# dec_timer_flat

[src/rtl/dec_timer_pkg.sv]
// Shared types and default widths for the dec_timer block.
package dec_timer_pkg;

  localparam int unsigned DefWidth = 16;
  localparam int unsigned DefPreW  = 8;

  typedef enum logic [1:0] {
    StIdle,
    StRun,
    StHold
  } dec_timer_state_t;

endpackage

[src/rtl/dec_timer_if.sv]
// Control/status bundle between a sequencer (master) and dec_timer (slave).
interface dec_timer_if
  import dec_timer_pkg::*;
#(
  parameter int unsigned WIDTH = DefWidth,
  parameter int unsigned PRE_W = DefPreW
);

  logic             load;
  logic [WIDTH-1:0] load_val;
  logic [PRE_W-1:0] prescale;
  logic             start;
  logic             stop;
  logic [WIDTH-1:0] count;
  logic             busy;
  logic             expire;

  modport master (
    output load, load_val, prescale, start, stop,
    input  count, busy, expire
  );

  modport slave (
    input  load, load_val, prescale, start, stop,
    output count, busy, expire
  );

endinterface

[src/rtl/dec_timer_prescaler.sv]
// Prescaler for dec_timer: counts RUN cycles and emits a tick once pre_cnt reaches prescale.
module dec_timer_prescaler
  import dec_timer_pkg::*;
#(
  parameter int unsigned PRE_W = DefPreW
) (
  input  logic             clk,
  input  logic             reset,
  input  logic             run,
  input  logic             hold,
  input  logic             clear,
  input  logic [PRE_W-1:0] prescale,
  output logic             tick
);

  logic [PRE_W-1:0] pre_cnt_q, pre_cnt_d;

  // >= rather than == so that lowering prescale mid-count fires at once instead of wrapping.
  assign tick = run & ~hold & (pre_cnt_q >= prescale);

  always_comb begin
    pre_cnt_d = pre_cnt_q;
    if (clear) begin
      pre_cnt_d = '0;
    end else if (hold) begin
      pre_cnt_d = pre_cnt_q;
    end else if (run) begin
      pre_cnt_d = tick ? '0 : pre_cnt_q + 1'b1;
    end
  end

  always_ff @(posedge clk or negedge reset) begin
    if (!reset) begin
      pre_cnt_q <= '0;
    end else begin
      pre_cnt_q <= pre_cnt_d;
    end
  end

endmodule

[src/rtl/dec_timer.sv]
// Loadable down-counting timer with prescaler and one-cycle expiry pulse.
// Optional build macro DEC_TIMER_AUTO_RELOAD_EN: reload count on expiry and keep running.
module dec_timer
  import dec_timer_pkg::*;
#(
  parameter int unsigned WIDTH = DefWidth,
  parameter int unsigned PRE_W = DefPreW
) (
  input logic        clk,
  input logic        reset,
  dec_timer_if.slave bus
);

  dec_timer_state_t state_q, state_d;
  logic [WIDTH-1:0] count_q, count_d;
  logic             busy_q, busy_d;
  logic             expire_q, expire_d;
  logic [WIDTH-1:0] reload_val;
  logic [WIDTH-1:0] eff_count;
  logic             tick;

`ifdef DEC_TIMER_AUTO_RELOAD_EN
  logic [WIDTH-1:0] reload_q, reload_d;

  assign reload_d   = bus.load ? bus.load_val : reload_q;
  assign reload_val = reload_q;

  always_ff @(posedge clk or negedge reset) begin
    if (!reset) begin
      reload_q <= '0;
    end else begin
      reload_q <= reload_d;
    end
  end
`else
  assign reload_val = '0;
`endif

  assign eff_count = bus.load ? bus.load_val : count_q;

  dec_timer_prescaler #(
    .PRE_W (PRE_W)
  ) u_prescaler (
    .clk      (clk),
    .reset    (reset),
    .run      (state_q == StRun),
    .hold     (state_q == StHold),
    .clear    (bus.load | (state_q == StIdle)),
    .prescale (bus.prescale),
    .tick     (tick)
  );

  always_comb begin
    state_d  = state_q;
    count_d  = count_q;
    expire_d = 1'b0;
    unique case (state_q)
      StIdle: begin
        if (bus.load) count_d = bus.load_val;
        if (bus.start && !bus.stop && (eff_count != '0)) state_d = StRun;
      end
      StRun: begin
        if (bus.load) begin
          // A load discards any tick this cycle.
          count_d = bus.load_val;
          if (bus.load_val == '0) begin
            state_d = StIdle;
          end else if (bus.stop) begin
            state_d = StHold;
          end
        end else if (count_q == '0) begin
          state_d = StIdle;
        end else begin
          if (tick) begin
            if (count_q == WIDTH'(1)) begin
              expire_d = 1'b1;
              count_d  = reload_val;
              if (reload_val == '0) state_d = StIdle;
            end else begin
              count_d = count_q - 1'b1;
            end
          end
          // Stop still honours a tick committed on the same edge.
          if (bus.stop && (state_d == StRun)) state_d = StHold;
        end
      end
      StHold: begin
        if (bus.load) count_d = bus.load_val;
        if (bus.stop) begin
          state_d = StIdle;
        end else if (bus.start) begin
          state_d = (eff_count != '0) ? StRun : StIdle;
        end
      end
      default: state_d = StIdle;
    endcase
    busy_d = (state_d != StIdle);
  end

  always_ff @(posedge clk or negedge reset) begin
    if (!reset) begin
      state_q  <= StIdle;
      count_q  <= '0;
      busy_q   <= 1'b0;
      expire_q <= 1'b0;
    end else begin
      state_q  <= state_d;
      count_q  <= count_d;
      busy_q   <= busy_d;
      expire_q <= expire_d;
    end
  end

  assign bus.count  = count_q;
  assign bus.busy   = busy_q;
  assign bus.expire = expire_q;

endmodule

[src/flat_wrapper.sv]
// flat-port wrapper written by rule: the top's interface ports become plain ports
module dec_timer_flat import dec_timer_pkg::*;
#(
  parameter int unsigned WIDTH = DefWidth,
  parameter int unsigned PRE_W = DefPreW
)
  (clk, reset, bus_load, bus_load_val, bus_prescale, bus_start, bus_stop, bus_count, bus_busy, bus_expire);
  dec_timer_if #(.WIDTH(WIDTH), .PRE_W(PRE_W)) bus_i ();
  input logic clk;
  input logic reset;
  input wire logic [$bits(bus_i.load)-1:0] bus_load;
  input wire logic [$bits(bus_i.load_val)-1:0] bus_load_val;
  input wire logic [$bits(bus_i.prescale)-1:0] bus_prescale;
  input wire logic [$bits(bus_i.start)-1:0] bus_start;
  input wire logic [$bits(bus_i.stop)-1:0] bus_stop;
  output wire logic [$bits(bus_i.count)-1:0] bus_count;
  output wire logic [$bits(bus_i.busy)-1:0] bus_busy;
  output wire logic [$bits(bus_i.expire)-1:0] bus_expire;
  assign bus_i.load = bus_load;
  assign bus_i.load_val = bus_load_val;
  assign bus_i.prescale = bus_prescale;
  assign bus_i.start = bus_start;
  assign bus_i.stop = bus_stop;
  assign bus_count = bus_i.count;
  assign bus_busy = bus_i.busy;
  assign bus_expire = bus_i.expire;
  dec_timer #(.WIDTH(WIDTH), .PRE_W(PRE_W)) u_core (.clk(clk), .reset(reset), .bus(bus_i));
endmodule
[config.mk]
export PLATFORM = sky130hd
export DESIGN_NAME = dec_timer_flat
export DESIGN_NICKNAME = d
export VERILOG_FILES = /design/src/rtl/dec_timer_pkg.sv /design/src/rtl/dec_timer_if.sv /design/src/rtl/dec_timer_prescaler.sv /design/src/rtl/dec_timer.sv /design/src/flat_wrapper.sv
export SDC_FILE = /design/constraint.sdc
export NUM_CORES = 1
export LEC_CHECK = 0
export CORE_MARGIN = 2
export CORE_UTILIZATION = 51
export DETAILED_ROUTE_END_ITERATION = 8
export PLACE_DENSITY = 0.8
export REMOVE_ABC_BUFFERS = 1
export SYNTH_ARGS = -nofsm -noshare
export SYNTH_HDL_FRONTEND = slang
export SYNTH_HIERARCHICAL = 1
export SYNTH_SLANG_ARGS = --single-unit
[constraint.sdc]
create_clock -name clk -period 3.01 [get_ports clk]
set_clock_uncertainty 0.2 [all_clocks]
set_input_delay 0.4515 -clock clk [delete_from_list [all_inputs] [get_ports clk]]
set_output_delay 0.4515 -clock clk [all_outputs]
set_load 0.02 [all_outputs]
# dcache_arbiter

$ cat config.mk
export PLATFORM = sky130hd
export DESIGN_NAME = dcache_arbiter
export DESIGN_NICKNAME = d
export VERILOG_FILES = /design/src/rtl/dcache_arbiter_pkg.sv /design/src/rtl/dcache_resp_pipe.sv /design/src/rtl/dcache_arbiter.sv
export SDC_FILE = /design/constraint.sdc
export NUM_CORES = 1
export LEC_CHECK = 0
export CORE_AREA = 2 2 135 137
export CTS_CLUSTER_SIZE = 30
export DETAILED_ROUTE_END_ITERATION = 16
export DIE_AREA = 0 0 137 139
export SYNTH_ARGS = -nofsm -noshare
export SYNTH_HDL_FRONTEND = slang
export SYNTH_HIERARCHICAL = 1
export SYNTH_SLANG_ARGS = --single-unit
export TNS_END_PERCENT = 100
$ cat constraint.sdc
create_clock -name clk -period 2 [get_ports clk]
set_input_delay 0.2 -clock clk [delete_from_list [all_inputs] [get_ports clk]]
set_output_delay 0.2 -clock clk [all_outputs]
set_load 0.005 [all_outputs]
$ cat src/rtl/dcache_arbiter_pkg.sv
// Shared identifiers, access-size codes and response-tag types for the data-cache arbiter.
package dcache_arbiter_pkg;

    localparam logic ARB_ID_M0 = 1'b0;
    localparam logic ARB_ID_M1 = 1'b1;

    localparam int DC_RD_LAT = 2;

    localparam logic [2:0] ACCESS_SZ_BYTE = 3'd0;
    localparam logic [2:0] ACCESS_SZ_HALF = 3'd1;
    localparam logic [2:0] ACCESS_SZ_WORD = 3'd2;

    typedef enum logic [1:0] {
        GRANT_NONE,
        GRANT_M0,
        GRANT_M1
    } grant_e;

    typedef struct packed {
        logic valid;
        logic id;
    } rsp_tag_t;

endpackage

$ cat src/rtl/dcache_resp_pipe.sv
// Fixed-depth {valid, id} shift register that follows each cache read to its response cycle.
module dcache_resp_pipe
    import dcache_arbiter_pkg::*;
#(
    parameter int DEPTH = DC_RD_LAT
) (
    input  logic clk,
    input  logic rst_n,
    input  logic in_valid,
    input  logic in_id,
    output logic out_valid,
    output logic out_id
);

    rsp_tag_t stage_q [DEPTH];

    // Reset drops every in-flight tag so no response is produced for it.
    always_ff @(posedge clk or negedge rst_n) begin
        if (!rst_n) begin
            for (int i = 0; i < DEPTH; i++) begin
                stage_q[i] <= '0;
            end
        end else begin
            stage_q[0] <= '{valid: in_valid, id: in_id};
            for (int i = 1; i < DEPTH; i++) begin
                stage_q[i] <= stage_q[i-1];
            end
        end
    end

    assign out_valid = stage_q[DEPTH-1].valid;
    assign out_id    = stage_q[DEPTH-1].id;

endmodule

$ cat src/rtl/dcache_arbiter.sv
// Two-requester arbiter for the single data-cache port: write-to-read turnaround,
// M1 anti-starvation and routing of fixed-latency read responses.
module dcache_arbiter
    import dcache_arbiter_pkg::*;
#(
    parameter int RD_LAT     = DC_RD_LAT,
    parameter int STARVE_MAX = 4
) (
    input  logic        clk,
    input  logic        rst_n,
    input  logic        m0_req,
    input  logic        m0_we,
    input  logic [31:0] m0_addr,
    input  logic [31:0] m0_wdata,
    input  logic [2:0]  m0_wsz,
    output logic        m0_gnt,
    output logic        m0_rvalid,
    output logic [31:0] m0_rdata,
    output logic        m0_rhit,
    input  logic        m1_req,
    input  logic        m1_we,
    input  logic [31:0] m1_addr,
    input  logic [31:0] m1_wdata,
    input  logic [2:0]  m1_wsz,
    output logic        m1_gnt,
    output logic        m1_rvalid,
    output logic [31:0] m1_rdata,
    output logic        m1_rhit,
    output logic        dc_re,
    output logic [31:0] dc_raddr,
    output logic        dc_we,
    output logic [31:0] dc_waddr,
    output logic [31:0] dc_wdata,
    output logic [2:0]  dc_wsz,
    input  logic [31:0] dc_rdata,
    input  logic        dc_hit
);

    localparam int CNT_W = $clog2(STARVE_MAX + 1);
    localparam logic [CNT_W-1:0] STARVE_LIM = CNT_W'(STARVE_MAX);

    logic [CNT_W-1:0] starve_cnt;
    logic             wr_last;
    logic             m0_elig;
    logic             m1_elig;
    grant_e           grant;
    logic             sel_we;
    logic [31:0]      sel_addr;
    logic [31:0]      sel_wdata;
    logic [2:0]       sel_wsz;
    logic             granted;
    logic             rsp_valid;
    logic             rsp_id;

    // A read right after an accepted write is held off one cycle; writes stay eligible.
    always_comb begin
        m0_elig = rst_n & m0_req & (m0_we | ~wr_last);
        m1_elig = rst_n & m1_req & (m1_we | ~wr_last);
        grant   = GRANT_NONE;
        if (m1_elig && (starve_cnt == STARVE_LIM)) begin
            grant = GRANT_M1;
        end else if (m0_elig) begin
            grant = GRANT_M0;
        end else if (m1_elig) begin
            grant = GRANT_M1;
        end
    end

    always_comb begin
        sel_we    = 1'b0;
        sel_addr  = '0;
        sel_wdata = '0;
        sel_wsz   = '0;
        case (grant)
            GRANT_M0: begin
                sel_we    = m0_we;
                sel_addr  = m0_addr;
                sel_wdata = m0_wdata;
                sel_wsz   = m0_wsz;
            end
            GRANT_M1: begin
                sel_we    = m1_we;
                sel_addr  = m1_addr;
                sel_wdata = m1_wdata;
                sel_wsz   = m1_wsz;
            end
            default: begin
            end
        endcase
    end

    assign granted  = (grant != GRANT_NONE);
    assign m0_gnt   = (grant == GRANT_M0);
    assign m1_gnt   = (grant == GRANT_M1);

    assign dc_re    = granted & ~sel_we;
    assign dc_we    = granted & sel_we;
    assign dc_raddr = dc_re ? sel_addr  : '0;
    assign dc_waddr = dc_we ? sel_addr  : '0;
    assign dc_wdata = dc_we ? sel_wdata : '0;
    assign dc_wsz   = dc_we ? sel_wsz   : '0;

    // The counter only tracks an unbroken run of refusals; any idle or granted cycle clears it.
    always_ff @(posedge clk or negedge rst_n) begin
        if (!rst_n) begin
            starve_cnt <= '0;
            wr_last    <= 1'b0;
        end else begin
            wr_last <= dc_we;
            if (!m1_req || m1_gnt) begin
                starve_cnt <= '0;
            end else if (starve_cnt != STARVE_LIM) begin
                starve_cnt <= starve_cnt + CNT_W'(1);
            end
        end
    end

    dcache_resp_pipe #(
        .DEPTH (RD_LAT)
    ) u_resp_pipe (
        .clk       (clk),
        .rst_n     (rst_n),
        .in_valid  (dc_re),
        .in_id     ((grant == GRANT_M1) ? ARB_ID_M1 : ARB_ID_M0),
        .out_valid (rsp_valid),
        .out_id    (rsp_id)
    );

    assign m0_rvalid = rsp_valid & (rsp_id == ARB_ID_M0);
    assign m1_rvalid = rsp_valid & (rsp_id == ARB_ID_M1);
    assign m0_rdata  = m0_rvalid ? dc_rdata : '0;
    assign m1_rdata  = m1_rvalid ? dc_rdata : '0;
    assign m0_rhit   = m0_rvalid & dc_hit;
    assign m1_rhit   = m1_rvalid & dc_hit;

endmodule

# neokeon_iter_core_flat

===== config.mk =====
export PLATFORM = sky130hd
export DESIGN_NAME = neokeon_iter_core_flat
export DESIGN_NICKNAME = d
export VERILOG_FILES = /design/src/rtl/neokeon_iter_core_if.sv /design/src/rtl/neokeon_iter_core.sv /design/src/flat_wrapper.sv
export SDC_FILE = /design/constraint.sdc
export NUM_CORES = 2
export LEC_CHECK = 0
export CORE_ASPECT_RATIO = 0.5
export CORE_MARGIN = 2
export CORE_UTILIZATION = 39
export DETAILED_ROUTE_END_ITERATION = 10
export HOLD_SLACK_MARGIN = 0.12
export PLACE_DENSITY = 0.56
export SLEW_MARGIN = 20
export SYNTH_ARGS = -nofsm -noshare
export SYNTH_HDL_FRONTEND = slang
export SYNTH_SLANG_ARGS = --single-unit

===== constraint.sdc =====
create_clock -name clk -period 6.8 [get_ports clk]
set_input_delay 1.36 -clock clk [delete_from_list [all_inputs] [get_ports clk]]
set_output_delay 1.36 -clock clk [all_outputs]
set_load 0.02 [all_outputs]

===== src/rtl/neokeon_iter_core_if.sv =====
// Block/key request and result channels of the Neokeon core; each direction uses valid/ready.
// The core side is "slave": it takes requests in and drives the result out.
interface neokeon_iter_core_if;
    logic         in_valid;
    logic         in_ready;
    logic         in_decrypt;
    logic [127:0] inDataKey;
    logic [127:0] inDataState;
    logic         out_valid;
    logic         out_ready;
    logic [127:0] outDataState;

    modport master (
        output in_valid, in_decrypt, inDataKey, inDataState, out_ready,
        input  in_ready, out_valid, outDataState
    );

    modport slave (
        input  in_valid, in_decrypt, inDataKey, inDataState, out_ready,
        output in_ready, out_valid, outDataState
    );
endinterface


===== src/rtl/neokeon_iter_core.sv =====
// Iterative Neokeon-128 direct-key encrypt/decrypt, ROUNDS_PER_CYCLE rounds per clock; result after NROUNDS/ROUNDS_PER_CYCLE cycles.
// Accepts only in IDLE; the result is held stable in DONE until out_ready, then one idle cycle before the next accept.
module neokeon_iter_core #(
    parameter int NROUNDS          = 16,
    parameter int ROUNDS_PER_CYCLE = 1
) (
    input  logic               clk,
    input  logic               rst_n,
    neokeon_iter_core_if.slave bus
);
    localparam int NCYC  = NROUNDS / ROUNDS_PER_CYCLE;
    localparam int CNT_W = $clog2(NCYC + 1);
    localparam logic [CNT_W-1:0] CNT_LAST = CNT_W'(NCYC - 1);

    function automatic logic [7:0] rc_next(input logic [7:0] rc);
        return {rc[6:0], 1'b0} ^ (rc[7] ? 8'h1B : 8'h00);
    endfunction

    function automatic logic [7:0] rc_prev(input logic [7:0] rc);
        return rc[0] ? (((rc ^ 8'h1B) >> 1) | 8'h80) : (rc >> 1);
    endfunction

    function automatic logic [7:0] rc_at(input int n);
        logic [7:0] rc;
        rc = 8'h80;
        for (int i = 0; i < n; i++) rc = rc_next(rc);
        return rc;
    endfunction

    // Decrypt starts from the last constant and walks the sequence backwards.
    localparam logic [7:0] RC_LAST = rc_at(NROUNDS);

    function automatic logic [31:0] rotl(input logic [31:0] x, input int n);
        return (x << n) | (x >> (32 - n));
    endfunction

    function automatic logic [127:0] rc_word(input logic [7:0] rc);
        return {24'h0, rc, 96'h0};
    endfunction

    function automatic logic [127:0] theta(input logic [127:0] s, input logic [127:0] k);
        logic [31:0] a0, a1, a2, a3, t;
        {a0, a1, a2, a3} = s;
        t  = a0 ^ a2;
        t  = t ^ rotl(t, 8) ^ rotl(t, 24);
        a1 = a1 ^ t;
        a3 = a3 ^ t;
        {a0, a1, a2, a3} = {a0, a1, a2, a3} ^ k;
        t  = a1 ^ a3;
        t  = t ^ rotl(t, 8) ^ rotl(t, 24);
        a0 = a0 ^ t;
        a2 = a2 ^ t;
        return {a0, a1, a2, a3};
    endfunction

    function automatic logic [127:0] pi1(input logic [127:0] s);
        return {s[127:96], rotl(s[95:64], 1), rotl(s[63:32], 5), rotl(s[31:0], 2)};
    endfunction

    function automatic logic [127:0] pi2(input logic [127:0] s);
        return {s[127:96], rotl(s[95:64], 31), rotl(s[63:32], 27), rotl(s[31:0], 30)};
    endfunction

    function automatic logic [127:0] gamma(input logic [127:0] s);
        logic [31:0] a0, a1, a2, a3, t;
        {a0, a1, a2, a3} = s;
        a1 = a1 ^ (~a3 & ~a2);
        a0 = a0 ^ (a2 & a1);
        t  = a3;
        a3 = a0;
        a0 = t;
        a2 = a2 ^ a0 ^ a1 ^ a3;
        a1 = a1 ^ (~a3 & ~a2);
        a0 = a0 ^ (a2 & a1);
        return {a0, a1, a2, a3};
    endfunction

    function automatic logic [127:0] enc_round(input logic [127:0] s, input logic [127:0] k,
                                               input logic [7:0] rc);
        return pi2(gamma(pi1(theta(s ^ rc_word(rc), k))));
    endfunction

    function automatic logic [127:0] dec_round(input logic [127:0] s, input logic [127:0] k,
                                               input logic [7:0] rc);
        return pi2(gamma(pi1(theta(s, k) ^ rc_word(rc))));
    endfunction

    typedef enum logic [1:0] {
        S_IDLE = 2'd0,
        S_RUN  = 2'd1,
        S_DONE = 2'd2
    } state_t;

    state_t             r_state;
    state_t             w_next;
    logic [127:0]       r_dat;
    logic [127:0]       r_key;
    logic               r_dec;
    logic [7:0]         r_rc;
    logic [CNT_W-1:0]   r_cnt;
    logic [127:0]       r_out;

    logic               w_in_ready;
    logic               w_out_valid;
    logic               w_accept;
    logic               w_last;
    logic [127:0]       w_st_end;
    logic [7:0]         w_rc_end;
    logic [127:0]       w_fin;

    // Unrolled round chain; stage g feeds stage g+1 within the same cycle.
    for (genvar g = 0; g < ROUNDS_PER_CYCLE; g++) begin : g_rnd
        logic [127:0] w_si;
        logic [127:0] w_so;
        logic [7:0]   w_ri;
        logic [7:0]   w_ro;
        if (g == 0) begin : g_head
            assign w_si = r_dat;
            assign w_ri = r_rc;
        end else begin : g_link
            assign w_si = g_rnd[g-1].w_so;
            assign w_ri = g_rnd[g-1].w_ro;
        end
        assign w_so = r_dec ? dec_round(w_si, r_key, w_ri) : enc_round(w_si, r_key, w_ri);
        assign w_ro = r_dec ? rc_prev(w_ri) : rc_next(w_ri);
    end

    assign w_st_end = g_rnd[ROUNDS_PER_CYCLE-1].w_so;
    assign w_rc_end = g_rnd[ROUNDS_PER_CYCLE-1].w_ro;

    // On the last RUN cycle w_rc_end is RC[NROUNDS] (encrypt) or RC[0] (decrypt).
    assign w_fin = r_dec ? (theta(w_st_end, r_key) ^ rc_word(w_rc_end))
                         : theta(w_st_end ^ rc_word(w_rc_end), r_key);

    assign w_last   = (r_state == S_RUN) && (r_cnt == CNT_LAST);
    assign w_accept = w_in_ready && bus.in_valid;

    always_ff @(posedge clk or negedge rst_n) begin
        if (!rst_n) begin
            r_state <= S_IDLE;
        end else begin
            r_state <= w_next;
        end
    end

    always_comb begin
        w_next = r_state;
        case (r_state)
            S_IDLE:  if (bus.in_valid)  w_next = S_RUN;
            S_RUN:   if (w_last)        w_next = S_DONE;
            S_DONE:  if (bus.out_ready) w_next = S_IDLE;
            default: w_next = S_IDLE;
        endcase
    end

    always_comb begin
        w_in_ready  = 1'b0;
        w_out_valid = 1'b0;
        case (r_state)
            S_IDLE:  w_in_ready  = 1'b1;
            S_DONE:  w_out_valid = 1'b1;
            default: ;
        endcase
    end

    always_ff @(posedge clk or negedge rst_n) begin
        if (!rst_n) begin
            r_dat <= '0;
            r_key <= '0;
            r_dec <= 1'b0;
            r_rc  <= '0;
            r_cnt <= '0;
            r_out <= '0;
        end else if (w_accept) begin
            r_dat <= bus.inDataState;
            r_key <= bus.in_decrypt ? theta(bus.inDataKey, 128'h0) : bus.inDataKey;
            r_dec <= bus.in_decrypt;
            r_rc  <= bus.in_decrypt ? RC_LAST : 8'h80;
            r_cnt <= '0;
        end else if (r_state == S_RUN) begin
            r_dat <= w_st_end;
            r_rc  <= w_rc_end;
            r_cnt <= r_cnt + 1'b1;
            if (w_last) r_out <= w_fin;
        end
    end

    assign bus.in_ready     = w_in_ready;
    assign bus.out_valid    = w_out_valid;
    assign bus.outDataState = r_out;
endmodule


===== src/flat_wrapper.sv =====
// flat-port wrapper written by rule: the top's interface ports become plain ports
module neokeon_iter_core_flat 
#(
    parameter int NROUNDS          = 16,
    parameter int ROUNDS_PER_CYCLE = 1
)
  (clk, rst_n, bus_in_valid, bus_in_decrypt, bus_inDataKey, bus_inDataState, bus_out_ready, bus_in_ready, bus_out_valid, bus_outDataState);
  neokeon_iter_core_if bus_i ();
  input  logic clk;
  input  logic rst_n;
  input wire logic [$bits(bus_i.in_valid)-1:0] bus_in_valid;
  input wire logic [$bits(bus_i.in_decrypt)-1:0] bus_in_decrypt;
  input wire logic [$bits(bus_i.inDataKey)-1:0] bus_inDataKey;
  input wire logic [$bits(bus_i.inDataState)-1:0] bus_inDataState;
  input wire logic [$bits(bus_i.out_ready)-1:0] bus_out_ready;
  output wire logic [$bits(bus_i.in_ready)-1:0] bus_in_ready;
  output wire logic [$bits(bus_i.out_valid)-1:0] bus_out_valid;
  output wire logic [$bits(bus_i.outDataState)-1:0] bus_outDataState;
  assign bus_i.in_valid = bus_in_valid;
  assign bus_i.in_decrypt = bus_in_decrypt;
  assign bus_i.inDataKey = bus_inDataKey;
  assign bus_i.inDataState = bus_inDataState;
  assign bus_i.out_ready = bus_out_ready;
  assign bus_in_ready = bus_i.in_ready;
  assign bus_out_valid = bus_i.out_valid;
  assign bus_outDataState = bus_i.outDataState;
  neokeon_iter_core #(.NROUNDS(NROUNDS), .ROUNDS_PER_CYCLE(ROUNDS_PER_CYCLE)) u_core (.clk(clk), .rst_n(rst_n), .bus(bus_i));
endmodule

# regfile_mp

`config.mk`:
```
export PLATFORM = sky130hd
export DESIGN_NAME = regfile_mp
export DESIGN_NICKNAME = d
export VERILOG_FILES = /design/src/rtl/regfile_mp.sv
export SDC_FILE = /design/constraint.sdc
export NUM_CORES = 2
export LEC_CHECK = 0
export CORE_MARGIN = 1.5
export CORE_UTILIZATION = 37
export DETAILED_ROUTE_END_ITERATION = 16
export HOLD_SLACK_MARGIN = 0.1
export SLEW_MARGIN = 5
export SYNTH_ARGS = -nofsm -noshare
export SYNTH_HDL_FRONTEND = slang
export SYNTH_SLANG_ARGS = --single-unit
```
`constraint.sdc`:
```
create_clock -name clk -period 8.7 [get_ports clk]
set_input_delay 0.87 -clock clk [delete_from_list [all_inputs] [get_ports clk]]
set_output_delay 0.87 -clock clk [all_outputs]
set_load 0.01 [all_outputs]
```
`src/rtl/regfile_mp.sv`:
```
// Multi-port register file: NREAD combinational read ports with write bypass,
// two write ports (port 1 wins), and a per-register busy scoreboard.
module regfile_mp #(
  parameter  int XLEN  = 32,
  parameter  int NREGS = 32,
  parameter  int NREAD = 2,
  localparam int AW    = $clog2(NREGS),
  localparam int CW    = $clog2(NREGS + 1)
) (
  input  logic                  clk,
  input  logic                  reset_n,
  input  logic [NREAD*AW-1:0]   rd_addr,
  output logic [NREAD*XLEN-1:0] rd_data,
  output logic [NREAD-1:0]      rd_busy,
  input  logic [1:0]            wr_en,
  input  logic [2*AW-1:0]       wr_addr,
  input  logic [2*XLEN-1:0]     wr_data,
  input  logic                  issue_en,
  input  logic [AW-1:0]         issue_addr,
  output logic [CW-1:0]         busy_count,
  output logic                  wr_err
);

  logic [XLEN-1:0] regs_q [NREGS];
  logic [XLEN-1:0] regs_d [NREGS];
  logic [NREGS-1:0] busy_q, busy_d;
  logic [CW-1:0]    busy_count_q, busy_count_d;
  logic             wr_err_q, wr_err_d;

  logic [AW-1:0]   wa0, wa1;
  logic [XLEN-1:0] wd0, wd1;
  logic            wv0, wv1, iv;

  assign wa0 = wr_addr[0 +: AW];
  assign wa1 = wr_addr[AW +: AW];
  assign wd0 = wr_data[0 +: XLEN];
  assign wd1 = wr_data[XLEN +: XLEN];
  assign wv0 = wr_en[0] && (wa0 != '0);
  assign wv1 = wr_en[1] && (wa1 != '0);
  assign iv  = issue_en && (issue_addr != '0);

  // Writes clear busy before issue sets it, so a same-cycle issue keeps the bit.
  always_comb begin
    regs_d       = regs_q;
    busy_d       = busy_q;
    wr_err_d     = wr_err_q;
    busy_count_d = '0;
    if (wv0) begin
      regs_d[wa0] = wd0;
      busy_d[wa0] = 1'b0;
      if (!busy_q[wa0] && !(iv && (issue_addr == wa0))) wr_err_d = 1'b1;
    end
    if (wv1) begin
      regs_d[wa1] = wd1;
      busy_d[wa1] = 1'b0;
      if (!busy_q[wa1] && !(iv && (issue_addr == wa1))) wr_err_d = 1'b1;
    end
    if (iv) busy_d[issue_addr] = 1'b1;
    for (int unsigned i = 0; i < NREGS; i++) begin
      busy_count_d = busy_count_d + CW'(busy_d[i]);
    end
  end

  always_ff @(posedge clk or negedge reset_n) begin
    if (!reset_n) begin
      for (int unsigned i = 0; i < NREGS; i++) regs_q[i] <= '0;
      busy_q       <= '0;
      busy_count_q <= '0;
      wr_err_q     <= 1'b0;
    end else begin
      regs_q       <= regs_d;
      busy_q       <= busy_d;
      busy_count_q <= busy_count_d;
      wr_err_q     <= wr_err_d;
    end
  end

  for (genvar g = 0; g < NREAD; g++) begin : g_rd
    logic [AW-1:0] ra;
    logic          hit0, hit1;

    assign ra   = rd_addr[g*AW +: AW];
    assign hit0 = wv0 && (wa0 == ra);
    assign hit1 = wv1 && (wa1 == ra);

    always_comb begin
      if (ra == '0)  rd_data[g*XLEN +: XLEN] = '0;
      else if (hit1) rd_data[g*XLEN +: XLEN] = wd1;
      else if (hit0) rd_data[g*XLEN +: XLEN] = wd0;
      else           rd_data[g*XLEN +: XLEN] = regs_q[ra];
      rd_busy[g] = busy_q[ra] & ~(hit0 | hit1);
    end
  end

  assign busy_count = busy_count_q;
  assign wr_err     = wr_err_q;

endmodule

```

==> gallery <==
Placement view.
Plate I
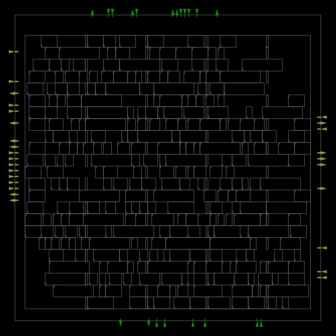
Plate II
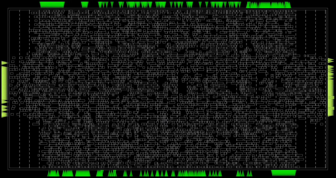
Plate III
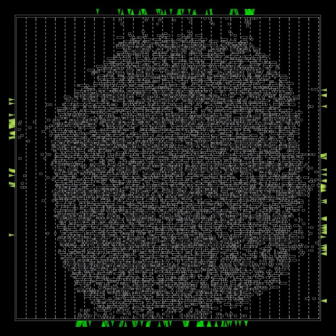
Plate IV
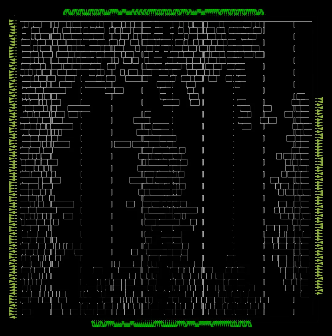
The one with the most sequential cells is Plate III.
The one with the fewest sequential cells is Plate IV.
neokeon_iter_core_flat: Plate II
dcache_arbiter: Plate IV
regfile_mp: Plate III
dec_timer_flat: Plate I

==> dec_timer_flat/flops_by_reg.png <==
The bar under the picture is 20 µm long. Other sequential cells in the stronger grey, the rest of the logic in the fainter grey.
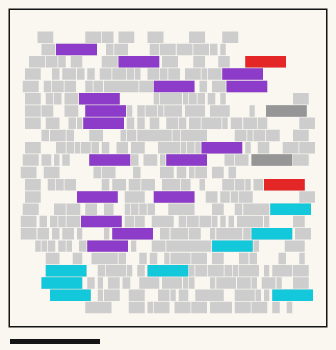
[u_core/state_q] red | flops: 2
[u_core/bus.count] purple | flops: 16
[u_core/u_prescaler/pre_cnt_q] cyan | flops: 8
final cell utilization of the core: 0.698

==> COMMIT_EDITMSG, dec_timer_flat <==
Record implementation results from latest flow run

- The flow ran to the end, and the final reports show no timing, DRC or antenna violations.
* Cell-by-cell listing of the critical path: clkdlybuf4s50_1 > ha_1 > nand2b_4 > a2111oi_4 > nor3_2 > o21a_1 > nand2b_1 > o21ai_1 > buf_4 > a21o_2 > a21o_1 > a22o_1
* Detail-routed net length per standard cell: about 16 µm
- For this run, the leading register cell type out of synthesis is sky130_fd_sc_hd__dfrtp_1.
- The routed design could run at a clock period as short as around 2900 ps.
- Area fraction in compound gates: 0.305
- Detailed placement finished with a half-perimeter wire length of 4390 µm.
- The number of sequential cells reported for the layout is 28.
* RR Endpoint: u_core/bus.count[12]
- Top area cell types: sky130_fd_sc_hd__dfrtp_1, sky130_fd_sc_hd__ha_1, sky130_fd_sc_hd__o311ai_2
- DRT antenna net count: 0
- Along the worst path, the maximum fanout reaches 9.
- Flops & latches, synth: 28
* Cts-stage hold buffer count: 0
- Flip-flop count of the largest register, all copies and words added: 16
* Worst slack on hold paths: around 360 ps
- The worst setup path is launched from a primary input.
- Length of routed wiring on met1: 2790 µm
* Met1 Track Usage GR: 0.356
- Total routing usage reported by global routing: 0.239
- Prior to clock tree synthesis, the placed netlist has a worst setup slack of -236 ps.
- The worst register-to-register path depth is 12.
- Slowest cell on crit path: sky130_fd_sc_hd__clkdlybuf4s50_1
* Top library cells by usage in the layout, fill and taps aside: sky130_fd_sc_hd__clkdlybuf4s50_1, sky130_fd_sc_hd__dfrtp_1, sky130_fd_sc_hd__nand2_1
- Simple logic cell fraction of the synthesized area: 0.248
* Buffers inserted during post-CTS setup optimization: 0
* Area of the die: 4890 µm²
* Data-path buffer share of cell area in the final layout: 0.198
- Yosys reported that registers with async set or reset make up 1.00.
- Placed Cells: 354
* Final sum of negative setup slack: 0 ps
- Number of remaining DRC errors: 0
- For this run, the script counts the antenna cells in the layout as 0.
* Die X-Extent: 70.0 µm
- After synthesis, the mean cell area works out to 8.70 µm².
- On the reported timing paths, the clock transition at the registers reads about 100 ps.
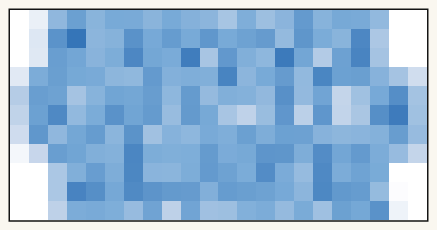
(neokeon_iter_core_flat/cell_density.png)
The die is cut into 22 by 11 equal tiles; white is low, dark blue is high, 0 to 100% covered.
mean over tiles: 44%
nearly empty tiles: 8.3%
fullest tile: 72%
final cell utilization of the core: 0.472
Placeable Area: 97600 µm²
Core Density at Floorplan: 0.393

==> COMMIT_EDITMSG, neokeon_iter_core_flat <==
Record implementation results from latest flow run

* Run status: finished clean
- Counting instances, the worst hold path has a depth of 2.
- Setup repair after global routing left no endpoint under its margin.
- Longest Clk Path Bufs: 3
- The routed layout has 31300 vias.
- The fraction of final cell area spent on non-clock buffers in this run is 0.111.
- Post-DR vias/cell: 5.54
- Setup slack after placement: 828 ps
- Worst slack on hold paths: between 400 and 500 ps
- TritonCTS reports the number of clock sinks as 400.
- In this run the worst setup path begins at u_core.r_key[4].
* I/O pin count: 391
* Tap cell instance count: 1328
- Count of cell instances traversed by the critical path: 16
- Leading cell types by count after synthesis: sky130_fd_sc_hd__xnor2_1, sky130_fd_sc_hd__nand2_1, sky130_fd_sc_hd__xor2_1
* Mux share: 0.0143
* Data required time at the worst endpoint: 7260 ps
* Multi-input logic portion of the cell area: 0.597
* Die outline height: 226 µm
* Placed Cells: around 5600
- Compared with the post-synthesis result, the final layout area differs by 20.0%.
- Yosys top cell area share: 0.261
- At the end of the flow, the number of nets in the layout was around 4600.
- Met2 wirelength from detailed routing: a little under 70000 µm
- Post-synthesis cell type with the largest instance count: sky130_fd_sc_hd__xnor2_1
- Most frequent cell on the critical path: sky130_fd_sc_hd__xnor2_1
- Entering global routing, the biggest net connects between 200 and 250 pins.
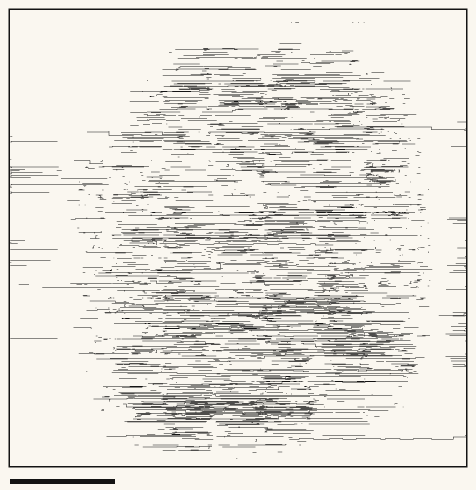
(regfile_mp/layer_met3.png)
The bar under the picture is 100 µm long.
wire length on this layer: 35.8 mm
nets with wire on the layer: 773
share of all routed wire: 12%
main direction: horizontal
count of vias placed by the detailed router: 58700
met3 demand-to-capacity share in global routing: 0.0857
total routed wirelength: 295000 µm

==> COMMIT_EDITMSG, regfile_mp <==
Record implementation results from latest flow run

- The flow ran to the end, and the final reports show no timing, DRC or antenna violations.
- Layout filler cell count: 17500
- The worst setup path is captured at a flop.
* Wire length of the first global-routing pass: 419000 µm
- Per the detail_route report, vias per standard cell equal around 6.4.
- Area of the die: approximately 190000 µm²
* Cell-by-cell listing of the critical path: clkdlybuf4s50_1 > nand2_1 > nor2_1 > buf_4 > nand2_4 > buf_4 > nand2_1 > o21ai_0 > inv_1 > fa_1 > fa_1 > fa_1 > inv_1 > fa_1 > fa_1 > fa_1 > ha_1 > inv_1 > fa_1 > inv_1 > a21o_1 > a21oi_1 > xnor2_1
* Worst path top cell family by delay: adder cells
- Top area cell types: sky130_fd_sc_hd__dfrtp_1, sky130_fd_sc_hd__mux2i_1, sky130_fd_sc_hd__mux4_2
- The synthesized netlist occupies a cell area of around 70000 µm².
- After layout, the setup clock skew is reported as approximately 30 ps.
- The synthesis log from Yosys contains 0 warnings.
* Slowest cell on crit path: sky130_fd_sc_hd__clkdlybuf4s50_1
- For the final routed database, the setup TNS stands at 0 ps.
* Final cell utilization of the core: 0.414
* Data-path buffer share of cell area in the final layout: 0.0450
- Logic depth of the worst register-to-register path: 15
- At the placement stage, the worst setup path has a slack of 1300 ps.
- Data required time at the worst endpoint: 9360 ps
* Clock tree from TritonCTS: built
- Buffers inserted to repair hold after CTS numbered 1.
- Antenna Cells: 2
- Flops & latches, synth: 1063
* Setup repair after global routing missed its margin: false
- For this run, combinational gates with multiple inputs come to 4932.
- Once layout is complete, the cells apart from fillers number approximately 9100.
- Signal inverters: 58
- Tap insertion was completed with roughly 2500 tapcells.
* Total non-filler cell area in the finished layout: 76000 µm²
- GRT Residual Overflow: 0
* Crit path kind: primary input to flop
- Share of the cycle needed by the critical path after routing: 0.771
* I/O pin count: 167
- The critical path starts at wr_addr[9].
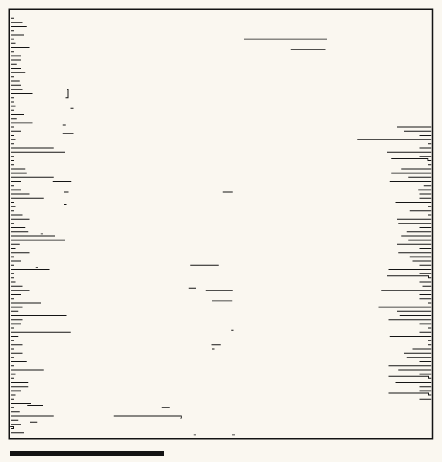
(dcache_arbiter/layer_met3.png)
The bar under the picture is 50 µm long.
main direction: horizontal
longest straight run: 26.7 µm

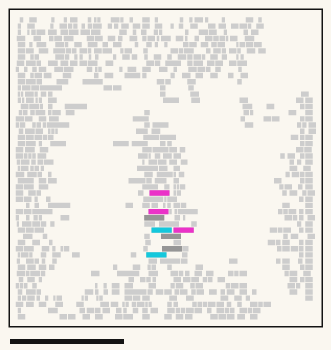
(dcache_arbiter/flops_by_reg.png)
The bar under the picture is 50 µm long. Other sequential cells in the stronger grey, the rest of the logic in the fainter grey.
[starve_cnt] magenta | flops: 3
[u_resp_pipe/stage_q] cyan | flops: 2
not coloured: 3
sequential portion of the cell area: 0.0302
final cell utilization of the core: 0.376
register area: 200 µm²

==> COMMIT_EDITMSG, dcache_arbiter <==
Record implementation results from latest flow run

* Run status: complete, but fails checks
* Violations in the final reports: negative setup slack
* Number of multi-input combinational cells in the layout: 256
- Across the routed clock network, the largest skew measured is 1.09 ps.
- Final sum of negative setup slack: -28120 ps
* Cts-stage hold buffer count: 0
* Placed Cells: 888
- Chip area in the Yosys report: approximately 1800 µm²
- In this run the number of H-tree levels came out at 1.
- Setup slack on the critical path of the routed design comes to -369 ps.
- GRT Residual Overflow: 0
* Yosys top cell area share: 0.280
- The post-synth register bit count is 8.
* Die X-Extent: 137 µm
* Ys Warns: 6
- Largest registers: starve_cnt: 3 flops, u_resp_pipe/stage_q: 2 flops
- Per the detailed placement report, the placed cell area equals 5810 µm².
- When the netlist entered floorplanning its net count stood at between 400 and 500.
- In this run the core area contains 49 standard-cell rows.
* Number of max-cap violations: 0
- Setup violations remaining at the end of the flow were counted as 102.
* Wire length of the first global-routing pass: 21100 µm
- The critical path is of the flop to output pin type.
- Tally of clock buffers in the finished layout: 3

# stack_op_sequencer_flat

==> src/rtl/stack_op_sequencer_if.sv <==
// Decode-side handshake bundle for the stack micro-op sequencer.
// master = decode (drives requests), slave = sequencer (drives injected ops and PC load).
interface stack_op_sequencer_if;
  logic        call_req;
  logic        ret_req;
  logic        rti_req;
  logic        int_req;
  logic [1:0]  int_index;
  logic [15:0] rdst_value;
  logic        accept;
  logic        int_ack;
  logic        inj_valid;
  logic [15:0] inj_op;
  logic        stall;
  logic        pc_load;
  logic [31:0] pc_target;
  logic        stack_err;

  modport master (
    output call_req, ret_req, rti_req, int_req, int_index, rdst_value,
    input  accept, int_ack, inj_valid, inj_op, stall, pc_load, pc_target, stack_err
  );

  modport slave (
    input  call_req, ret_req, rti_req, int_req, int_index, rdst_value,
    output accept, int_ack, inj_valid, inj_op, stall, pc_load, pc_target, stack_err
  );
endinterface

==> src/rtl/stack_op_sequencer.sv <==
// Arbitrates CALL/RET/INT/RTI and injects the matching stack micro-op sequence into decode.
// Optional STACK_DEPTH_CHECK_EN adds a saturating call-depth counter driving a sticky stack_err.
module stack_op_sequencer #(
  parameter logic [15:0] PUSH_LO_OP   = 16'h6008,
  parameter logic [15:0] PUSH_HI_OP   = 16'h6009,
  parameter logic [15:0] POP_HI_OP    = 16'h700A,
  parameter logic [15:0] POP_LO_OP    = 16'h700B,
  parameter logic [15:0] PUSH_FL_OP   = 16'h600C,
  parameter logic [15:0] POP_FL_OP    = 16'h700D,
  parameter logic [31:0] INT_VEC_BASE = 32'h0000_0002,
  parameter int          DEPTH_W      = 4
) (
  input logic                 clk,
  input logic                 reset,
  stack_op_sequencer_if.slave bus
);

  // Each non-idle state names the op being emitted in that cycle.
  typedef enum logic [3:0] {
    IDLE, CALL_LO, CALL_HI, RET_HI, RET_LO,
    INT_FL, INT_LO, INT_HI, RTI_HI, RTI_LO, RTI_FL
  } state_t;

  state_t      state, state_nxt;
  logic        accept_q, accept_nxt;
  logic        int_ack_q, int_ack_nxt;
  logic        inj_valid_q, inj_valid_nxt;
  logic [15:0] inj_op_q, inj_op_nxt;
  logic        stall_q, stall_nxt;
  logic        pc_load_q, pc_load_nxt;
  logic [31:0] pc_target_q, pc_target_nxt;
  logic [31:0] target_q, target_nxt;
  logic        stack_err_q, stack_err_nxt;
  logic        int_pending;
  logic [1:0]  int_idx;
  logic        idle_ok, sel_int, sel_rti, sel_call, sel_ret;
  logic        pop_blocked, err_trip;

  // accept_q gating stops a still-held request being taken twice after an underflow accept.
  assign idle_ok  = (state == IDLE) && !accept_q;
  assign sel_int  = idle_ok && int_pending;
  assign sel_rti  = idle_ok && !int_pending && bus.rti_req;
  assign sel_call = idle_ok && !int_pending && !bus.rti_req && bus.call_req;
  assign sel_ret  = idle_ok && !int_pending && !bus.rti_req && !bus.call_req && bus.ret_req;

`ifdef STACK_DEPTH_CHECK_EN
  logic [DEPTH_W-1:0] depth;

  assign pop_blocked = (depth == '0);
  assign err_trip    = ((sel_ret || sel_rti) && (depth == '0)) ||
                       ((sel_call || sel_int) && (depth == '1));

  always_ff @(posedge clk or posedge reset) begin
    if (reset) begin
      depth <= '0;
    end else if (sel_call || sel_int) begin
      if (depth != '1) depth <= depth + 1'b1;
    end else if ((sel_ret || sel_rti) && (depth != '0)) begin
      depth <= depth - 1'b1;
    end
  end
`else
  logic [DEPTH_W-1:0] depth_unused;

  assign depth_unused = '0;
  assign pop_blocked  = 1'b0;
  assign err_trip     = 1'b0;
`endif

  // A pulse arriving while one is already pending is dropped, keeping the first index.
  always_ff @(posedge clk or posedge reset) begin
    if (reset) begin
      int_pending <= 1'b0;
      int_idx     <= 2'b00;
    end else if (sel_int) begin
      int_pending <= 1'b0;
    end else if (bus.int_req && !int_pending) begin
      int_pending <= 1'b1;
      int_idx     <= bus.int_index;
    end
  end

  always_comb begin
    state_nxt     = state;
    accept_nxt    = 1'b0;
    int_ack_nxt   = 1'b0;
    inj_op_nxt    = 16'h0000;
    pc_load_nxt   = 1'b0;
    pc_target_nxt = pc_target_q;
    target_nxt    = target_q;
    stack_err_nxt = stack_err_q | err_trip;

    case (state)
      IDLE: begin
        if (sel_int) begin
          accept_nxt  = 1'b1;
          int_ack_nxt = 1'b1;
          inj_op_nxt  = PUSH_FL_OP;
          target_nxt  = INT_VEC_BASE + {30'b0, int_idx};
          state_nxt   = INT_FL;
        end else if (sel_rti) begin
          accept_nxt = 1'b1;
          if (!pop_blocked) begin
            inj_op_nxt = POP_HI_OP;
            state_nxt  = RTI_HI;
          end
        end else if (sel_call) begin
          accept_nxt = 1'b1;
          inj_op_nxt = PUSH_LO_OP;
          target_nxt = {16'b0, bus.rdst_value};
          state_nxt  = CALL_LO;
        end else if (sel_ret) begin
          accept_nxt = 1'b1;
          if (!pop_blocked) begin
            inj_op_nxt = POP_HI_OP;
            state_nxt  = RET_HI;
          end
        end
      end
      CALL_LO: begin
        inj_op_nxt    = PUSH_HI_OP;
        pc_load_nxt   = 1'b1;
        pc_target_nxt = target_q;
        state_nxt     = CALL_HI;
      end
      RET_HI: begin
        inj_op_nxt = POP_LO_OP;
        state_nxt  = RET_LO;
      end
      INT_FL: begin
        inj_op_nxt = PUSH_LO_OP;
        state_nxt  = INT_LO;
      end
      INT_LO: begin
        inj_op_nxt    = PUSH_HI_OP;
        pc_load_nxt   = 1'b1;
        pc_target_nxt = target_q;
        state_nxt     = INT_HI;
      end
      RTI_HI: begin
        inj_op_nxt = POP_LO_OP;
        state_nxt  = RTI_LO;
      end
      RTI_LO: begin
        inj_op_nxt = POP_FL_OP;
        state_nxt  = RTI_FL;
      end
      default: state_nxt = IDLE;
    endcase

    inj_valid_nxt = (state_nxt != IDLE);
    stall_nxt     = (state_nxt != IDLE);
  end

  always_ff @(posedge clk or posedge reset) begin
    if (reset) begin
      state       <= IDLE;
      accept_q    <= 1'b0;
      int_ack_q   <= 1'b0;
      inj_valid_q <= 1'b0;
      inj_op_q    <= 16'h0000;
      stall_q     <= 1'b0;
      pc_load_q   <= 1'b0;
      pc_target_q <= 32'h0;
      target_q    <= 32'h0;
      stack_err_q <= 1'b0;
    end else begin
      state       <= state_nxt;
      accept_q    <= accept_nxt;
      int_ack_q   <= int_ack_nxt;
      inj_valid_q <= inj_valid_nxt;
      inj_op_q    <= inj_op_nxt;
      stall_q     <= stall_nxt;
      pc_load_q   <= pc_load_nxt;
      pc_target_q <= pc_target_nxt;
      target_q    <= target_nxt;
      stack_err_q <= stack_err_nxt;
    end
  end

  assign bus.accept    = accept_q;
  assign bus.int_ack   = int_ack_q;
  assign bus.inj_valid = inj_valid_q;
  assign bus.inj_op    = inj_op_q;
  assign bus.stall     = stall_q;
  assign bus.pc_load   = pc_load_q;
  assign bus.pc_target = pc_target_q;
  assign bus.stack_err = stack_err_q;

endmodule

==> src/flat_wrapper.sv <==
// flat-port wrapper written by rule: the top's interface ports become plain ports
module stack_op_sequencer_flat 
#(
  parameter logic [15:0] PUSH_LO_OP   = 16'h6008,
  parameter logic [15:0] PUSH_HI_OP   = 16'h6009,
  parameter logic [15:0] POP_HI_OP    = 16'h700A,
  parameter logic [15:0] POP_LO_OP    = 16'h700B,
  parameter logic [15:0] PUSH_FL_OP   = 16'h600C,
  parameter logic [15:0] POP_FL_OP    = 16'h700D,
  parameter logic [31:0] INT_VEC_BASE = 32'h0000_0002,
  parameter int          DEPTH_W      = 4
)
  (clk, reset, bus_call_req, bus_ret_req, bus_rti_req, bus_int_req, bus_int_index, bus_rdst_value, bus_accept, bus_int_ack, bus_inj_valid, bus_inj_op, bus_stall, bus_pc_load, bus_pc_target, bus_stack_err);
  stack_op_sequencer_if bus_i ();
  input logic clk;
  input logic reset;
  input wire logic [$bits(bus_i.call_req)-1:0] bus_call_req;
  input wire logic [$bits(bus_i.ret_req)-1:0] bus_ret_req;
  input wire logic [$bits(bus_i.rti_req)-1:0] bus_rti_req;
  input wire logic [$bits(bus_i.int_req)-1:0] bus_int_req;
  input wire logic [$bits(bus_i.int_index)-1:0] bus_int_index;
  input wire logic [$bits(bus_i.rdst_value)-1:0] bus_rdst_value;
  output wire logic [$bits(bus_i.accept)-1:0] bus_accept;
  output wire logic [$bits(bus_i.int_ack)-1:0] bus_int_ack;
  output wire logic [$bits(bus_i.inj_valid)-1:0] bus_inj_valid;
  output wire logic [$bits(bus_i.inj_op)-1:0] bus_inj_op;
  output wire logic [$bits(bus_i.stall)-1:0] bus_stall;
  output wire logic [$bits(bus_i.pc_load)-1:0] bus_pc_load;
  output wire logic [$bits(bus_i.pc_target)-1:0] bus_pc_target;
  output wire logic [$bits(bus_i.stack_err)-1:0] bus_stack_err;
  assign bus_i.call_req = bus_call_req;
  assign bus_i.ret_req = bus_ret_req;
  assign bus_i.rti_req = bus_rti_req;
  assign bus_i.int_req = bus_int_req;
  assign bus_i.int_index = bus_int_index;
  assign bus_i.rdst_value = bus_rdst_value;
  assign bus_accept = bus_i.accept;
  assign bus_int_ack = bus_i.int_ack;
  assign bus_inj_valid = bus_i.inj_valid;
  assign bus_inj_op = bus_i.inj_op;
  assign bus_stall = bus_i.stall;
  assign bus_pc_load = bus_i.pc_load;
  assign bus_pc_target = bus_i.pc_target;
  assign bus_stack_err = bus_i.stack_err;
  stack_op_sequencer #(.PUSH_LO_OP(PUSH_LO_OP), .PUSH_HI_OP(PUSH_HI_OP), .POP_HI_OP(POP_HI_OP), .POP_LO_OP(POP_LO_OP), .PUSH_FL_OP(PUSH_FL_OP), .POP_FL_OP(POP_FL_OP), .INT_VEC_BASE(INT_VEC_BASE), .DEPTH_W(DEPTH_W)) u_core (.clk(clk), .reset(reset), .bus(bus_i));
endmodule
==> config.mk <==
export PLATFORM = sky130hd
export DESIGN_NAME = stack_op_sequencer_flat
export DESIGN_NICKNAME = d
export VERILOG_FILES = /design/src/rtl/stack_op_sequencer_if.sv /design/src/rtl/stack_op_sequencer.sv /design/src/flat_wrapper.sv
export SDC_FILE = /design/constraint.sdc
export NUM_CORES = 1
export LEC_CHECK = 0
export ABC_AREA = 1
export CAP_MARGIN = 10
export CORE_ASPECT_RATIO = 0.6
export CORE_MARGIN = 4
export CORE_UTILIZATION = 41
export CTS_CLUSTER_DIAMETER = 120
export DETAILED_ROUTE_END_ITERATION = 8
export PLACE_DENSITY_LB_ADDON = 0.2
export REMOVE_ABC_BUFFERS = 1
export SLEW_MARGIN = 5
export SYNTH_ARGS = -nofsm -noshare
export SYNTH_HDL_FRONTEND = slang
export SYNTH_SLANG_ARGS = --single-unit
==> constraint.sdc <==
create_clock -name clk -period 1.3 [get_ports clk]
set_input_delay 0.195 -clock clk [delete_from_list [all_inputs] [get_ports clk]]
set_output_delay 0.195 -clock clk [all_outputs]
set_load 0.1 [all_outputs]
# decode_issue_stage

## config.mk

```make
export PLATFORM = sky130hd
export DESIGN_NAME = decode_issue_stage
export DESIGN_NICKNAME = d
export VERILOG_FILES = /design/src/rtl/decode_issue_stage.sv
export SDC_FILE = /design/constraint.sdc
export NUM_CORES = 1
export LEC_CHECK = 0
export CELL_PAD_IN_SITES_DETAIL_PLACEMENT = 0
export CELL_PAD_IN_SITES_GLOBAL_PLACEMENT = 1
export CORE_MARGIN = 1
export CORE_UTILIZATION = 38
export DETAILED_ROUTE_END_ITERATION = 12
export PLACE_DENSITY = 0.77
export SETUP_SLACK_MARGIN = 0.1
export SYNTH_ARGS = -nofsm -noshare
export SYNTH_HDL_FRONTEND = slang
export SYNTH_SLANG_ARGS = --single-unit
```

## constraint.sdc

```tcl
create_clock -name clk -period 3.8 [get_ports clk]
set_input_delay 1.14 -clock clk [delete_from_list [all_inputs] [get_ports clk]]
set_output_delay 1.14 -clock clk [all_outputs]
set_load 0.005 [all_outputs]
```

## src/rtl/decode_issue_stage.sv

```systemverilog
// Decode/issue stage: holds one instruction in a decode slot and reads its operands from the
// register bank. A pending-write scoreboard keeps it from issuing on a stale operand.
module decode_issue_stage (
    input  logic        clk,
    input  logic        rst_n,
    input  logic        in_valid,
    output logic        in_ready,
    input  logic [31:0] in_instr,
    input  logic [31:0] in_pc,
    input  logic        flush,
    output logic [4:0]  rf_addr_a,
    output logic [4:0]  rf_addr_b,
    input  logic [31:0] rf_a,
    input  logic [31:0] rf_b,
    input  logic        wb_valid,
    input  logic [4:0]  wb_addr,
    output logic        out_valid,
    input  logic        out_ready,
    output logic [31:0] out_pc,
    output logic [31:0] out_instr,
    output logic [31:0] out_a,
    output logic [31:0] out_b,
    output logic [31:0] out_imm,
    output logic [4:0]  out_rd,
    output logic        out_we,
    output logic [15:0] stall_count
);

    localparam logic [6:0] OpR      = 7'b0110011;
    localparam logic [6:0] OpImm    = 7'b0010011;
    localparam logic [6:0] OpLoad   = 7'b0000011;
    localparam logic [6:0] OpStore  = 7'b0100011;
    localparam logic [6:0] OpBranch = 7'b1100011;

    // Decode slot
    logic        slot_valid_q, slot_valid_d;
    logic [31:0] slot_instr_q, slot_instr_d;
    logic [31:0] slot_pc_q, slot_pc_d;

    // Issue packet register
    logic        out_valid_q, out_valid_d;
    logic [31:0] out_pc_q, out_pc_d;
    logic [31:0] out_instr_q, out_instr_d;
    logic [31:0] out_a_q, out_a_d;
    logic [31:0] out_b_q, out_b_d;
    logic [31:0] out_imm_q, out_imm_d;
    logic [4:0]  out_rd_q, out_rd_d;
    logic        out_we_q, out_we_d;

    logic [31:0] pending_q, pending_d;
    logic [15:0] stall_count_q, stall_count_d;

    // Decoded fields of the slot instruction
    logic [6:0]  opcode;
    logic [4:0]  rd_f, rs1_f, rs2_f;
    logic        use_rs1, use_rs2, writes_rd;
    logic [31:0] imm;
    logic [4:0]  rs1_used, rs2_used, rd_dec;
    logic        we_dec;
    logic        hazard;
    logic        issue;
    logic [31:0] set_mask, clr_mask;

    always_comb begin
        opcode    = slot_instr_q[6:0];
        rd_f      = slot_instr_q[11:7];
        rs1_f     = slot_instr_q[19:15];
        rs2_f     = slot_instr_q[24:20];
        use_rs1   = 1'b0;
        use_rs2   = 1'b0;
        writes_rd = 1'b0;
        imm       = 32'd0;
        case (opcode)
            OpR: begin
                use_rs1   = 1'b1;
                use_rs2   = 1'b1;
                writes_rd = 1'b1;
            end
            OpImm, OpLoad: begin
                use_rs1   = 1'b1;
                writes_rd = 1'b1;
                imm       = {{20{slot_instr_q[31]}}, slot_instr_q[31:20]};
            end
            OpStore: begin
                use_rs1 = 1'b1;
                use_rs2 = 1'b1;
                imm     = {{20{slot_instr_q[31]}}, slot_instr_q[31:25], slot_instr_q[11:7]};
            end
            OpBranch: begin
                use_rs1 = 1'b1;
                use_rs2 = 1'b1;
                imm     = {{19{slot_instr_q[31]}}, slot_instr_q[31], slot_instr_q[7],
                           slot_instr_q[30:25], slot_instr_q[11:8], 1'b0};
            end
            default: ;
        endcase
    end

    always_comb begin
        rs1_used = (slot_valid_q && use_rs1) ? rs1_f : 5'd0;
        rs2_used = (slot_valid_q && use_rs2) ? rs2_f : 5'd0;
        rd_dec   = writes_rd ? rd_f : 5'd0;
        we_dec   = writes_rd && (rd_f != 5'd0);
        // pending_q[0] is held at 0, so unused sources (address 0) never raise a hazard.
        // A same-cycle writeback does not mask the hazard: the bank updates at this edge.
        hazard   = pending_q[rs1_used] || pending_q[rs2_used] || (we_dec && pending_q[rd_f]);
        issue    = slot_valid_q && !hazard && !flush && (!out_valid_q || out_ready);
        in_ready = !slot_valid_q || issue || flush;
    end

    // Scoreboard: set wins over a same-edge clear of the same bit
    always_comb begin
        set_mask     = (issue && we_dec) ? (32'd1 << rd_f) : 32'd0;
        clr_mask     = wb_valid ? (32'd1 << wb_addr) : 32'd0;
        pending_d    = (pending_q & ~clr_mask) | set_mask;
        pending_d[0] = 1'b0;
    end

    always_comb begin
        slot_valid_d = slot_valid_q;
        slot_instr_d = slot_instr_q;
        slot_pc_d    = slot_pc_q;
        if (in_valid && in_ready) begin
            slot_valid_d = 1'b1;
            slot_instr_d = in_instr;
            slot_pc_d    = in_pc;
        end else if (issue || flush) begin
            slot_valid_d = 1'b0;
        end
    end

    always_comb begin
        out_valid_d = out_valid_q;
        out_pc_d    = out_pc_q;
        out_instr_d = out_instr_q;
        out_a_d     = out_a_q;
        out_b_d     = out_b_q;
        out_imm_d   = out_imm_q;
        out_rd_d    = out_rd_q;
        out_we_d    = out_we_q;
        if (issue) begin
            out_valid_d = 1'b1;
            out_pc_d    = slot_pc_q;
            out_instr_d = slot_instr_q;
            out_a_d     = rf_a;
            out_b_d     = rf_b;
            out_imm_d   = imm;
            out_rd_d    = rd_dec;
            out_we_d    = we_dec;
        end else if (out_ready) begin
            out_valid_d = 1'b0;
        end
    end

    always_comb begin
        stall_count_d = stall_count_q;
        if (slot_valid_q && hazard && !flush && (stall_count_q != 16'hFFFF)) begin
            stall_count_d = stall_count_q + 16'd1;
        end
    end

    always_ff @(posedge clk or negedge rst_n) begin
        if (!rst_n) begin
            slot_valid_q  <= 1'b0;
            slot_instr_q  <= 32'd0;
            slot_pc_q     <= 32'd0;
            out_valid_q   <= 1'b0;
            out_pc_q      <= 32'd0;
            out_instr_q   <= 32'd0;
            out_a_q       <= 32'd0;
            out_b_q       <= 32'd0;
            out_imm_q     <= 32'd0;
            out_rd_q      <= 5'd0;
            out_we_q      <= 1'b0;
            pending_q     <= 32'd0;
            stall_count_q <= 16'd0;
        end else begin
            slot_valid_q  <= slot_valid_d;
            slot_instr_q  <= slot_instr_d;
            slot_pc_q     <= slot_pc_d;
            out_valid_q   <= out_valid_d;
            out_pc_q      <= out_pc_d;
            out_instr_q   <= out_instr_d;
            out_a_q       <= out_a_d;
            out_b_q       <= out_b_d;
            out_imm_q     <= out_imm_d;
            out_rd_q      <= out_rd_d;
            out_we_q      <= out_we_d;
            pending_q     <= pending_d;
            stall_count_q <= stall_count_d;
        end
    end

    assign rf_addr_a   = rs1_used;
    assign rf_addr_b   = rs2_used;
    assign out_valid   = out_valid_q;
    assign out_pc      = out_pc_q;
    assign out_instr   = out_instr_q;
    assign out_a       = out_a_q;
    assign out_b       = out_b_q;
    assign out_imm     = out_imm_q;
    assign out_rd      = out_rd_q;
    assign out_we      = out_we_q;
    assign stall_count = stall_count_q;

endmodule

```

# keypad_scanner

## config.mk

```make
export PLATFORM = sky130hd
export DESIGN_NAME = keypad_scanner
export DESIGN_NICKNAME = d
export VERILOG_FILES = /design/src/rtl/keypad_scanner.sv
export SDC_FILE = /design/constraint.sdc
export NUM_CORES = 1
export LEC_CHECK = 0
export ABC_AREA = 0
export CAP_MARGIN = 20
export CELL_PAD_IN_SITES_DETAIL_PLACEMENT = 1
export CELL_PAD_IN_SITES_GLOBAL_PLACEMENT = 1
export CORE_MARGIN = 10
export CORE_UTILIZATION = 49
export CTS_CLUSTER_DIAMETER = 150
export CTS_CLUSTER_SIZE = 20
export DETAILED_ROUTE_END_ITERATION = 16
export PLACE_DENSITY = 0.86
export SYNTH_ARGS = -nofsm -noshare
export SYNTH_HDL_FRONTEND = slang
export SYNTH_SLANG_ARGS = --single-unit
```

## constraint.sdc

```tcl
create_clock -name clk -period 7.09 [get_ports clk]
set_input_delay 1.418 -clock clk [delete_from_list [all_inputs] [get_ports clk]]
set_output_delay 1.418 -clock clk [all_outputs]
set_load 0.02 [all_outputs]
```

## src/rtl/keypad_scanner.sv

```systemverilog
// keypad_scanner: generic ROWS x COLS matrix keypad scanner with whole-matrix
// debounce, multi-key rejection and a first-word-fall-through event FIFO.
module keypad_scanner #(
    parameter int ROWS           = 4,
    parameter int COLS           = 4,
    parameter int SETTLE_CYC     = 1000,
    parameter int DEBOUNCE_SCANS = 4,
    parameter int FIFO_DEPTH     = 4,
    localparam int KW            = $clog2(ROWS * COLS)
) (
    input  logic            clk,
    input  logic            rst_n,
    output logic [COLS-1:0] col_n,
    input  logic [ROWS-1:0] row_n,
    output logic [KW:0]     evt_data,
    output logic            evt_valid,
    input  logic            evt_ready,
    output logic            overflow,
    input  logic            overflow_clr,
    output logic            held,
    output logic            multi
);

    localparam int NK = ROWS * COLS;
    localparam int CW = $clog2(COLS);
    localparam int DW = $clog2(SETTLE_CYC);
    localparam int SW = $clog2(DEBOUNCE_SCANS + 1);
    localparam int AW = $clog2(FIFO_DEPTH);
    localparam logic [DW-1:0] DWELL_LAST = DW'(SETTLE_CYC - 1);
    localparam logic [CW-1:0] COL_LAST   = CW'(COLS - 1);
    localparam logic [SW-1:0] STABLE_MAX = SW'(DEBOUNCE_SCANS);

    typedef enum logic [1:0] {
        EV_IDLE,
        EV_REL,
        EV_PRESS
    } ev_state_e;

    logic [ROWS-1:0] row_meta_q, row_meta_d, row_sync_q, row_sync_d;
    logic [CW-1:0]   col_q, col_d;
    logic [DW-1:0]   dwell_q, dwell_d;
    logic [NK-1:0]   snap_q, snap_d, prev_q, prev_d, deb_q, deb_d;
    logic [SW-1:0]   stable_q, stable_d;
    logic            commit_q, commit_d;
    logic            last_dwell, scan_end;

    ev_state_e       state_q, state_d;
    logic [KW-1:0]   key_q, key_d, pend_q, pend_d;
    logic            held_q, held_d, multi_q, multi_d;
    logic [1:0]      nkeys;
    logic [KW-1:0]   first_key;
    logic            push;
    logic [KW:0]     push_data;

    logic [KW:0]     mem_q [FIFO_DEPTH];
    logic [KW:0]     mem_d [FIFO_DEPTH];
    logic [AW:0]     wptr_q, wptr_d, rptr_q, rptr_d;
    logic            overflow_q, overflow_d;
    logic            full, empty, pop, push_ok, drop;

    // Synchroniser, column scan, snapshot capture and debounce/commit
    always_comb begin
        row_meta_d = row_n;
        row_sync_d = row_meta_q;
        last_dwell = (dwell_q == DWELL_LAST);
        scan_end   = last_dwell && (col_q == COL_LAST);
        dwell_d    = last_dwell ? '0 : dwell_q + 1'b1;
        col_d      = col_q;
        if (last_dwell) begin
            col_d = (col_q == COL_LAST) ? '0 : col_q + 1'b1;
        end
        snap_d = snap_q;
        for (int unsigned r = 0; r < ROWS; r++) begin
            for (int unsigned c = 0; c < COLS; c++) begin
                if (last_dwell && (col_q == CW'(c))) begin
                    snap_d[r*COLS + c] = ~row_sync_q[r];
                end
            end
        end
        prev_d   = prev_q;
        stable_d = stable_q;
        deb_d    = deb_q;
        commit_d = 1'b0;
        if (scan_end) begin
            if (snap_d == prev_q) begin
                stable_d = (stable_q == STABLE_MAX) ? stable_q : stable_q + 1'b1;
            end else begin
                stable_d = SW'(1);
            end
            prev_d = snap_d;
            if (stable_d == STABLE_MAX) begin
                deb_d    = snap_d;
                commit_d = 1'b1;
            end
        end
        col_n = '1;
        for (int unsigned c = 0; c < COLS; c++) begin
            if (col_q == CW'(c)) col_n[c] = 1'b0;
        end
    end

    // Classify the debounced snapshot: none / one / several keys, lowest code
    always_comb begin
        nkeys     = 2'd0;
        first_key = '0;
        for (int unsigned i = 0; i < NK; i++) begin
            if (deb_q[i]) begin
                if (nkeys == 2'd0) first_key = KW'(i);
                if (nkeys != 2'd2) nkeys = nkeys + 1'b1;
            end
        end
    end

    // Event FSM: turns committed snapshots into press/release pushes
    always_comb begin
        state_d   = state_q;
        key_d     = key_q;
        pend_d    = pend_q;
        held_d    = held_q;
        multi_d   = multi_q;
        push      = 1'b0;
        push_data = '0;
        case (state_q)
            EV_IDLE: begin
                if (commit_q) begin
                    if (nkeys == 2'd0) begin
                        multi_d = 1'b0;
                        if (held_q) begin
                            push      = 1'b1;
                            push_data = {1'b0, key_q};
                            held_d    = 1'b0;
                        end
                    end else if (nkeys == 2'd1) begin
                        multi_d = 1'b0;
                        if (!held_q) begin
                            push      = 1'b1;
                            push_data = {1'b1, first_key};
                            key_d     = first_key;
                            held_d    = 1'b1;
                        end else if (first_key != key_q) begin
                            pend_d  = first_key;
                            state_d = EV_REL;
                        end
                    end else begin
                        multi_d = 1'b1;
                    end
                end
            end
            EV_REL: begin
                push      = 1'b1;
                push_data = {1'b0, key_q};
                state_d   = EV_PRESS;
            end
            EV_PRESS: begin
                push      = 1'b1;
                push_data = {1'b1, pend_q};
                key_d     = pend_q;
                state_d   = EV_IDLE;
            end
            default: state_d = EV_IDLE;
        endcase
    end

    // Event FIFO: a push on full is still accepted when the head pops that cycle
    always_comb begin
        empty      = (wptr_q == rptr_q);
        full       = (wptr_q[AW] != rptr_q[AW]) && (wptr_q[AW-1:0] == rptr_q[AW-1:0]);
        pop        = !empty && evt_ready;
        push_ok    = push && (!full || pop);
        drop       = push && full && !pop;
        mem_d      = mem_q;
        wptr_d     = wptr_q;
        rptr_d     = rptr_q;
        if (push_ok) begin
            mem_d[wptr_q[AW-1:0]] = push_data;
            wptr_d = wptr_q + 1'b1;
        end
        if (pop) rptr_d = rptr_q + 1'b1;
        overflow_d = drop ? 1'b1 : (overflow_clr ? 1'b0 : overflow_q);
    end

    // State registers
    always_ff @(posedge clk or negedge rst_n) begin
        if (!rst_n) begin
            row_meta_q <= '1;
            row_sync_q <= '1;
            col_q      <= '0;
            dwell_q    <= '0;
            snap_q     <= '0;
            prev_q     <= '0;
            deb_q      <= '0;
            stable_q   <= '0;
            commit_q   <= 1'b0;
            state_q    <= EV_IDLE;
            key_q      <= '0;
            pend_q     <= '0;
            held_q     <= 1'b0;
            multi_q    <= 1'b0;
            for (int unsigned i = 0; i < FIFO_DEPTH; i++) mem_q[i] <= '0;
            wptr_q     <= '0;
            rptr_q     <= '0;
            overflow_q <= 1'b0;
        end else begin
            row_meta_q <= row_meta_d;
            row_sync_q <= row_sync_d;
            col_q      <= col_d;
            dwell_q    <= dwell_d;
            snap_q     <= snap_d;
            prev_q     <= prev_d;
            deb_q      <= deb_d;
            stable_q   <= stable_d;
            commit_q   <= commit_d;
            state_q    <= state_d;
            key_q      <= key_d;
            pend_q     <= pend_d;
            held_q     <= held_d;
            multi_q    <= multi_d;
            mem_q      <= mem_d;
            wptr_q     <= wptr_d;
            rptr_q     <= rptr_d;
            overflow_q <= overflow_d;
        end
    end

    assign evt_data  = mem_q[rptr_q[AW-1:0]];
    assign evt_valid = !empty;
    assign overflow  = overflow_q;
    assign held      = held_q;
    assign multi     = multi_q;

endmodule

```

# cf

`src/rtl/cf_pkg.sv`:
```
// Shared constants for the cf threshold-vote filter.
// Input registering is optional via the CF_INPUT_REG_EN macro.
package cf_pkg;

   localparam int N_IN                  = 9;
   localparam int CNT_W                 = 4;
   localparam int DEFAULT_THRESHOLD     = 5;
   localparam int DEFAULT_FILTER_CYCLES = 1;

   localparam int THRESHOLD_MIN = 1;
   localparam int THRESHOLD_MAX = N_IN;
   localparam int FILTER_MIN    = 1;
   localparam int FILTER_MAX    = 15;

   function automatic bit in_range(input int val, input int lo, input int hi);
      return (val >= lo) && (val <= hi);
   endfunction

endpackage

```
`src/rtl/cf_popcount.sv`:
```
// Combinational population count of the vote vector.
module cf_popcount
   import cf_pkg::*;
(
   input  logic [N_IN-1:0]  bits,
   output logic [CNT_W-1:0] cnt
);

   always_comb begin
      cnt = '0;
      for (int i = 0; i < N_IN; i++) begin
         cnt = cnt + CNT_W'(bits[i]);
      end
   end

endmodule

```
`src/rtl/cf.sv`:
```
// Threshold vote over nine inputs with a persistence filter on the result.
// Define CF_INPUT_REG_EN to register the inputs ahead of the count (+1 cycle latency).
module cf
   import cf_pkg::*;
#(
   parameter int THRESHOLD     = DEFAULT_THRESHOLD,
   parameter int FILTER_CYCLES = DEFAULT_FILTER_CYCLES
) (
   input  logic clk,
   input  logic rst_n,
   input  logic I0,
   input  logic I1,
   input  logic I2,
   input  logic I3,
   input  logic I4,
   input  logic I5,
   input  logic I6,
   input  logic I7,
   input  logic I8,
   output logic Y
);

   generate
      if (!in_range(THRESHOLD, THRESHOLD_MIN, THRESHOLD_MAX)) begin : g_bad_threshold
         $error("cf: THRESHOLD out of range 1..9");
      end
      if (!in_range(FILTER_CYCLES, FILTER_MIN, FILTER_MAX)) begin : g_bad_filter
         $error("cf: FILTER_CYCLES out of range 1..15");
      end
   endgenerate

   localparam logic [CNT_W-1:0] TH      = CNT_W'(THRESHOLD);
   localparam logic [CNT_W-1:0] PC_LAST = CNT_W'(FILTER_CYCLES - 1);

   logic [N_IN-1:0]  vin;
   logic [N_IN-1:0]  vote;
   logic [CNT_W-1:0] cnt;
   logic [CNT_W-1:0] pc;
   logic             raw;

   assign vin = {I8, I7, I6, I5, I4, I3, I2, I1, I0};

`ifdef CF_INPUT_REG_EN
   always_ff @(posedge clk) begin
      if (!rst_n) begin
         vote <= '0;
      end else begin
         vote <= vin;
      end
   end
`else
   assign vote = vin;
`endif

   cf_popcount u_popcount (
      .bits (vote),
      .cnt  (cnt)
   );

   assign raw = (cnt >= TH);

   // pc counts consecutive disagreeing cycles; Y flips on the FILTER_CYCLES-th one.
   always_ff @(posedge clk) begin
      if (!rst_n) begin
         Y  <= 1'b0;
         pc <= '0;
      end else if (raw == Y) begin
         pc <= '0;
      end else if (pc == PC_LAST) begin
         Y  <= raw;
         pc <= '0;
      end else begin
         pc <= pc + 1'b1;
      end
   end

endmodule

```
`config.mk`:
```
export PLATFORM = sky130hd
export DESIGN_NAME = cf
export DESIGN_NICKNAME = d
export VERILOG_FILES = /design/src/rtl/cf_pkg.sv /design/src/rtl/cf_popcount.sv /design/src/rtl/cf.sv
export SDC_FILE = /design/constraint.sdc
export NUM_CORES = 1
export LEC_CHECK = 0
export CAP_MARGIN = 20
export CORE_AREA = 2 2 39 41
export CTS_CLUSTER_DIAMETER = 150
export CTS_CLUSTER_SIZE = 28
export DETAILED_ROUTE_END_ITERATION = 10
export DIE_AREA = 0 0 41 43
export PLACE_DENSITY = 0.68
export SLEW_MARGIN = 15
export SYNTH_ARGS = -nofsm -noshare
export SYNTH_HDL_FRONTEND = slang
export SYNTH_SLANG_ARGS = --single-unit
```
`constraint.sdc`:
```
create_clock -name clk -period 5.77 [get_ports clk]
set_input_delay 1.4425 -clock clk [delete_from_list [all_inputs] [get_ports clk]]
set_output_delay 1.4425 -clock clk [all_outputs]
set_load 0.01 [all_outputs]
```
==> stack_op_sequencer_flat/cell_density.png <==
The die is cut into 10 by 7 equal tiles; white is low, dark blue is high, 0 to 100% covered.
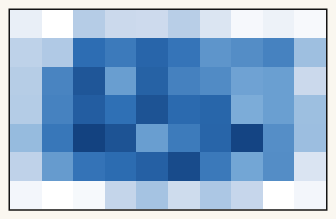
mean over tiles: 49%
fullest tile: 93%
tiles over 75% full: 21%
nearly empty tiles: 4.3%
densest ninth of the die: centre

==> COMMIT_EDITMSG, stack_op_sequencer_flat <==
Record implementation results from latest flow run

* Run status: complete, but fails checks
- Violations in the final reports: negative setup slack
- After routing the design area is ~3400 µm².
* Dpl cell area: roughly 3200 µm²
- Top Usage Layer GRT: met2
- GRT Residual Overflow: 0
- Total count of max-transition violations in the final report: 0
- The class occupying the most area after layout is reported as registers.
- Setup-failing EPs final: 38
- Final worst slack: -98.2 ps
- Tally of clock buffers in the finished layout: 6
- Post-CTS repair changed the size of 3 cells.
* Largest net degree at the start of global routing: ~49
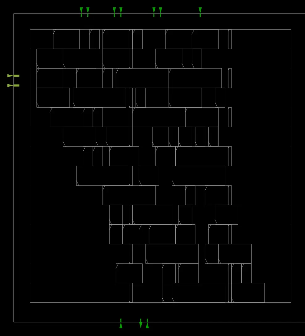
(cf/placement.png)
Placeable Area: 1380 µm²
sequential cell count: 5
final cell utilization of the core: 0.461

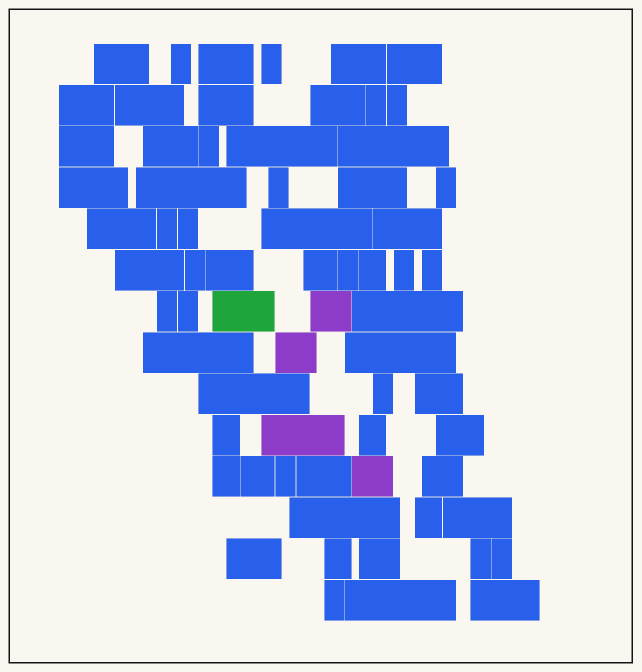
(cf/sizes.png)
[_3 and _4 cells] purple | cells: 4
[_0 and _1 cells] blue | cells: 62
[_2 cells] green | cells: 1

==> COMMIT_EDITMSG, cf <==
Record implementation results from latest flow run

- Register area: 100 µm²
- Placed Cells: around 79
- The first global-routing pass estimated 1270 µm of wire.
* Max Clock Skew: about 0.63 ps
- Xor and xnor area share after synthesis: 0.0545
- The worst setup path is captured at a flop.
* Most instantiated logic cell after routing: sky130_fd_sc_hd__inv_1
* Detail-routed net length per standard cell: 7.99 µm
- DRT antenna net count: 0
- STA lists the startpoint of the worst register-to-register path as pc[0].
- Min-delay src: pc[0]
- Antenna Cells: 0
- Number of max-cap violations: 0
- The worst setup path is launched from a primary input.
- The synthesis run identifies the leading combinational cell family as adder cells.
- Met1 Track Usage GR: 0.116
- Cts-stage hold buffer count: 0
- Per STA, the highest per-stage delay on the worst path measures 490 ps.
* Post-layout instance count excluding filler cells: around 83
- Total non-filler cell area in the finished layout: about 640 µm²
- Initial detailed-routing violation count: 2
* CTS HTree Levels: 1
- Run status: finished clean
- For this run, the register share of the synthesized area comes to 0.208.
- Top area cell types: sky130_fd_sc_hd__dfxtp_1, sky130_fd_sc_hd__fa_1, sky130_fd_sc_hd__ha_1
* Global Route met2 Usage: 0.172
- The register with the most flip-flops in the layout has 4 of them.
* Final sum of negative setup slack: 0 ps
- Of all the cell area in the finished design, the clock network holds 0.0412.
- The signal on the critical path passes through clkdlybuf4s50_1 > ha_1 > inv_1 > fa_1 > fa_1 > fa_1 > inv_1 > ha_1 > inv_1 > fa_1 > nor2b_1 > o221a_2 > mux2_4 > nor3_1.
* Worst slack on hold paths: 484 ps
* Cell count listed in synth_stat.txt: 52
- Top library cells by usage in the layout, fill and taps aside: sky130_fd_sc_hd__inv_1, sky130_fd_sc_hd__clkdlybuf4s50_1, sky130_fd_sc_hd__ha_1
* Top Usage Layer GRT: met2
* Sequential portion of the cell area: 0.157
- Signal inverters: 17
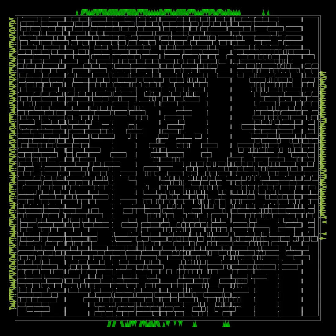
(decode_issue_stage/placement.png)
tap cell instance count: 396
post-layout instance count excluding filler cells: 1659
Placeable Area: 30500 µm²
sequential portion of the cell area: 0.387

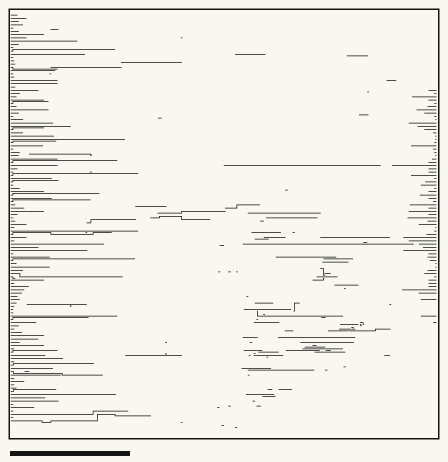
(decode_issue_stage/layer_met3.png)
The bar under the picture is 50 µm long.
nets with wire on the layer: 243
main direction: horizontal

==> COMMIT_EDITMSG, decode_issue_stage <==
Record implementation results from latest flow run

- The run finished, with violations left.
* Violations in the final reports: negative setup slack
- Setup-failing EPs final: 1
- Met2 wirelength from detailed routing: 16200 µm
- Final period demand of the worst path: about 3800 ps
- The detailed router finished its first iteration with ~510 violations.
- Counting instances, the worst hold path has a depth of 2.
- Area fraction in compound gates: 0.0742
- After global routing, the most crowded layer is met2.
- Final weighted congestion of routability-driven global placement: 0.925
* Ys Warns: 0
- Length of routed wiring on met1: 13600 µm
* Count of cell instances traversed by the critical path: 9
- Clock tree from TritonCTS: built
* Total routed wirelength: about 34000 µm
- Final worst slack: -7.99 ps
- Mux share: 0.234
- Global Route met2 Usage: 0.350
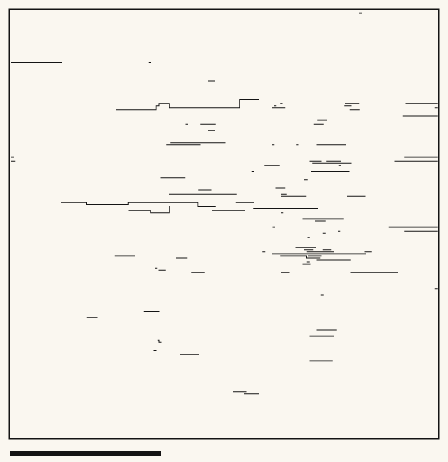
(keypad_scanner/layer_met3.png)
The bar under the picture is 50 µm long.
wire length on this layer: 600 µm
main direction: horizontal
longest straight run: 30.8 µm
nets with wire on the layer: 58
total routed wirelength: 22100 µm
count of vias placed by the detailed router: 6143
met3 demand-to-capacity share in global routing: 0.0364

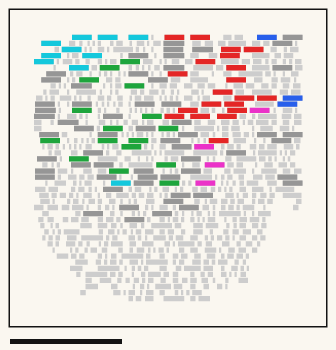
(keypad_scanner/flops_by_reg.png)
The bar under the picture is 50 µm long. Other sequential cells in the stronger grey, the rest of the logic in the fainter grey.
[prev_q] green | flops: 16
[key_q] magenta | flops: 4
[dwell_q] cyan | flops: 10 | where: north-west
[mem_q] red | flops: 20
[wptr_q] blue | flops: 3

==> COMMIT_EDITMSG, keypad_scanner <==
Record implementation results from latest flow run

- Flip-flop count of the largest register, all copies and words added: 20
- Total count of max-transition violations in the final report: 0
* Primary FF master, synth: sky130_fd_sc_hd__dfrtp_1
* Top routing layer in use: met4
- Hold EP: row_sync_q[0]
* Sequential portion of the cell area: 0.324
- Number of max-cap violations: 0
* Placed Cells: 947
- In the final design, more cell area goes to combinational gates than to any other class.
* Worst slack on hold paths: 360 ps
* Area taken by multi-input logic gates: 4520 µm²
- CTS HTree Levels: 3
- For this configuration, the core starts out at a cell density of 0.499.
* Post-synthesis net count: 789
* Total clock sinks: ~110
* Row Count: about 44
- Of the cells placed in the final design, the portion with a size suffix greater than 1 is 0.241.
- Of the post-synthesis cell area, the dominant cell type holds 0.357.
* DRT antenna net count: 0
- In the post-route analysis, the smallest setup slack over all paths is 137 ps.
- After the first detailed-routing iteration, the DRC count stood at 372.
* Nature of the critical path endpoint: flop
- The run finished with clean final reports.
- Net count of the finished layout: 838
* End of the critical path: pend_q[1]
- Tap cell instance count: 184
- Setup slack after placement: -284 ps
* Largest net degree at the start of global routing: 82
- Post-synthesis average cell area: 9.53 µm²
- After synthesis, the design contains 758 cells according to Yosys.
* Top library cells by usage in the layout, fill and taps aside: sky130_fd_sc_hd__dfrtp_1, sky130_fd_sc_hd__nand2_1, sky130_fd_sc_hd__nor2_1
- Dividing the final minimum period by the clock period gives 0.981.
- Data required time at the worst endpoint: 7350 ps
- Of the synthesized area, sequential elements account for 0.386.
* Final count of hold timing violations: 0
* Post-cts sizing count: 11
- Chip area in the Yosys report: 7230 µm²
- Most instantiated logic cell after routing: sky130_fd_sc_hd__dfrtp_1

## Gallery

Placed cells, one colour a class.
image #1
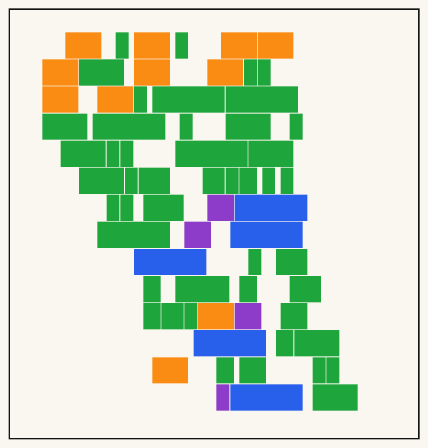
image #2
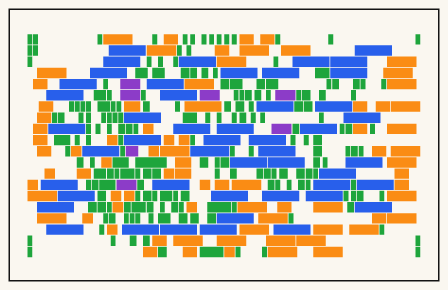
image #3
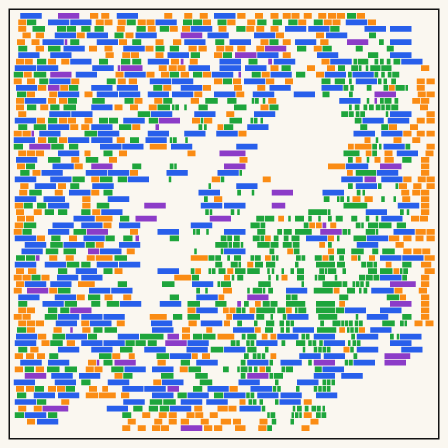
image #4
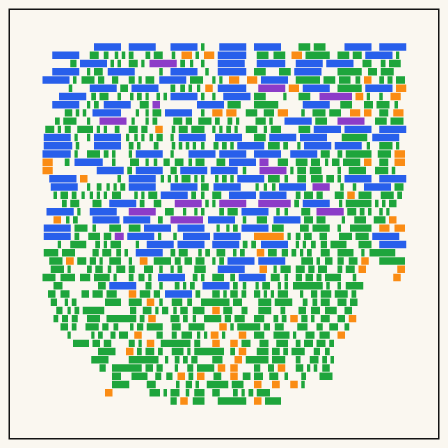
Image #4 comes from keypad_scanner.
Image #3 comes from decode_issue_stage.
Image #1 comes from cf.
Image #2 comes from stack_op_sequencer_flat.
Of these, most sequential cells: image #3

Key to image #1:
[combinational and other logic] green | cells: 47 | share of their area: 62%
[clock drivers and dummy loads] purple | cells: 4 | share of their area: 4.3%
[flops] blue | cells: 5 | share of their area: 16%
[other buffers and delay cells] orange | cells: 11 | share of their area: 18%


# jtag_loader_flat

==> jtag_loader_flat/layer_met3.png <==
The bar under the picture is 20 µm long.
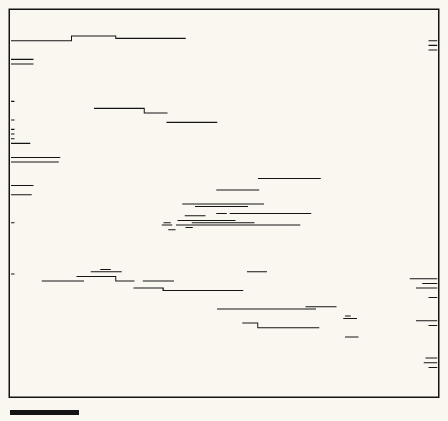

===== src/rtl/jtag_loader_pkg.sv =====
// Shared types and widths for the JTAG-to-SDRAM loader.
package jtag_loader_pkg;

    localparam int SDRAM_ADDR_W = 25;
    localparam int SDRAM_DATA_W = 16;
    localparam int LEN_W        = 16;

    // Frame-level loader states
    typedef enum logic [2:0] {
        LEN_LO,
        LEN_HI,
        DATA_LO,
        DATA_HI,
        SDRAM_WR,
        ACK,
        DONE
    } state_t;

    // Byte-level JTAG handshake states
    typedef enum logic [1:0] {
        PORT_IDLE,
        PORT_RD,
        PORT_CAP,
        PORT_WR
    } port_state_t;

endpackage


===== src/rtl/jtag_loader_if.sv =====
// JTAG UART handshake plus SDRAM write request bus for jtag_loader.
interface jtag_loader_if;

    logic                                    Act;
    logic                                    WE;
    logic                                    R;
    logic                                    A;
    logic [7:0]                              Din;
    logic [7:0]                              Dout;
    logic                                    wr_valid;
    logic                                    wr_ready;
    logic [jtag_loader_pkg::SDRAM_ADDR_W-1:0] wr_addr;
    logic [jtag_loader_pkg::SDRAM_DATA_W-1:0] wr_data;
    logic                                    busy;
    logic                                    done;

    modport master (
        output Act, WE, Din, wr_valid, wr_addr, wr_data, busy, done,
        input  R, A, Dout, wr_ready
    );

    modport slave (
        input  Act, WE, Din, wr_valid, wr_addr, wr_data, busy, done,
        output R, A, Dout, wr_ready
    );

endinterface


===== src/rtl/jtag_byte_port.sv =====
// Single-byte JTAG UART handshake: issues a read (get) or write (put) when
// A=1, holds Act until R=0, captures Dout one cycle after read completion.
// PUT_EN=0 ties WE and Din to zero.
module jtag_byte_port
    import jtag_loader_pkg::*;
#(
    parameter bit PUT_EN = 1'b1
) (
    input  logic       Clk,
    input  logic       Reset,
    input  logic       get,
    input  logic       put,
    input  logic [7:0] put_data,
    output logic       Act,
    output logic       WE,
    output logic [7:0] Din,
    input  logic       R,
    input  logic       A,
    input  logic [7:0] Dout,
    output logic       byte_valid,
    output logic [7:0] byte_data,
    output logic       put_done
);

    port_state_t pstate;
    logic        we_q;
    logic [7:0]  din_q;

    // Handshake sequencer; no new request is issued in the cycle a result
    // pulse is visible, so the parent FSM has time to leave its state.
    always_ff @(posedge Clk) begin
        if (Reset) begin
            pstate     <= PORT_IDLE;
            Act        <= 1'b0;
            we_q       <= 1'b0;
            din_q      <= '0;
            byte_valid <= 1'b0;
            byte_data  <= '0;
            put_done   <= 1'b0;
        end else begin
            byte_valid <= 1'b0;
            put_done   <= 1'b0;
            case (pstate)
                PORT_IDLE: begin
                    if (A && !byte_valid && !put_done) begin
                        if (put && PUT_EN) begin
                            Act    <= 1'b1;
                            we_q   <= 1'b1;
                            din_q  <= put_data;
                            pstate <= PORT_WR;
                        end else if (get) begin
                            Act    <= 1'b1;
                            we_q   <= 1'b0;
                            pstate <= PORT_RD;
                        end
                    end
                end
                PORT_RD: begin
                    if (!R) begin
                        Act    <= 1'b0;
                        pstate <= PORT_CAP;
                    end
                end
                PORT_CAP: begin
                    byte_valid <= 1'b1;
                    byte_data  <= Dout;
                    pstate     <= PORT_IDLE;
                end
                PORT_WR: begin
                    if (!R) begin
                        Act      <= 1'b0;
                        put_done <= 1'b1;
                        pstate   <= PORT_IDLE;
                    end
                end
                default: pstate <= PORT_IDLE;
            endcase
        end
    end

    assign WE  = PUT_EN ? we_q  : 1'b0;
    assign Din = PUT_EN ? din_q : '0;

endmodule


===== src/rtl/jtag_loader.sv =====
// JTAG-to-SDRAM loader: receives a length-prefixed frame of 16-bit words
// over the JTAG UART and writes them to consecutive SDRAM word addresses.
// Optional macro JTAG_LOADER_CHECKSUM_EN returns an 8-bit payload checksum.
module jtag_loader
    import jtag_loader_pkg::*;
#(
    parameter logic [SDRAM_ADDR_W-1:0] BASE_ADDR = 25'h0000000
) (
    input logic           Clk,
    input logic           Reset,
    jtag_loader_if.master bus
);

`ifdef JTAG_LOADER_CHECKSUM_EN
    localparam state_t FINISH = ACK;
    localparam bit     PUT_EN = 1'b1;
    logic [7:0] csum;
`else
    localparam state_t FINISH = DONE;
    localparam bit     PUT_EN = 1'b0;
`endif

    state_t           state;
    logic [LEN_W-1:0] len;
    logic [LEN_W-1:0] cnt;
    logic [7:0]       lo_byte;
    logic             get;
    logic             put;
    logic [7:0]       put_data;
    logic             byte_valid;
    logic [7:0]       byte_data;
    logic             put_done;

    assign get = (state == LEN_LO) || (state == LEN_HI) ||
                 (state == DATA_LO) || (state == DATA_HI);
    assign put = (state == ACK);
`ifdef JTAG_LOADER_CHECKSUM_EN
    assign put_data = csum;
`else
    assign put_data = '0;
`endif

    jtag_byte_port #(.PUT_EN(PUT_EN)) u_port (
        .Clk        (Clk),
        .Reset      (Reset),
        .get        (get),
        .put        (put),
        .put_data   (put_data),
        .Act        (bus.Act),
        .WE         (bus.WE),
        .Din        (bus.Din),
        .R          (bus.R),
        .A          (bus.A),
        .Dout       (bus.Dout),
        .byte_valid (byte_valid),
        .byte_data  (byte_data),
        .put_done   (put_done)
    );

    // Frame FSM with registered SDRAM request, busy and done outputs.
    // FINISH is ACK or DONE depending on whether the checksum is returned;
    // done is raised on the same edge that enters DONE.
    always_ff @(posedge Clk) begin
        if (Reset) begin
            state        <= LEN_LO;
            len          <= '0;
            cnt          <= '0;
            lo_byte      <= '0;
            bus.wr_valid <= 1'b0;
            bus.wr_addr  <= BASE_ADDR;
            bus.wr_data  <= '0;
            bus.busy     <= 1'b0;
            bus.done     <= 1'b0;
`ifdef JTAG_LOADER_CHECKSUM_EN
            csum         <= '0;
`endif
        end else begin
            bus.done <= 1'b0;
            case (state)
                LEN_LO: begin
                    if (byte_valid) begin
                        len[7:0] <= byte_data;
                        bus.busy <= 1'b1;
                        state    <= LEN_HI;
                    end
                end
                LEN_HI: begin
                    if (byte_valid) begin
                        len[15:8]   <= byte_data;
                        cnt         <= '0;
                        bus.wr_addr <= BASE_ADDR;
`ifdef JTAG_LOADER_CHECKSUM_EN
                        csum        <= '0;
`endif
                        if ({byte_data, len[7:0]} == '0) begin
                            state    <= FINISH;
                            bus.done <= (FINISH == DONE);
                        end else begin
                            state <= DATA_LO;
                        end
                    end
                end
                DATA_LO: begin
                    if (byte_valid) begin
                        lo_byte <= byte_data;
`ifdef JTAG_LOADER_CHECKSUM_EN
                        csum    <= csum + byte_data;
`endif
                        state   <= DATA_HI;
                    end
                end
                DATA_HI: begin
                    if (byte_valid) begin
                        bus.wr_data  <= {byte_data, lo_byte};
                        bus.wr_valid <= 1'b1;
`ifdef JTAG_LOADER_CHECKSUM_EN
                        csum         <= csum + byte_data;
`endif
                        state        <= SDRAM_WR;
                    end
                end
                SDRAM_WR: begin
                    if (bus.wr_ready) begin
                        bus.wr_valid <= 1'b0;
                        bus.wr_addr  <= bus.wr_addr + 25'd1;
                        cnt          <= cnt + 16'd1;
                        if (cnt == len - 16'd1) begin
                            state    <= FINISH;
                            bus.done <= (FINISH == DONE);
                        end else begin
                            state <= DATA_LO;
                        end
                    end
                end
                ACK: begin
                    if (put_done) begin
                        state    <= DONE;
                        bus.done <= 1'b1;
                    end
                end
                DONE: begin
                    bus.busy <= 1'b0;
                    state    <= LEN_LO;
                end
                default: state <= LEN_LO;
            endcase
        end
    end

endmodule


===== src/flat_wrapper.sv =====
// flat-port wrapper written by rule: the top's interface ports become plain ports
module jtag_loader_flat import jtag_loader_pkg::*;
#(
    parameter logic [SDRAM_ADDR_W-1:0] BASE_ADDR = 25'h0000000
)
  (Clk, Reset, bus_Act, bus_WE, bus_Din, bus_wr_valid, bus_wr_addr, bus_wr_data, bus_busy, bus_done, bus_R, bus_A, bus_Dout, bus_wr_ready);
  jtag_loader_if bus_i ();
  input logic Clk;
  input logic Reset;
  output wire logic [$bits(bus_i.Act)-1:0] bus_Act;
  output wire logic [$bits(bus_i.WE)-1:0] bus_WE;
  output wire logic [$bits(bus_i.Din)-1:0] bus_Din;
  output wire logic [$bits(bus_i.wr_valid)-1:0] bus_wr_valid;
  output wire logic [$bits(bus_i.wr_addr)-1:0] bus_wr_addr;
  output wire logic [$bits(bus_i.wr_data)-1:0] bus_wr_data;
  output wire logic [$bits(bus_i.busy)-1:0] bus_busy;
  output wire logic [$bits(bus_i.done)-1:0] bus_done;
  input wire logic [$bits(bus_i.R)-1:0] bus_R;
  input wire logic [$bits(bus_i.A)-1:0] bus_A;
  input wire logic [$bits(bus_i.Dout)-1:0] bus_Dout;
  input wire logic [$bits(bus_i.wr_ready)-1:0] bus_wr_ready;
  assign bus_Act = bus_i.Act;
  assign bus_WE = bus_i.WE;
  assign bus_Din = bus_i.Din;
  assign bus_wr_valid = bus_i.wr_valid;
  assign bus_wr_addr = bus_i.wr_addr;
  assign bus_wr_data = bus_i.wr_data;
  assign bus_busy = bus_i.busy;
  assign bus_done = bus_i.done;
  assign bus_i.R = bus_R;
  assign bus_i.A = bus_A;
  assign bus_i.Dout = bus_Dout;
  assign bus_i.wr_ready = bus_wr_ready;
  jtag_loader #(.BASE_ADDR(BASE_ADDR)) u_core (.Clk(Clk), .Reset(Reset), .bus(bus_i));
endmodule

===== config.mk =====
export PLATFORM = sky130hd
export DESIGN_NAME = jtag_loader_flat
export DESIGN_NICKNAME = d
export VERILOG_FILES = /design/src/rtl/jtag_loader_pkg.sv /design/src/rtl/jtag_loader_if.sv /design/src/rtl/jtag_byte_port.sv /design/src/rtl/jtag_loader.sv /design/src/flat_wrapper.sv
export SDC_FILE = /design/constraint.sdc
export NUM_CORES = 1
export LEC_CHECK = 0
export CAP_MARGIN = 20
export CORE_ASPECT_RATIO = 0.9
export CORE_MARGIN = 2
export CORE_UTILIZATION = 35
export CTS_BUF_LIST = sky130_fd_sc_hd__clkbuf_8
export DETAILED_ROUTE_END_ITERATION = 10
export PLACE_DENSITY = 0.61
export SYNTH_ARGS = -nofsm -noshare
export SYNTH_HDL_FRONTEND = slang
export SYNTH_SLANG_ARGS = --single-unit

===== constraint.sdc =====
create_clock -name Clk -period 4.3 [get_ports Clk]
set_input_delay 0.645 -clock Clk [delete_from_list [all_inputs] [get_ports Clk]]
set_output_delay 0.645 -clock Clk [all_outputs]
set_load 0.1 [all_outputs]

# nor_logic_unit

<file path="config.mk">
export PLATFORM = sky130hd
export DESIGN_NAME = nor_logic_unit
export DESIGN_NICKNAME = d
export VERILOG_FILES = /design/src/rtl/nor_logic_unit.sv
export SDC_FILE = /design/constraint.sdc
export NUM_CORES = 1
export LEC_CHECK = 0
export ABC_AREA = 0
export ABC_CLOCK_PERIOD_IN_PS = 4050
export CAP_MARGIN = 20
export CORE_AREA = 2 2 98 100
export DETAILED_ROUTE_END_ITERATION = 10
export DIE_AREA = 0 0 100 102
export PLACE_DENSITY = 0.54
export SETUP_SLACK_MARGIN = 0.15
export SKIP_CTS_REPAIR_TIMING = 1
export SLEW_MARGIN = 0
export SYNTH_ARGS = -nofsm -noshare
export SYNTH_HDL_FRONTEND = slang
export SYNTH_SLANG_ARGS = --single-unit
</file>
<file path="constraint.sdc">
create_clock -name clk -period 4.05 [get_ports clk]
set_input_delay 0.405 -clock clk [delete_from_list [all_inputs] [get_ports clk]]
set_output_delay 0.405 -clock clk [all_outputs]
set_load 0.005 [all_outputs]
</file>
<file path="src/rtl/nor_logic_unit.sv">
// Bitwise logic unit built only from 2-input NOR gates, with its results queued in a FIFO
// behind a valid/ready handshake. It also counts the results the consumer has taken.
module nor_logic_unit #(
    parameter int WIDTH = 8,
    parameter int DEPTH = 4,
    parameter int CNT_W = 16
) (
    input  logic                         clk,
    input  logic                         rst,
    input  logic                         in_valid,
    output logic                         in_ready,
    input  logic [2:0]                   op,
    input  logic [WIDTH-1:0]             a,
    input  logic [WIDTH-1:0]             b,
    output logic                         out_valid,
    input  logic                         out_ready,
    output logic [WIDTH-1:0]             out_data,
    output logic [$clog2(DEPTH+1)-1:0]   count,
    output logic [CNT_W-1:0]             ops_done
);

    localparam int PW = (DEPTH > 1) ? $clog2(DEPTH) : 1;
    localparam int CW = $clog2(DEPTH+1);
    localparam logic [CW-1:0]    FULL = CW'(DEPTH);
    localparam logic [WIDTH-1:0] ZERO = '0;

    function automatic logic [WIDTH-1:0] nor2(input logic [WIDTH-1:0] x, input logic [WIDTH-1:0] y);
        return ~(x | y);
    endfunction

    logic [WIDTH-1:0] w_not_a, w_not_b, w_nor, w_or, w_and, w_nand, w_xor, w_xnor, w_pass;
    logic [WIDTH-1:0] w_result;
    logic             w_push, w_pop;

    logic [WIDTH-1:0] r_mem [DEPTH];
    logic [PW-1:0]    r_wr_ptr, r_rd_ptr;
    logic [CW-1:0]    r_count;
    logic [CNT_W-1:0] r_ops_done;

    // Every function is a NOR network; XOR is NOR(NOR(a,b), AND(a,b)).
    assign w_not_a = nor2(a, ZERO);
    assign w_not_b = nor2(b, ZERO);
    assign w_nor   = nor2(a, b);
    assign w_or    = nor2(w_nor, ZERO);
    assign w_and   = nor2(w_not_a, w_not_b);
    assign w_nand  = nor2(w_and, ZERO);
    assign w_xor   = nor2(w_nor, w_and);
    assign w_xnor  = nor2(w_xor, ZERO);
    assign w_pass  = nor2(w_not_a, ZERO);

    always_comb begin
        w_result = ZERO;
        case (op)
            3'b000: w_result = w_not_a;
            3'b001: w_result = w_nor;
            3'b010: w_result = w_or;
            3'b011: w_result = w_and;
            3'b100: w_result = w_nand;
            3'b101: w_result = w_xor;
            3'b110: w_result = w_xnor;
            default: w_result = w_pass;
        endcase
    end

    // Both handshake flags come from registered occupancy only, so out_ready never reaches in_ready.
    assign in_ready  = (r_count < FULL);
    assign out_valid = (r_count != '0);
    assign out_data  = out_valid ? r_mem[r_rd_ptr] : ZERO;
    assign count     = r_count;
    assign ops_done  = r_ops_done;

    assign w_push = in_valid && in_ready;
    assign w_pop  = out_valid && out_ready;

    always_ff @(posedge clk) begin
        if (!rst && w_push) begin
            r_mem[r_wr_ptr] <= w_result;
        end
    end

    always_ff @(posedge clk) begin
        if (rst) begin
            r_wr_ptr   <= '0;
            r_rd_ptr   <= '0;
            r_count    <= '0;
            r_ops_done <= '0;
        end else begin
            if (w_push) begin
                r_wr_ptr <= r_wr_ptr + PW'(1);
            end
            if (w_pop) begin
                r_rd_ptr   <= r_rd_ptr + PW'(1);
                r_ops_done <= r_ops_done + CNT_W'(1);
            end
            case ({w_push, w_pop})
                2'b10:   r_count <= r_count + CW'(1);
                2'b01:   r_count <= r_count - CW'(1);
                default: r_count <= r_count;
            endcase
        end
    end

endmodule

</file>
# clock_12h_alarm_flat

--- config.mk ---
export PLATFORM = sky130hd
export DESIGN_NAME = clock_12h_alarm_flat
export DESIGN_NICKNAME = d
export VERILOG_FILES = /design/src/rtl/clock_12h_alarm_if.sv /design/src/rtl/clock_12h_alarm.sv /design/src/flat_wrapper.sv
export SDC_FILE = /design/constraint.sdc
export NUM_CORES = 1
export LEC_CHECK = 0
export ABC_CLOCK_PERIOD_IN_PS = 2900
export CAP_MARGIN = 10
export CORE_ASPECT_RATIO = 0.9
export CORE_MARGIN = 4
export CORE_UTILIZATION = 40
export DETAILED_ROUTE_END_ITERATION = 8
export PLACE_DENSITY = 0.69
export SLEW_MARGIN = 40
export SYNTH_ARGS = -nofsm -noshare
export SYNTH_HDL_FRONTEND = slang
export SYNTH_SLANG_ARGS = --single-unit
--- constraint.sdc ---
create_clock -name clk -period 2.9 [get_ports clk]
set_clock_uncertainty 0.1 [all_clocks]
set_input_delay 0.29 -clock clk [delete_from_list [all_inputs] [get_ports clk]]
set_output_delay 0.29 -clock clk [all_outputs]
set_load 0.005 [all_outputs]
--- src/rtl/clock_12h_alarm_if.sv ---
// clock_12h_alarm_if: alarm-time set handshake between a user front end and the alarm controller
// Signals: set_valid/set_hh/set_mm/set_pm (request, BCD time, meridiem) and set_ack/set_err (one-cycle response pulses)
// Modports: master drives the request and receives the response; slave is the alarm controller side
interface clock_12h_alarm_if;
  logic       set_valid;
  logic [7:0] set_hh;
  logic [7:0] set_mm;
  logic       set_pm;
  logic       set_ack;
  logic       set_err;
  modport master (output set_valid, set_hh, set_mm, set_pm, input set_ack, set_err);
  modport slave  (input set_valid, set_hh, set_mm, set_pm, output set_ack, set_err);
endinterface

--- src/rtl/clock_12h_alarm.sv ---
// clock_12h_alarm: alarm controller for the 12-hour BCD clock with ring, snooze, stop and ring timeout
// Ports: clk; reset (async, active-low); ena (one-second strobe); hh/mm/ss/pm (live BCD time);
//   arm (alarm enable level); s (set handshake, slave side); snooze/stop (button levels);
//   ring (high in RINGING); snoozing (high in SNOOZE); snooze_cnt (snoozes used in this alarm event)
module clock_12h_alarm #(
  parameter int RING_SECS   = 60,
  parameter int SNOOZE_SECS = 300,
  parameter int MAX_SNOOZE  = 3
) (
  input  logic                clk,
  input  logic                reset,
  input  logic                ena,
  input  logic [7:0]          hh,
  input  logic [7:0]          mm,
  input  logic [7:0]          ss,
  input  logic                pm,
  input  logic                arm,
  clock_12h_alarm_if.slave    s,
  input  logic                snooze,
  input  logic                stop,
  output logic                ring,
  output logic                snoozing,
  output logic [1:0]          snooze_cnt
);
  localparam int MAXS = RING_SECS > SNOOZE_SECS ? RING_SECS : SNOOZE_SECS;
  localparam int CW   = MAXS > 1 ? $clog2(MAXS) : 1;
  typedef enum logic [1:0] {IDLE, RINGING, SNOOZE} state_t;
  state_t        state, state_n;
  logic [CW-1:0] sec_cnt, sec_n;
  logic [1:0]    snz_n;
  logic [7:0]    al_hh, al_mm;
  logic          al_pm, ack_q, err_q, set_ok, match;
  // Hours 01..09 or 10..12 in BCD; minutes tens 0..5, ones 0..9
  assign set_ok = ((s.set_hh >= 8'h01 && s.set_hh <= 8'h09) || (s.set_hh >= 8'h10 && s.set_hh <= 8'h12)) &&
                  s.set_mm[7:4] <= 4'd5 && s.set_mm[3:0] <= 4'd9;
  // Seconds==00 holds for one ena period, so this fires at most once per minute
  assign match = ena && hh == al_hh && mm == al_mm && pm == al_pm && ss == 8'h00;
  assign s.set_ack = ack_q;
  assign s.set_err = err_q;
  always_ff @(posedge clk or negedge reset)
    if (!reset) begin
      state      <= IDLE;
      sec_cnt    <= '0;
      snooze_cnt <= '0;
      al_hh      <= 8'h12;
      al_mm      <= 8'h00;
      al_pm      <= 1'b0;
      ack_q      <= 1'b0;
      err_q      <= 1'b0;
    end else begin
      state      <= state_n;
      sec_cnt    <= sec_n;
      snooze_cnt <= snz_n;
      ack_q      <= s.set_valid && set_ok;
      err_q      <= s.set_valid && !set_ok;
      if (s.set_valid && set_ok) {al_hh, al_mm, al_pm} <= {s.set_hh, s.set_mm, s.set_pm};
    end
  // Priority: set_valid > ~arm > stop > snooze > ena counting; every path into IDLE clears both counters
  always_comb begin
    state_n = state;
    sec_n   = sec_cnt;
    snz_n   = snooze_cnt;
    if (s.set_valid || !arm) begin
      state_n = IDLE;
      sec_n   = '0;
      snz_n   = '0;
    end else
      case (state)
        IDLE:
          if (match) begin
            state_n = RINGING;
            sec_n   = '0;
            snz_n   = '0;
          end
        RINGING:
          if (stop) begin
            state_n = IDLE;
            sec_n   = '0;
            snz_n   = '0;
          end else if (snooze && snooze_cnt < 2'(MAX_SNOOZE)) begin
            state_n = SNOOZE;
            sec_n   = '0;
            snz_n   = snooze_cnt + 2'd1;
          end else if (ena) begin
            state_n = sec_cnt == CW'(RING_SECS - 1) ? IDLE : RINGING;
            sec_n   = sec_cnt == CW'(RING_SECS - 1) ? '0 : sec_cnt + 1'b1;
            snz_n   = sec_cnt == CW'(RING_SECS - 1) ? 2'd0 : snooze_cnt;
          end
        SNOOZE:
          if (stop) begin
            state_n = IDLE;
            sec_n   = '0;
            snz_n   = '0;
          end else if (ena) begin
            state_n = sec_cnt == CW'(SNOOZE_SECS - 1) ? RINGING : SNOOZE;
            sec_n   = sec_cnt == CW'(SNOOZE_SECS - 1) ? '0 : sec_cnt + 1'b1;
          end
        default: begin
          state_n = IDLE;
          sec_n   = '0;
          snz_n   = '0;
        end
      endcase
  end
  always_comb begin
    ring     = state == RINGING;
    snoozing = state == SNOOZE;
  end
endmodule

--- src/flat_wrapper.sv ---
// flat-port wrapper written by rule: the top's interface ports become plain ports
module clock_12h_alarm_flat 
#(
  parameter int RING_SECS   = 60,
  parameter int SNOOZE_SECS = 300,
  parameter int MAX_SNOOZE  = 3
)
  (clk, reset, ena, hh, mm, ss, pm, arm, snooze, stop, ring, snoozing, snooze_cnt, s_set_valid, s_set_hh, s_set_mm, s_set_pm, s_set_ack, s_set_err);
  clock_12h_alarm_if s_i ();
  input  logic clk;
  input  logic reset;
  input  logic ena;
  input  logic [7:0] hh;
  input  logic [7:0] mm;
  input  logic [7:0] ss;
  input  logic pm;
  input  logic arm;
  input  logic snooze;
  input  logic stop;
  output logic ring;
  output logic snoozing;
  output logic [1:0] snooze_cnt;
  input wire logic [$bits(s_i.set_valid)-1:0] s_set_valid;
  input wire logic [$bits(s_i.set_hh)-1:0] s_set_hh;
  input wire logic [$bits(s_i.set_mm)-1:0] s_set_mm;
  input wire logic [$bits(s_i.set_pm)-1:0] s_set_pm;
  output wire logic [$bits(s_i.set_ack)-1:0] s_set_ack;
  output wire logic [$bits(s_i.set_err)-1:0] s_set_err;
  assign s_i.set_valid = s_set_valid;
  assign s_i.set_hh = s_set_hh;
  assign s_i.set_mm = s_set_mm;
  assign s_i.set_pm = s_set_pm;
  assign s_set_ack = s_i.set_ack;
  assign s_set_err = s_i.set_err;
  clock_12h_alarm #(.RING_SECS(RING_SECS), .SNOOZE_SECS(SNOOZE_SECS), .MAX_SNOOZE(MAX_SNOOZE)) u_core (.clk(clk), .reset(reset), .ena(ena), .hh(hh), .mm(mm), .ss(ss), .pm(pm), .arm(arm), .s(s_i), .snooze(snooze), .stop(stop), .ring(ring), .snoozing(snoozing), .snooze_cnt(snooze_cnt));
endmodule
# mem_port_arbiter

$ cat config.mk
export PLATFORM = sky130hd
export DESIGN_NAME = mem_port_arbiter
export DESIGN_NICKNAME = d
export VERILOG_FILES = /design/src/rtl/mem_port_arbiter.sv
export SDC_FILE = /design/constraint.sdc
export NUM_CORES = 1
export LEC_CHECK = 0
export CORE_AREA = 2 2 638 640
export DETAILED_ROUTE_END_ITERATION = 6
export DIE_AREA = 0 0 640 642
export PLACE_DENSITY = 0.3
export SLEW_MARGIN = 25
export SYNTH_ARGS = -nofsm -noshare
export SYNTH_HDL_FRONTEND = slang
export SYNTH_SLANG_ARGS = --single-unit
$ cat constraint.sdc
create_clock -name clk -period 16.7 [get_ports clk]
set_input_delay 1.67 -clock clk [delete_from_list [all_inputs] [get_ports clk]]
set_output_delay 1.67 -clock clk [all_outputs]
set_load 0.05 [all_outputs]
$ cat src/rtl/mem_port_arbiter.sv
// Two-requester round-robin arbiter that funnels icache (A) and dcache (B)
// line requests onto a single downstream memory port, one transaction at a time.
module mem_port_arbiter #(
    parameter int s_line = 256
) (
    input  logic              clk,
    input  logic              rst,

    input  logic              a_read,
    input  logic              a_write,
    input  logic [31:0]       a_address,
    input  logic [s_line-1:0] a_wdata,
    output logic              a_resp,
    output logic [s_line-1:0] a_rdata,

    input  logic              b_read,
    input  logic              b_write,
    input  logic [31:0]       b_address,
    input  logic [s_line-1:0] b_wdata,
    output logic              b_resp,
    output logic [s_line-1:0] b_rdata,

    output logic              d_read,
    output logic              d_write,
    output logic [31:0]       d_address,
    output logic [s_line-1:0] d_wdata,
    input  logic              d_resp,
    input  logic [s_line-1:0] d_rdata
);

    typedef enum logic [1:0] {
        IDLE,
        BUSY_A,
        BUSY_B,
        RECOVER
    } state_t;

    state_t            state;
    state_t            next_state;
    logic              last_grant_b;
    logic              grant_a;
    logic              grant_b;
    logic              a_req;
    logic              b_req;
    logic [31:0]       cap_address;
    logic [s_line-1:0] cap_wdata;
    logic              cap_write;

    assign a_req = a_read | a_write;
    assign b_req = b_read | b_write;

    // Arbitration only happens in IDLE; a tie goes to whoever was not served last.
    always_comb begin
        next_state = state;
        grant_a    = 1'b0;
        grant_b    = 1'b0;
        case (state)
            IDLE: begin
                if (a_req && b_req) begin
                    grant_a = last_grant_b;
                    grant_b = ~last_grant_b;
                end else begin
                    grant_a = a_req;
                    grant_b = b_req;
                end
                if (grant_a) begin
                    next_state = BUSY_A;
                end else if (grant_b) begin
                    next_state = BUSY_B;
                end
            end
            BUSY_A: begin
                if (d_resp) begin
                    next_state = RECOVER;
                end
            end
            BUSY_B: begin
                if (d_resp) begin
                    next_state = RECOVER;
                end
            end
            RECOVER: begin
                next_state = IDLE;
            end
            default: begin
                next_state = IDLE;
            end
        endcase
    end

    always_ff @(posedge clk or posedge rst) begin
        if (rst) begin
            state <= IDLE;
        end else begin
            state <= next_state;
        end
    end

    // Requests are latched at the grant so later requester activity cannot disturb the downstream port.
    always_ff @(posedge clk or posedge rst) begin
        if (rst) begin
            cap_address  <= '0;
            cap_wdata    <= '0;
            cap_write    <= 1'b0;
            last_grant_b <= 1'b1;
        end else if (grant_a) begin
            cap_address  <= a_address;
            cap_wdata    <= a_wdata;
            cap_write    <= a_write;
            last_grant_b <= 1'b0;
        end else if (grant_b) begin
            cap_address  <= b_address;
            cap_wdata    <= b_wdata;
            cap_write    <= b_write;
            last_grant_b <= 1'b1;
        end
    end

    always_comb begin
        d_read    = 1'b0;
        d_write   = 1'b0;
        d_address = cap_address;
        d_wdata   = cap_wdata;
        if (state == BUSY_A || state == BUSY_B) begin
            d_read  = ~cap_write;
            d_write = cap_write;
        end
    end

    // Completion is steered back only to the requester that owns the port.
    always_comb begin
        a_resp  = 1'b0;
        b_resp  = 1'b0;
        a_rdata = '0;
        b_rdata = '0;
        if (state == BUSY_A) begin
            a_resp  = d_resp;
            a_rdata = d_rdata;
        end
        if (state == BUSY_B) begin
            b_resp  = d_resp;
            b_rdata = d_rdata;
        end
    end

endmodule

==> jtag_loader_flat/flops_by_reg.png <==
The bar under the picture is 20 µm long. Other sequential cells in the stronger grey, the rest of the logic in the fainter grey.
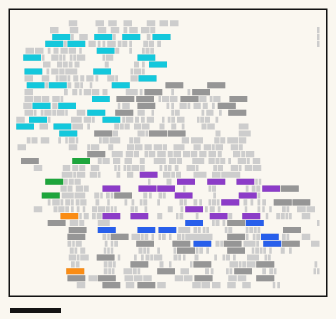
[u_core.u_port.pstate] orange | flops: 2
[u_core.bus.wr_addr] cyan | flops: 25 | where: north-west
[u_core.state] green | flops: 3
[u_core.len] purple | flops: 16
[u_core.lo_byte] blue | flops: 8
sequential portion of the cell area: 0.370
final cell utilization of the core: 0.425
register area: 2000 µm²
sequential power: 940 µW

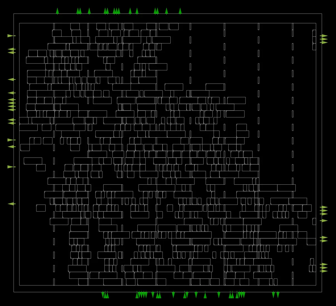
(jtag_loader_flat/placement.png)
Row Count: 39
layout filler cell count: 1280
post-layout instance count excluding filler cells: 770
tap cell instance count: 164

About jtag_loader_flat/layer_met3.png:
longest straight run: 35.9 µm
share of all routed wire: 5.2%
nets with wire on the layer: 47
main direction: horizontal

==> COMMIT_EDITMSG, jtag_loader_flat <==
Record implementation results from latest flow run

* CTS HTree Levels: 3
- Across every metal layer, demand over resource in global routing totals 0.151.
- Insertion delay at the late pin of the worst-skew pair: 380 ps
- The number of antenna violations at the first check in global routing is 0.
* Run status: finished clean
- For this run, asynchronously set or reset flops after synthesis account for 0.
- Post-CTS repair ended up resizing 0 cells.
* Top routing layer in use: met4
- Per the summary, power density relative to cell area is 311 nW/µm².
* Top power group: registers
- STA classifies the critical path endpoint as a flop.
- Total non-filler cell area in the finished layout: 5420 µm²
- Net count of the finished layout: 617
* Area of the die: 14000 µm²
- Fraction of the mapped netlist area in adder cells: 0.00818
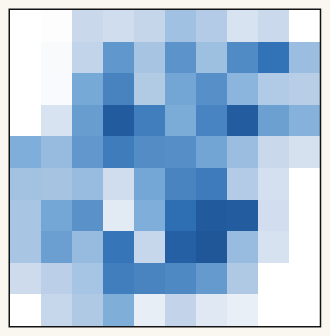
(nor_logic_unit/cell_density.png)
The die is cut into 10 by 10 equal tiles; white is low, dark blue is high, 0 to 100% covered.
mean over tiles: 38%
densest ninth of the die: centre
fullest tile: 84%
nearly empty tiles: 14%
tiles over 75% full: 6.0%

==> COMMIT_EDITMSG, nor_logic_unit <==
Record implementation results from latest flow run

- Once detailed placement completed, the half-perimeter wirelength came to 4450 µm.
* Number of max-cap violations: 0
- Once layout is complete, the cells apart from fillers number 470.
- The share of total power dissipated in the clock network is 0.249.
* Signal inverters: 32
- The clock tree synthesis step divided the H-tree into 3 levels.
- Leading cell types by count after synthesis: sky130_fd_sc_hd__edfxtp_1, sky130_fd_sc_hd__inv_1, sky130_fd_sc_hd__nor2_1
- Fraction of the mapped netlist area in adder cells: 0.0921
* Clock network power: 445 µW
- In this run, synthesis produced a sequential element count of 57.
* Wire length of the first global-routing pass: 10300 µm
- Logic depth of the worst register-to-register path: 8
* Tally of clock buffers in the finished layout: 15
- Data-path buffer share of cell area in the final layout: 0.134
- Detailed routing placed a total of 300 µm of wire on met3.
- The number of cells on the worst hold path is listed as 2.
* Number of multi-input combinational cells in the layout: 201
- Clock tree from TritonCTS: built
* Top area cell types: sky130_fd_sc_hd__edfxtp_1, sky130_fd_sc_hd__dfxtp_1, sky130_fd_sc_hd__mux4_2
- Run status: finished clean
* Clock tree root buffer cell: sky130_fd_sc_hd__clkbuf_8
- The layout report gives the register share of total cell area as 0.366.
- In this run, CTS created clock tree buffers numbering 9.
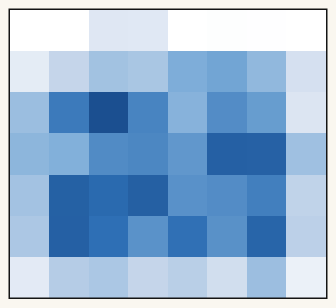
(clock_12h_alarm_flat/cell_density.png)
The die is cut into 8 by 7 equal tiles; white is low, dark blue is high, 0 to 100% covered.
nearly empty tiles: 11%
mean over tiles: 43%
fullest tile: 88%
Core Density at Floorplan: 0.416
Placeable Area: 4490 µm²
final cell utilization of the core: 0.574

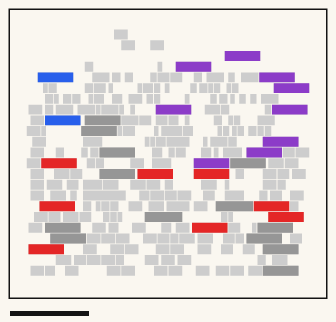
(clock_12h_alarm_flat/flops_by_reg.png)
The bar under the picture is 20 µm long. Other sequential cells in the stronger grey, the rest of the logic in the fainter grey.
[u_core.sec_cnt] purple | flops: 9
[u_core.snooze_cnt] blue | flops: 2
[u_core.al_mm] red | flops: 8
not coloured: 13

==> COMMIT_EDITMSG, clock_12h_alarm_flat <==
Record implementation results from latest flow run

- Post-synthesis average cell area: 10.3 µm²
- Ranked by total cell area, the synthesized netlist is headed by sky130_fd_sc_hd__dfrtp_1, sky130_fd_sc_hd__xnor2_1, sky130_fd_sc_hd__mux2_2.
* Worst slack on hold paths: ~310 ps
* End of the critical path: u_core.sec_cnt[7]
* Met1 Track Usage GR: 0.221
* Post-synthesis net count: 236
- The slowest stage of the critical path is the sky130_fd_sc_hd__or4_1 cell.
- The number of clock sinks came to 32.
- Tally of clock buffers in the finished layout: 6
- Switch Pwr: 237 µW
- Once detailed placement completed, the half-perimeter wirelength came to around 3500 µm.
- Along the worst path, the maximum fanout reaches 11.
* Crit path buffers/inverters: 1
- The number of antenna diodes in the final layout is 0.
* Length of routed wiring on met1: 2010 µm
* Sequential power: 487 µW
* Share of async-settable or async-resettable flops after synthesis: 1.00
* Crit path kind: flop to flop
- Run status: finished clean
- Pins over their slew limit in the final report were tallied at 0.
- Area of the die: 5830 µm²
* Post-synthesis cell type with the largest instance count: sky130_fd_sc_hd__dfrtp_1
* Xor and xnor area share after synthesis: 0.0797
- The most critical min-delay path falls under primary input to async pin.
- The clock reaches the later pin of the worst-skew pair after 280 ps.
- CTS HTree Levels: 2
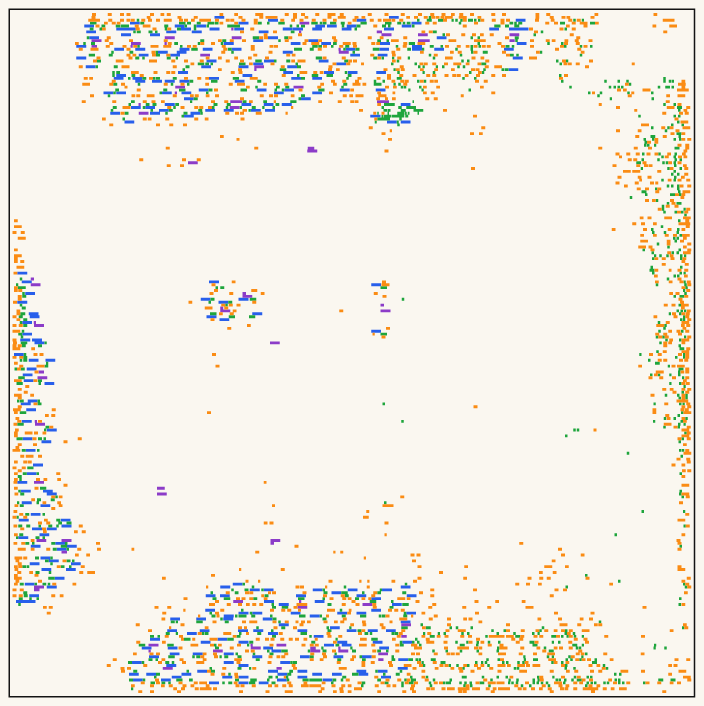
(mem_port_arbiter/placement_by_type.png)
[clock drivers and dummy loads] purple | cells: 78 | share of their area: 4.3%
[combinational and other logic] green | cells: 1124 | share of their area: 25%
[other buffers and delay cells] orange | cells: 1667 | share of their area: 49%
[flops] blue | cells: 292 | share of their area: 22%

==> COMMIT_EDITMSG, mem_port_arbiter <==
Record implementation results from latest flow run

- Run status: complete, but fails checks
* Violations in the final reports: design-rule violations
- Post-CTS repair ended up resizing 0 cells.
* Signal inverters: 8
* RR Endpoint: d_wdata[109]
- Crit path kind: flop to output pin
* Pint: 3600 µW
- The worst setup path is captured at an output pin.
- The number of multi-input combinational cells in the layout is ~1100.
* End of the critical path: b_rdata[24]
* Net count of the finished layout: 3972
- Number of remaining DRC errors: 5
- Sw Share: 0.593
* Detail-routed net length per standard cell: ~32 µm
- The final layout contains a sequential cell count of 292.
- Initial detailed-routing violation count: 1343
- Worst slack on hold paths: 497 ps
- Buffers inserted during post-CTS setup optimization: 0
* Final cell utilization of the core: 0.0997
- Summing over the stages, the warning tally comes to 40.


## Gallery

Register map, names as in the netlist.
picture 1
The bar under the picture is 50 µm long. Other sequential cells in the stronger grey, the rest of the logic in the fainter grey.
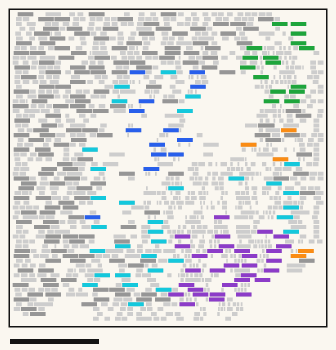
picture 2
The bar under the picture is 20 µm long. Other sequential cells in the stronger grey, the rest of the logic in the fainter grey.
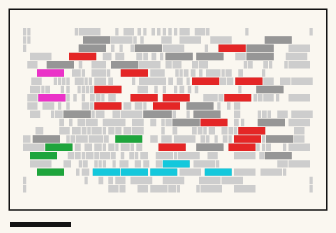
picture 3
The bar under the picture is 20 µm long. Other sequential cells in the stronger grey, the rest of the logic in the fainter grey.
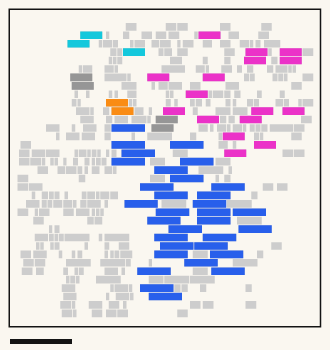
picture 4
The bar under the picture is 200 µm long. Other sequential cells in the stronger grey, the rest of the logic in the fainter grey.
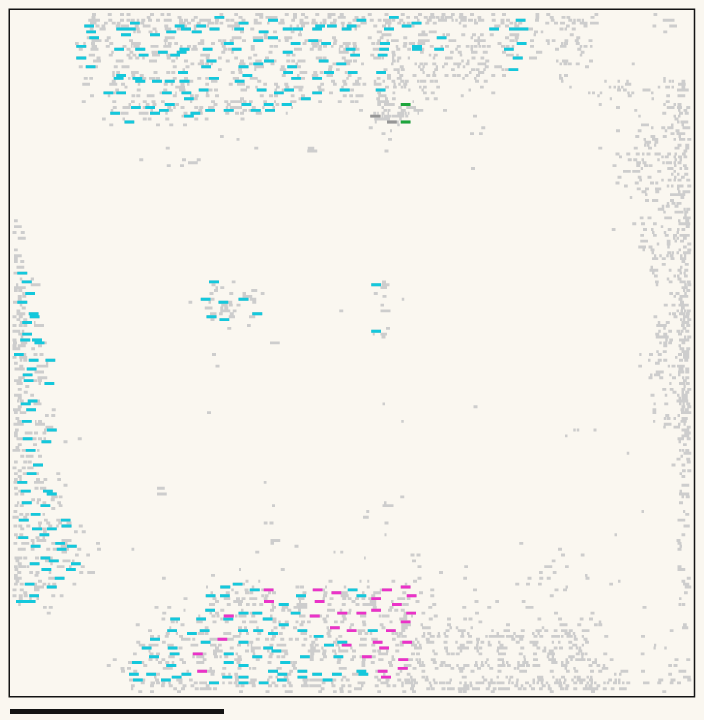
picture 5
The bar under the picture is 100 µm long. Other sequential cells in the stronger grey, the rest of the logic in the fainter grey.
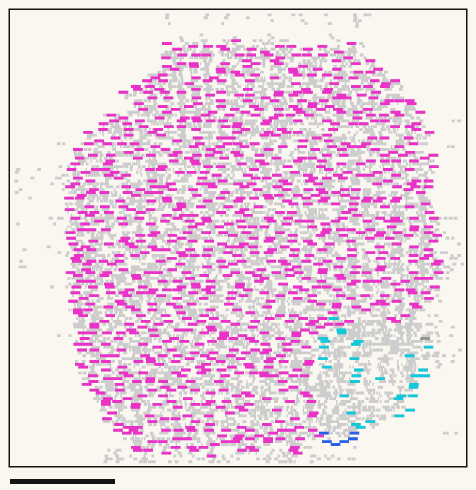
picture 6
The bar under the picture is 100 µm long. Other sequential cells in the stronger grey, the rest of the logic in the fainter grey.
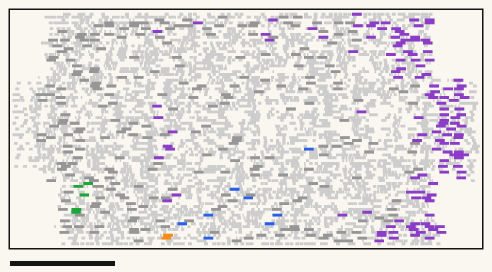
| from | picture |
|---|---|
| neokeon_iter_core_flat | picture 6 |
| regfile_mp | picture 5 |
| stack_op_sequencer_flat | picture 2 |
| mem_port_arbiter | picture 4 |
| nor_logic_unit | picture 3 |
| decode_issue_stage | picture 1 |
- most sequential cells: picture 5
- fewest cells: picture 2


==> layout pictures side by side <==
Placed cells, one colour a class.
shot_01.png
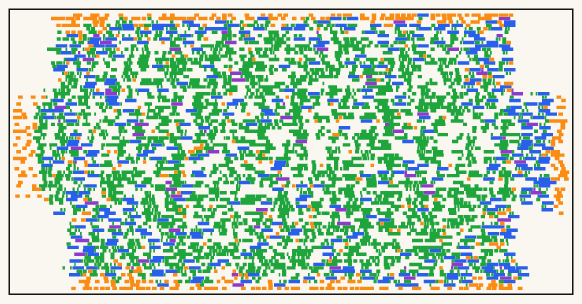
shot_02.png
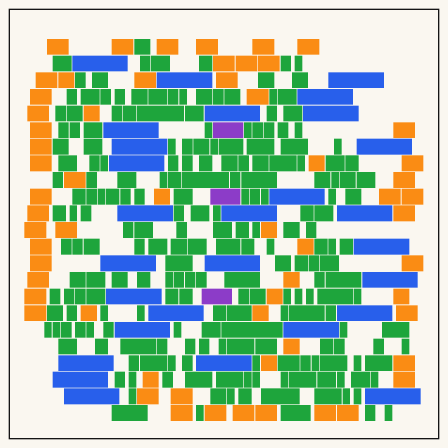
shot_03.png
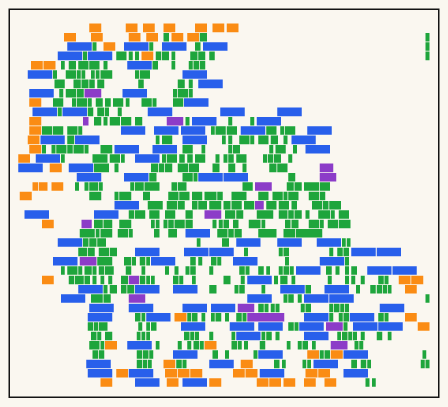
shot_04.png
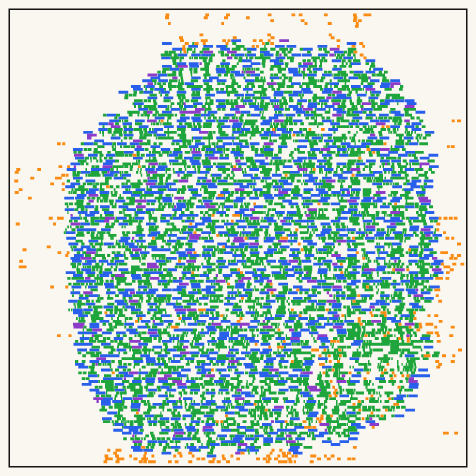
shot_05.png
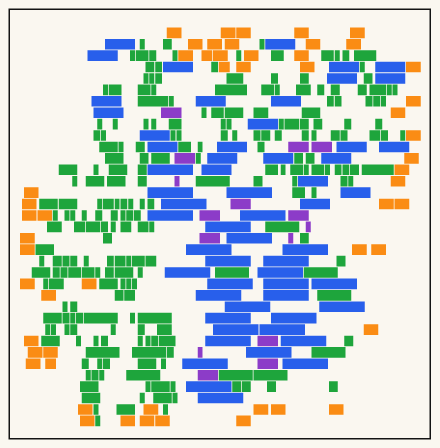
shot_06.png
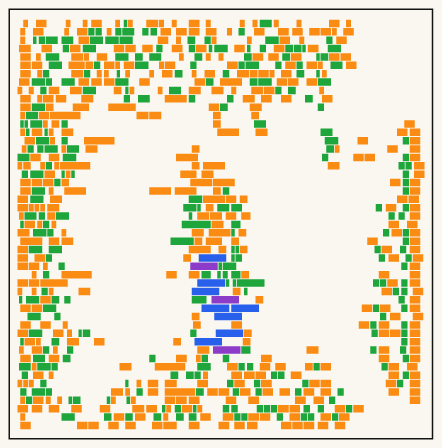
shot_02.png is dec_timer_flat.
shot_03.png is jtag_loader_flat.
shot_04.png is regfile_mp.
shot_01.png is neokeon_iter_core_flat.
shot_06.png is dcache_arbiter.
shot_05.png is nor_logic_unit.

No activity file was given, so power comes from the tool's default toggle rates.
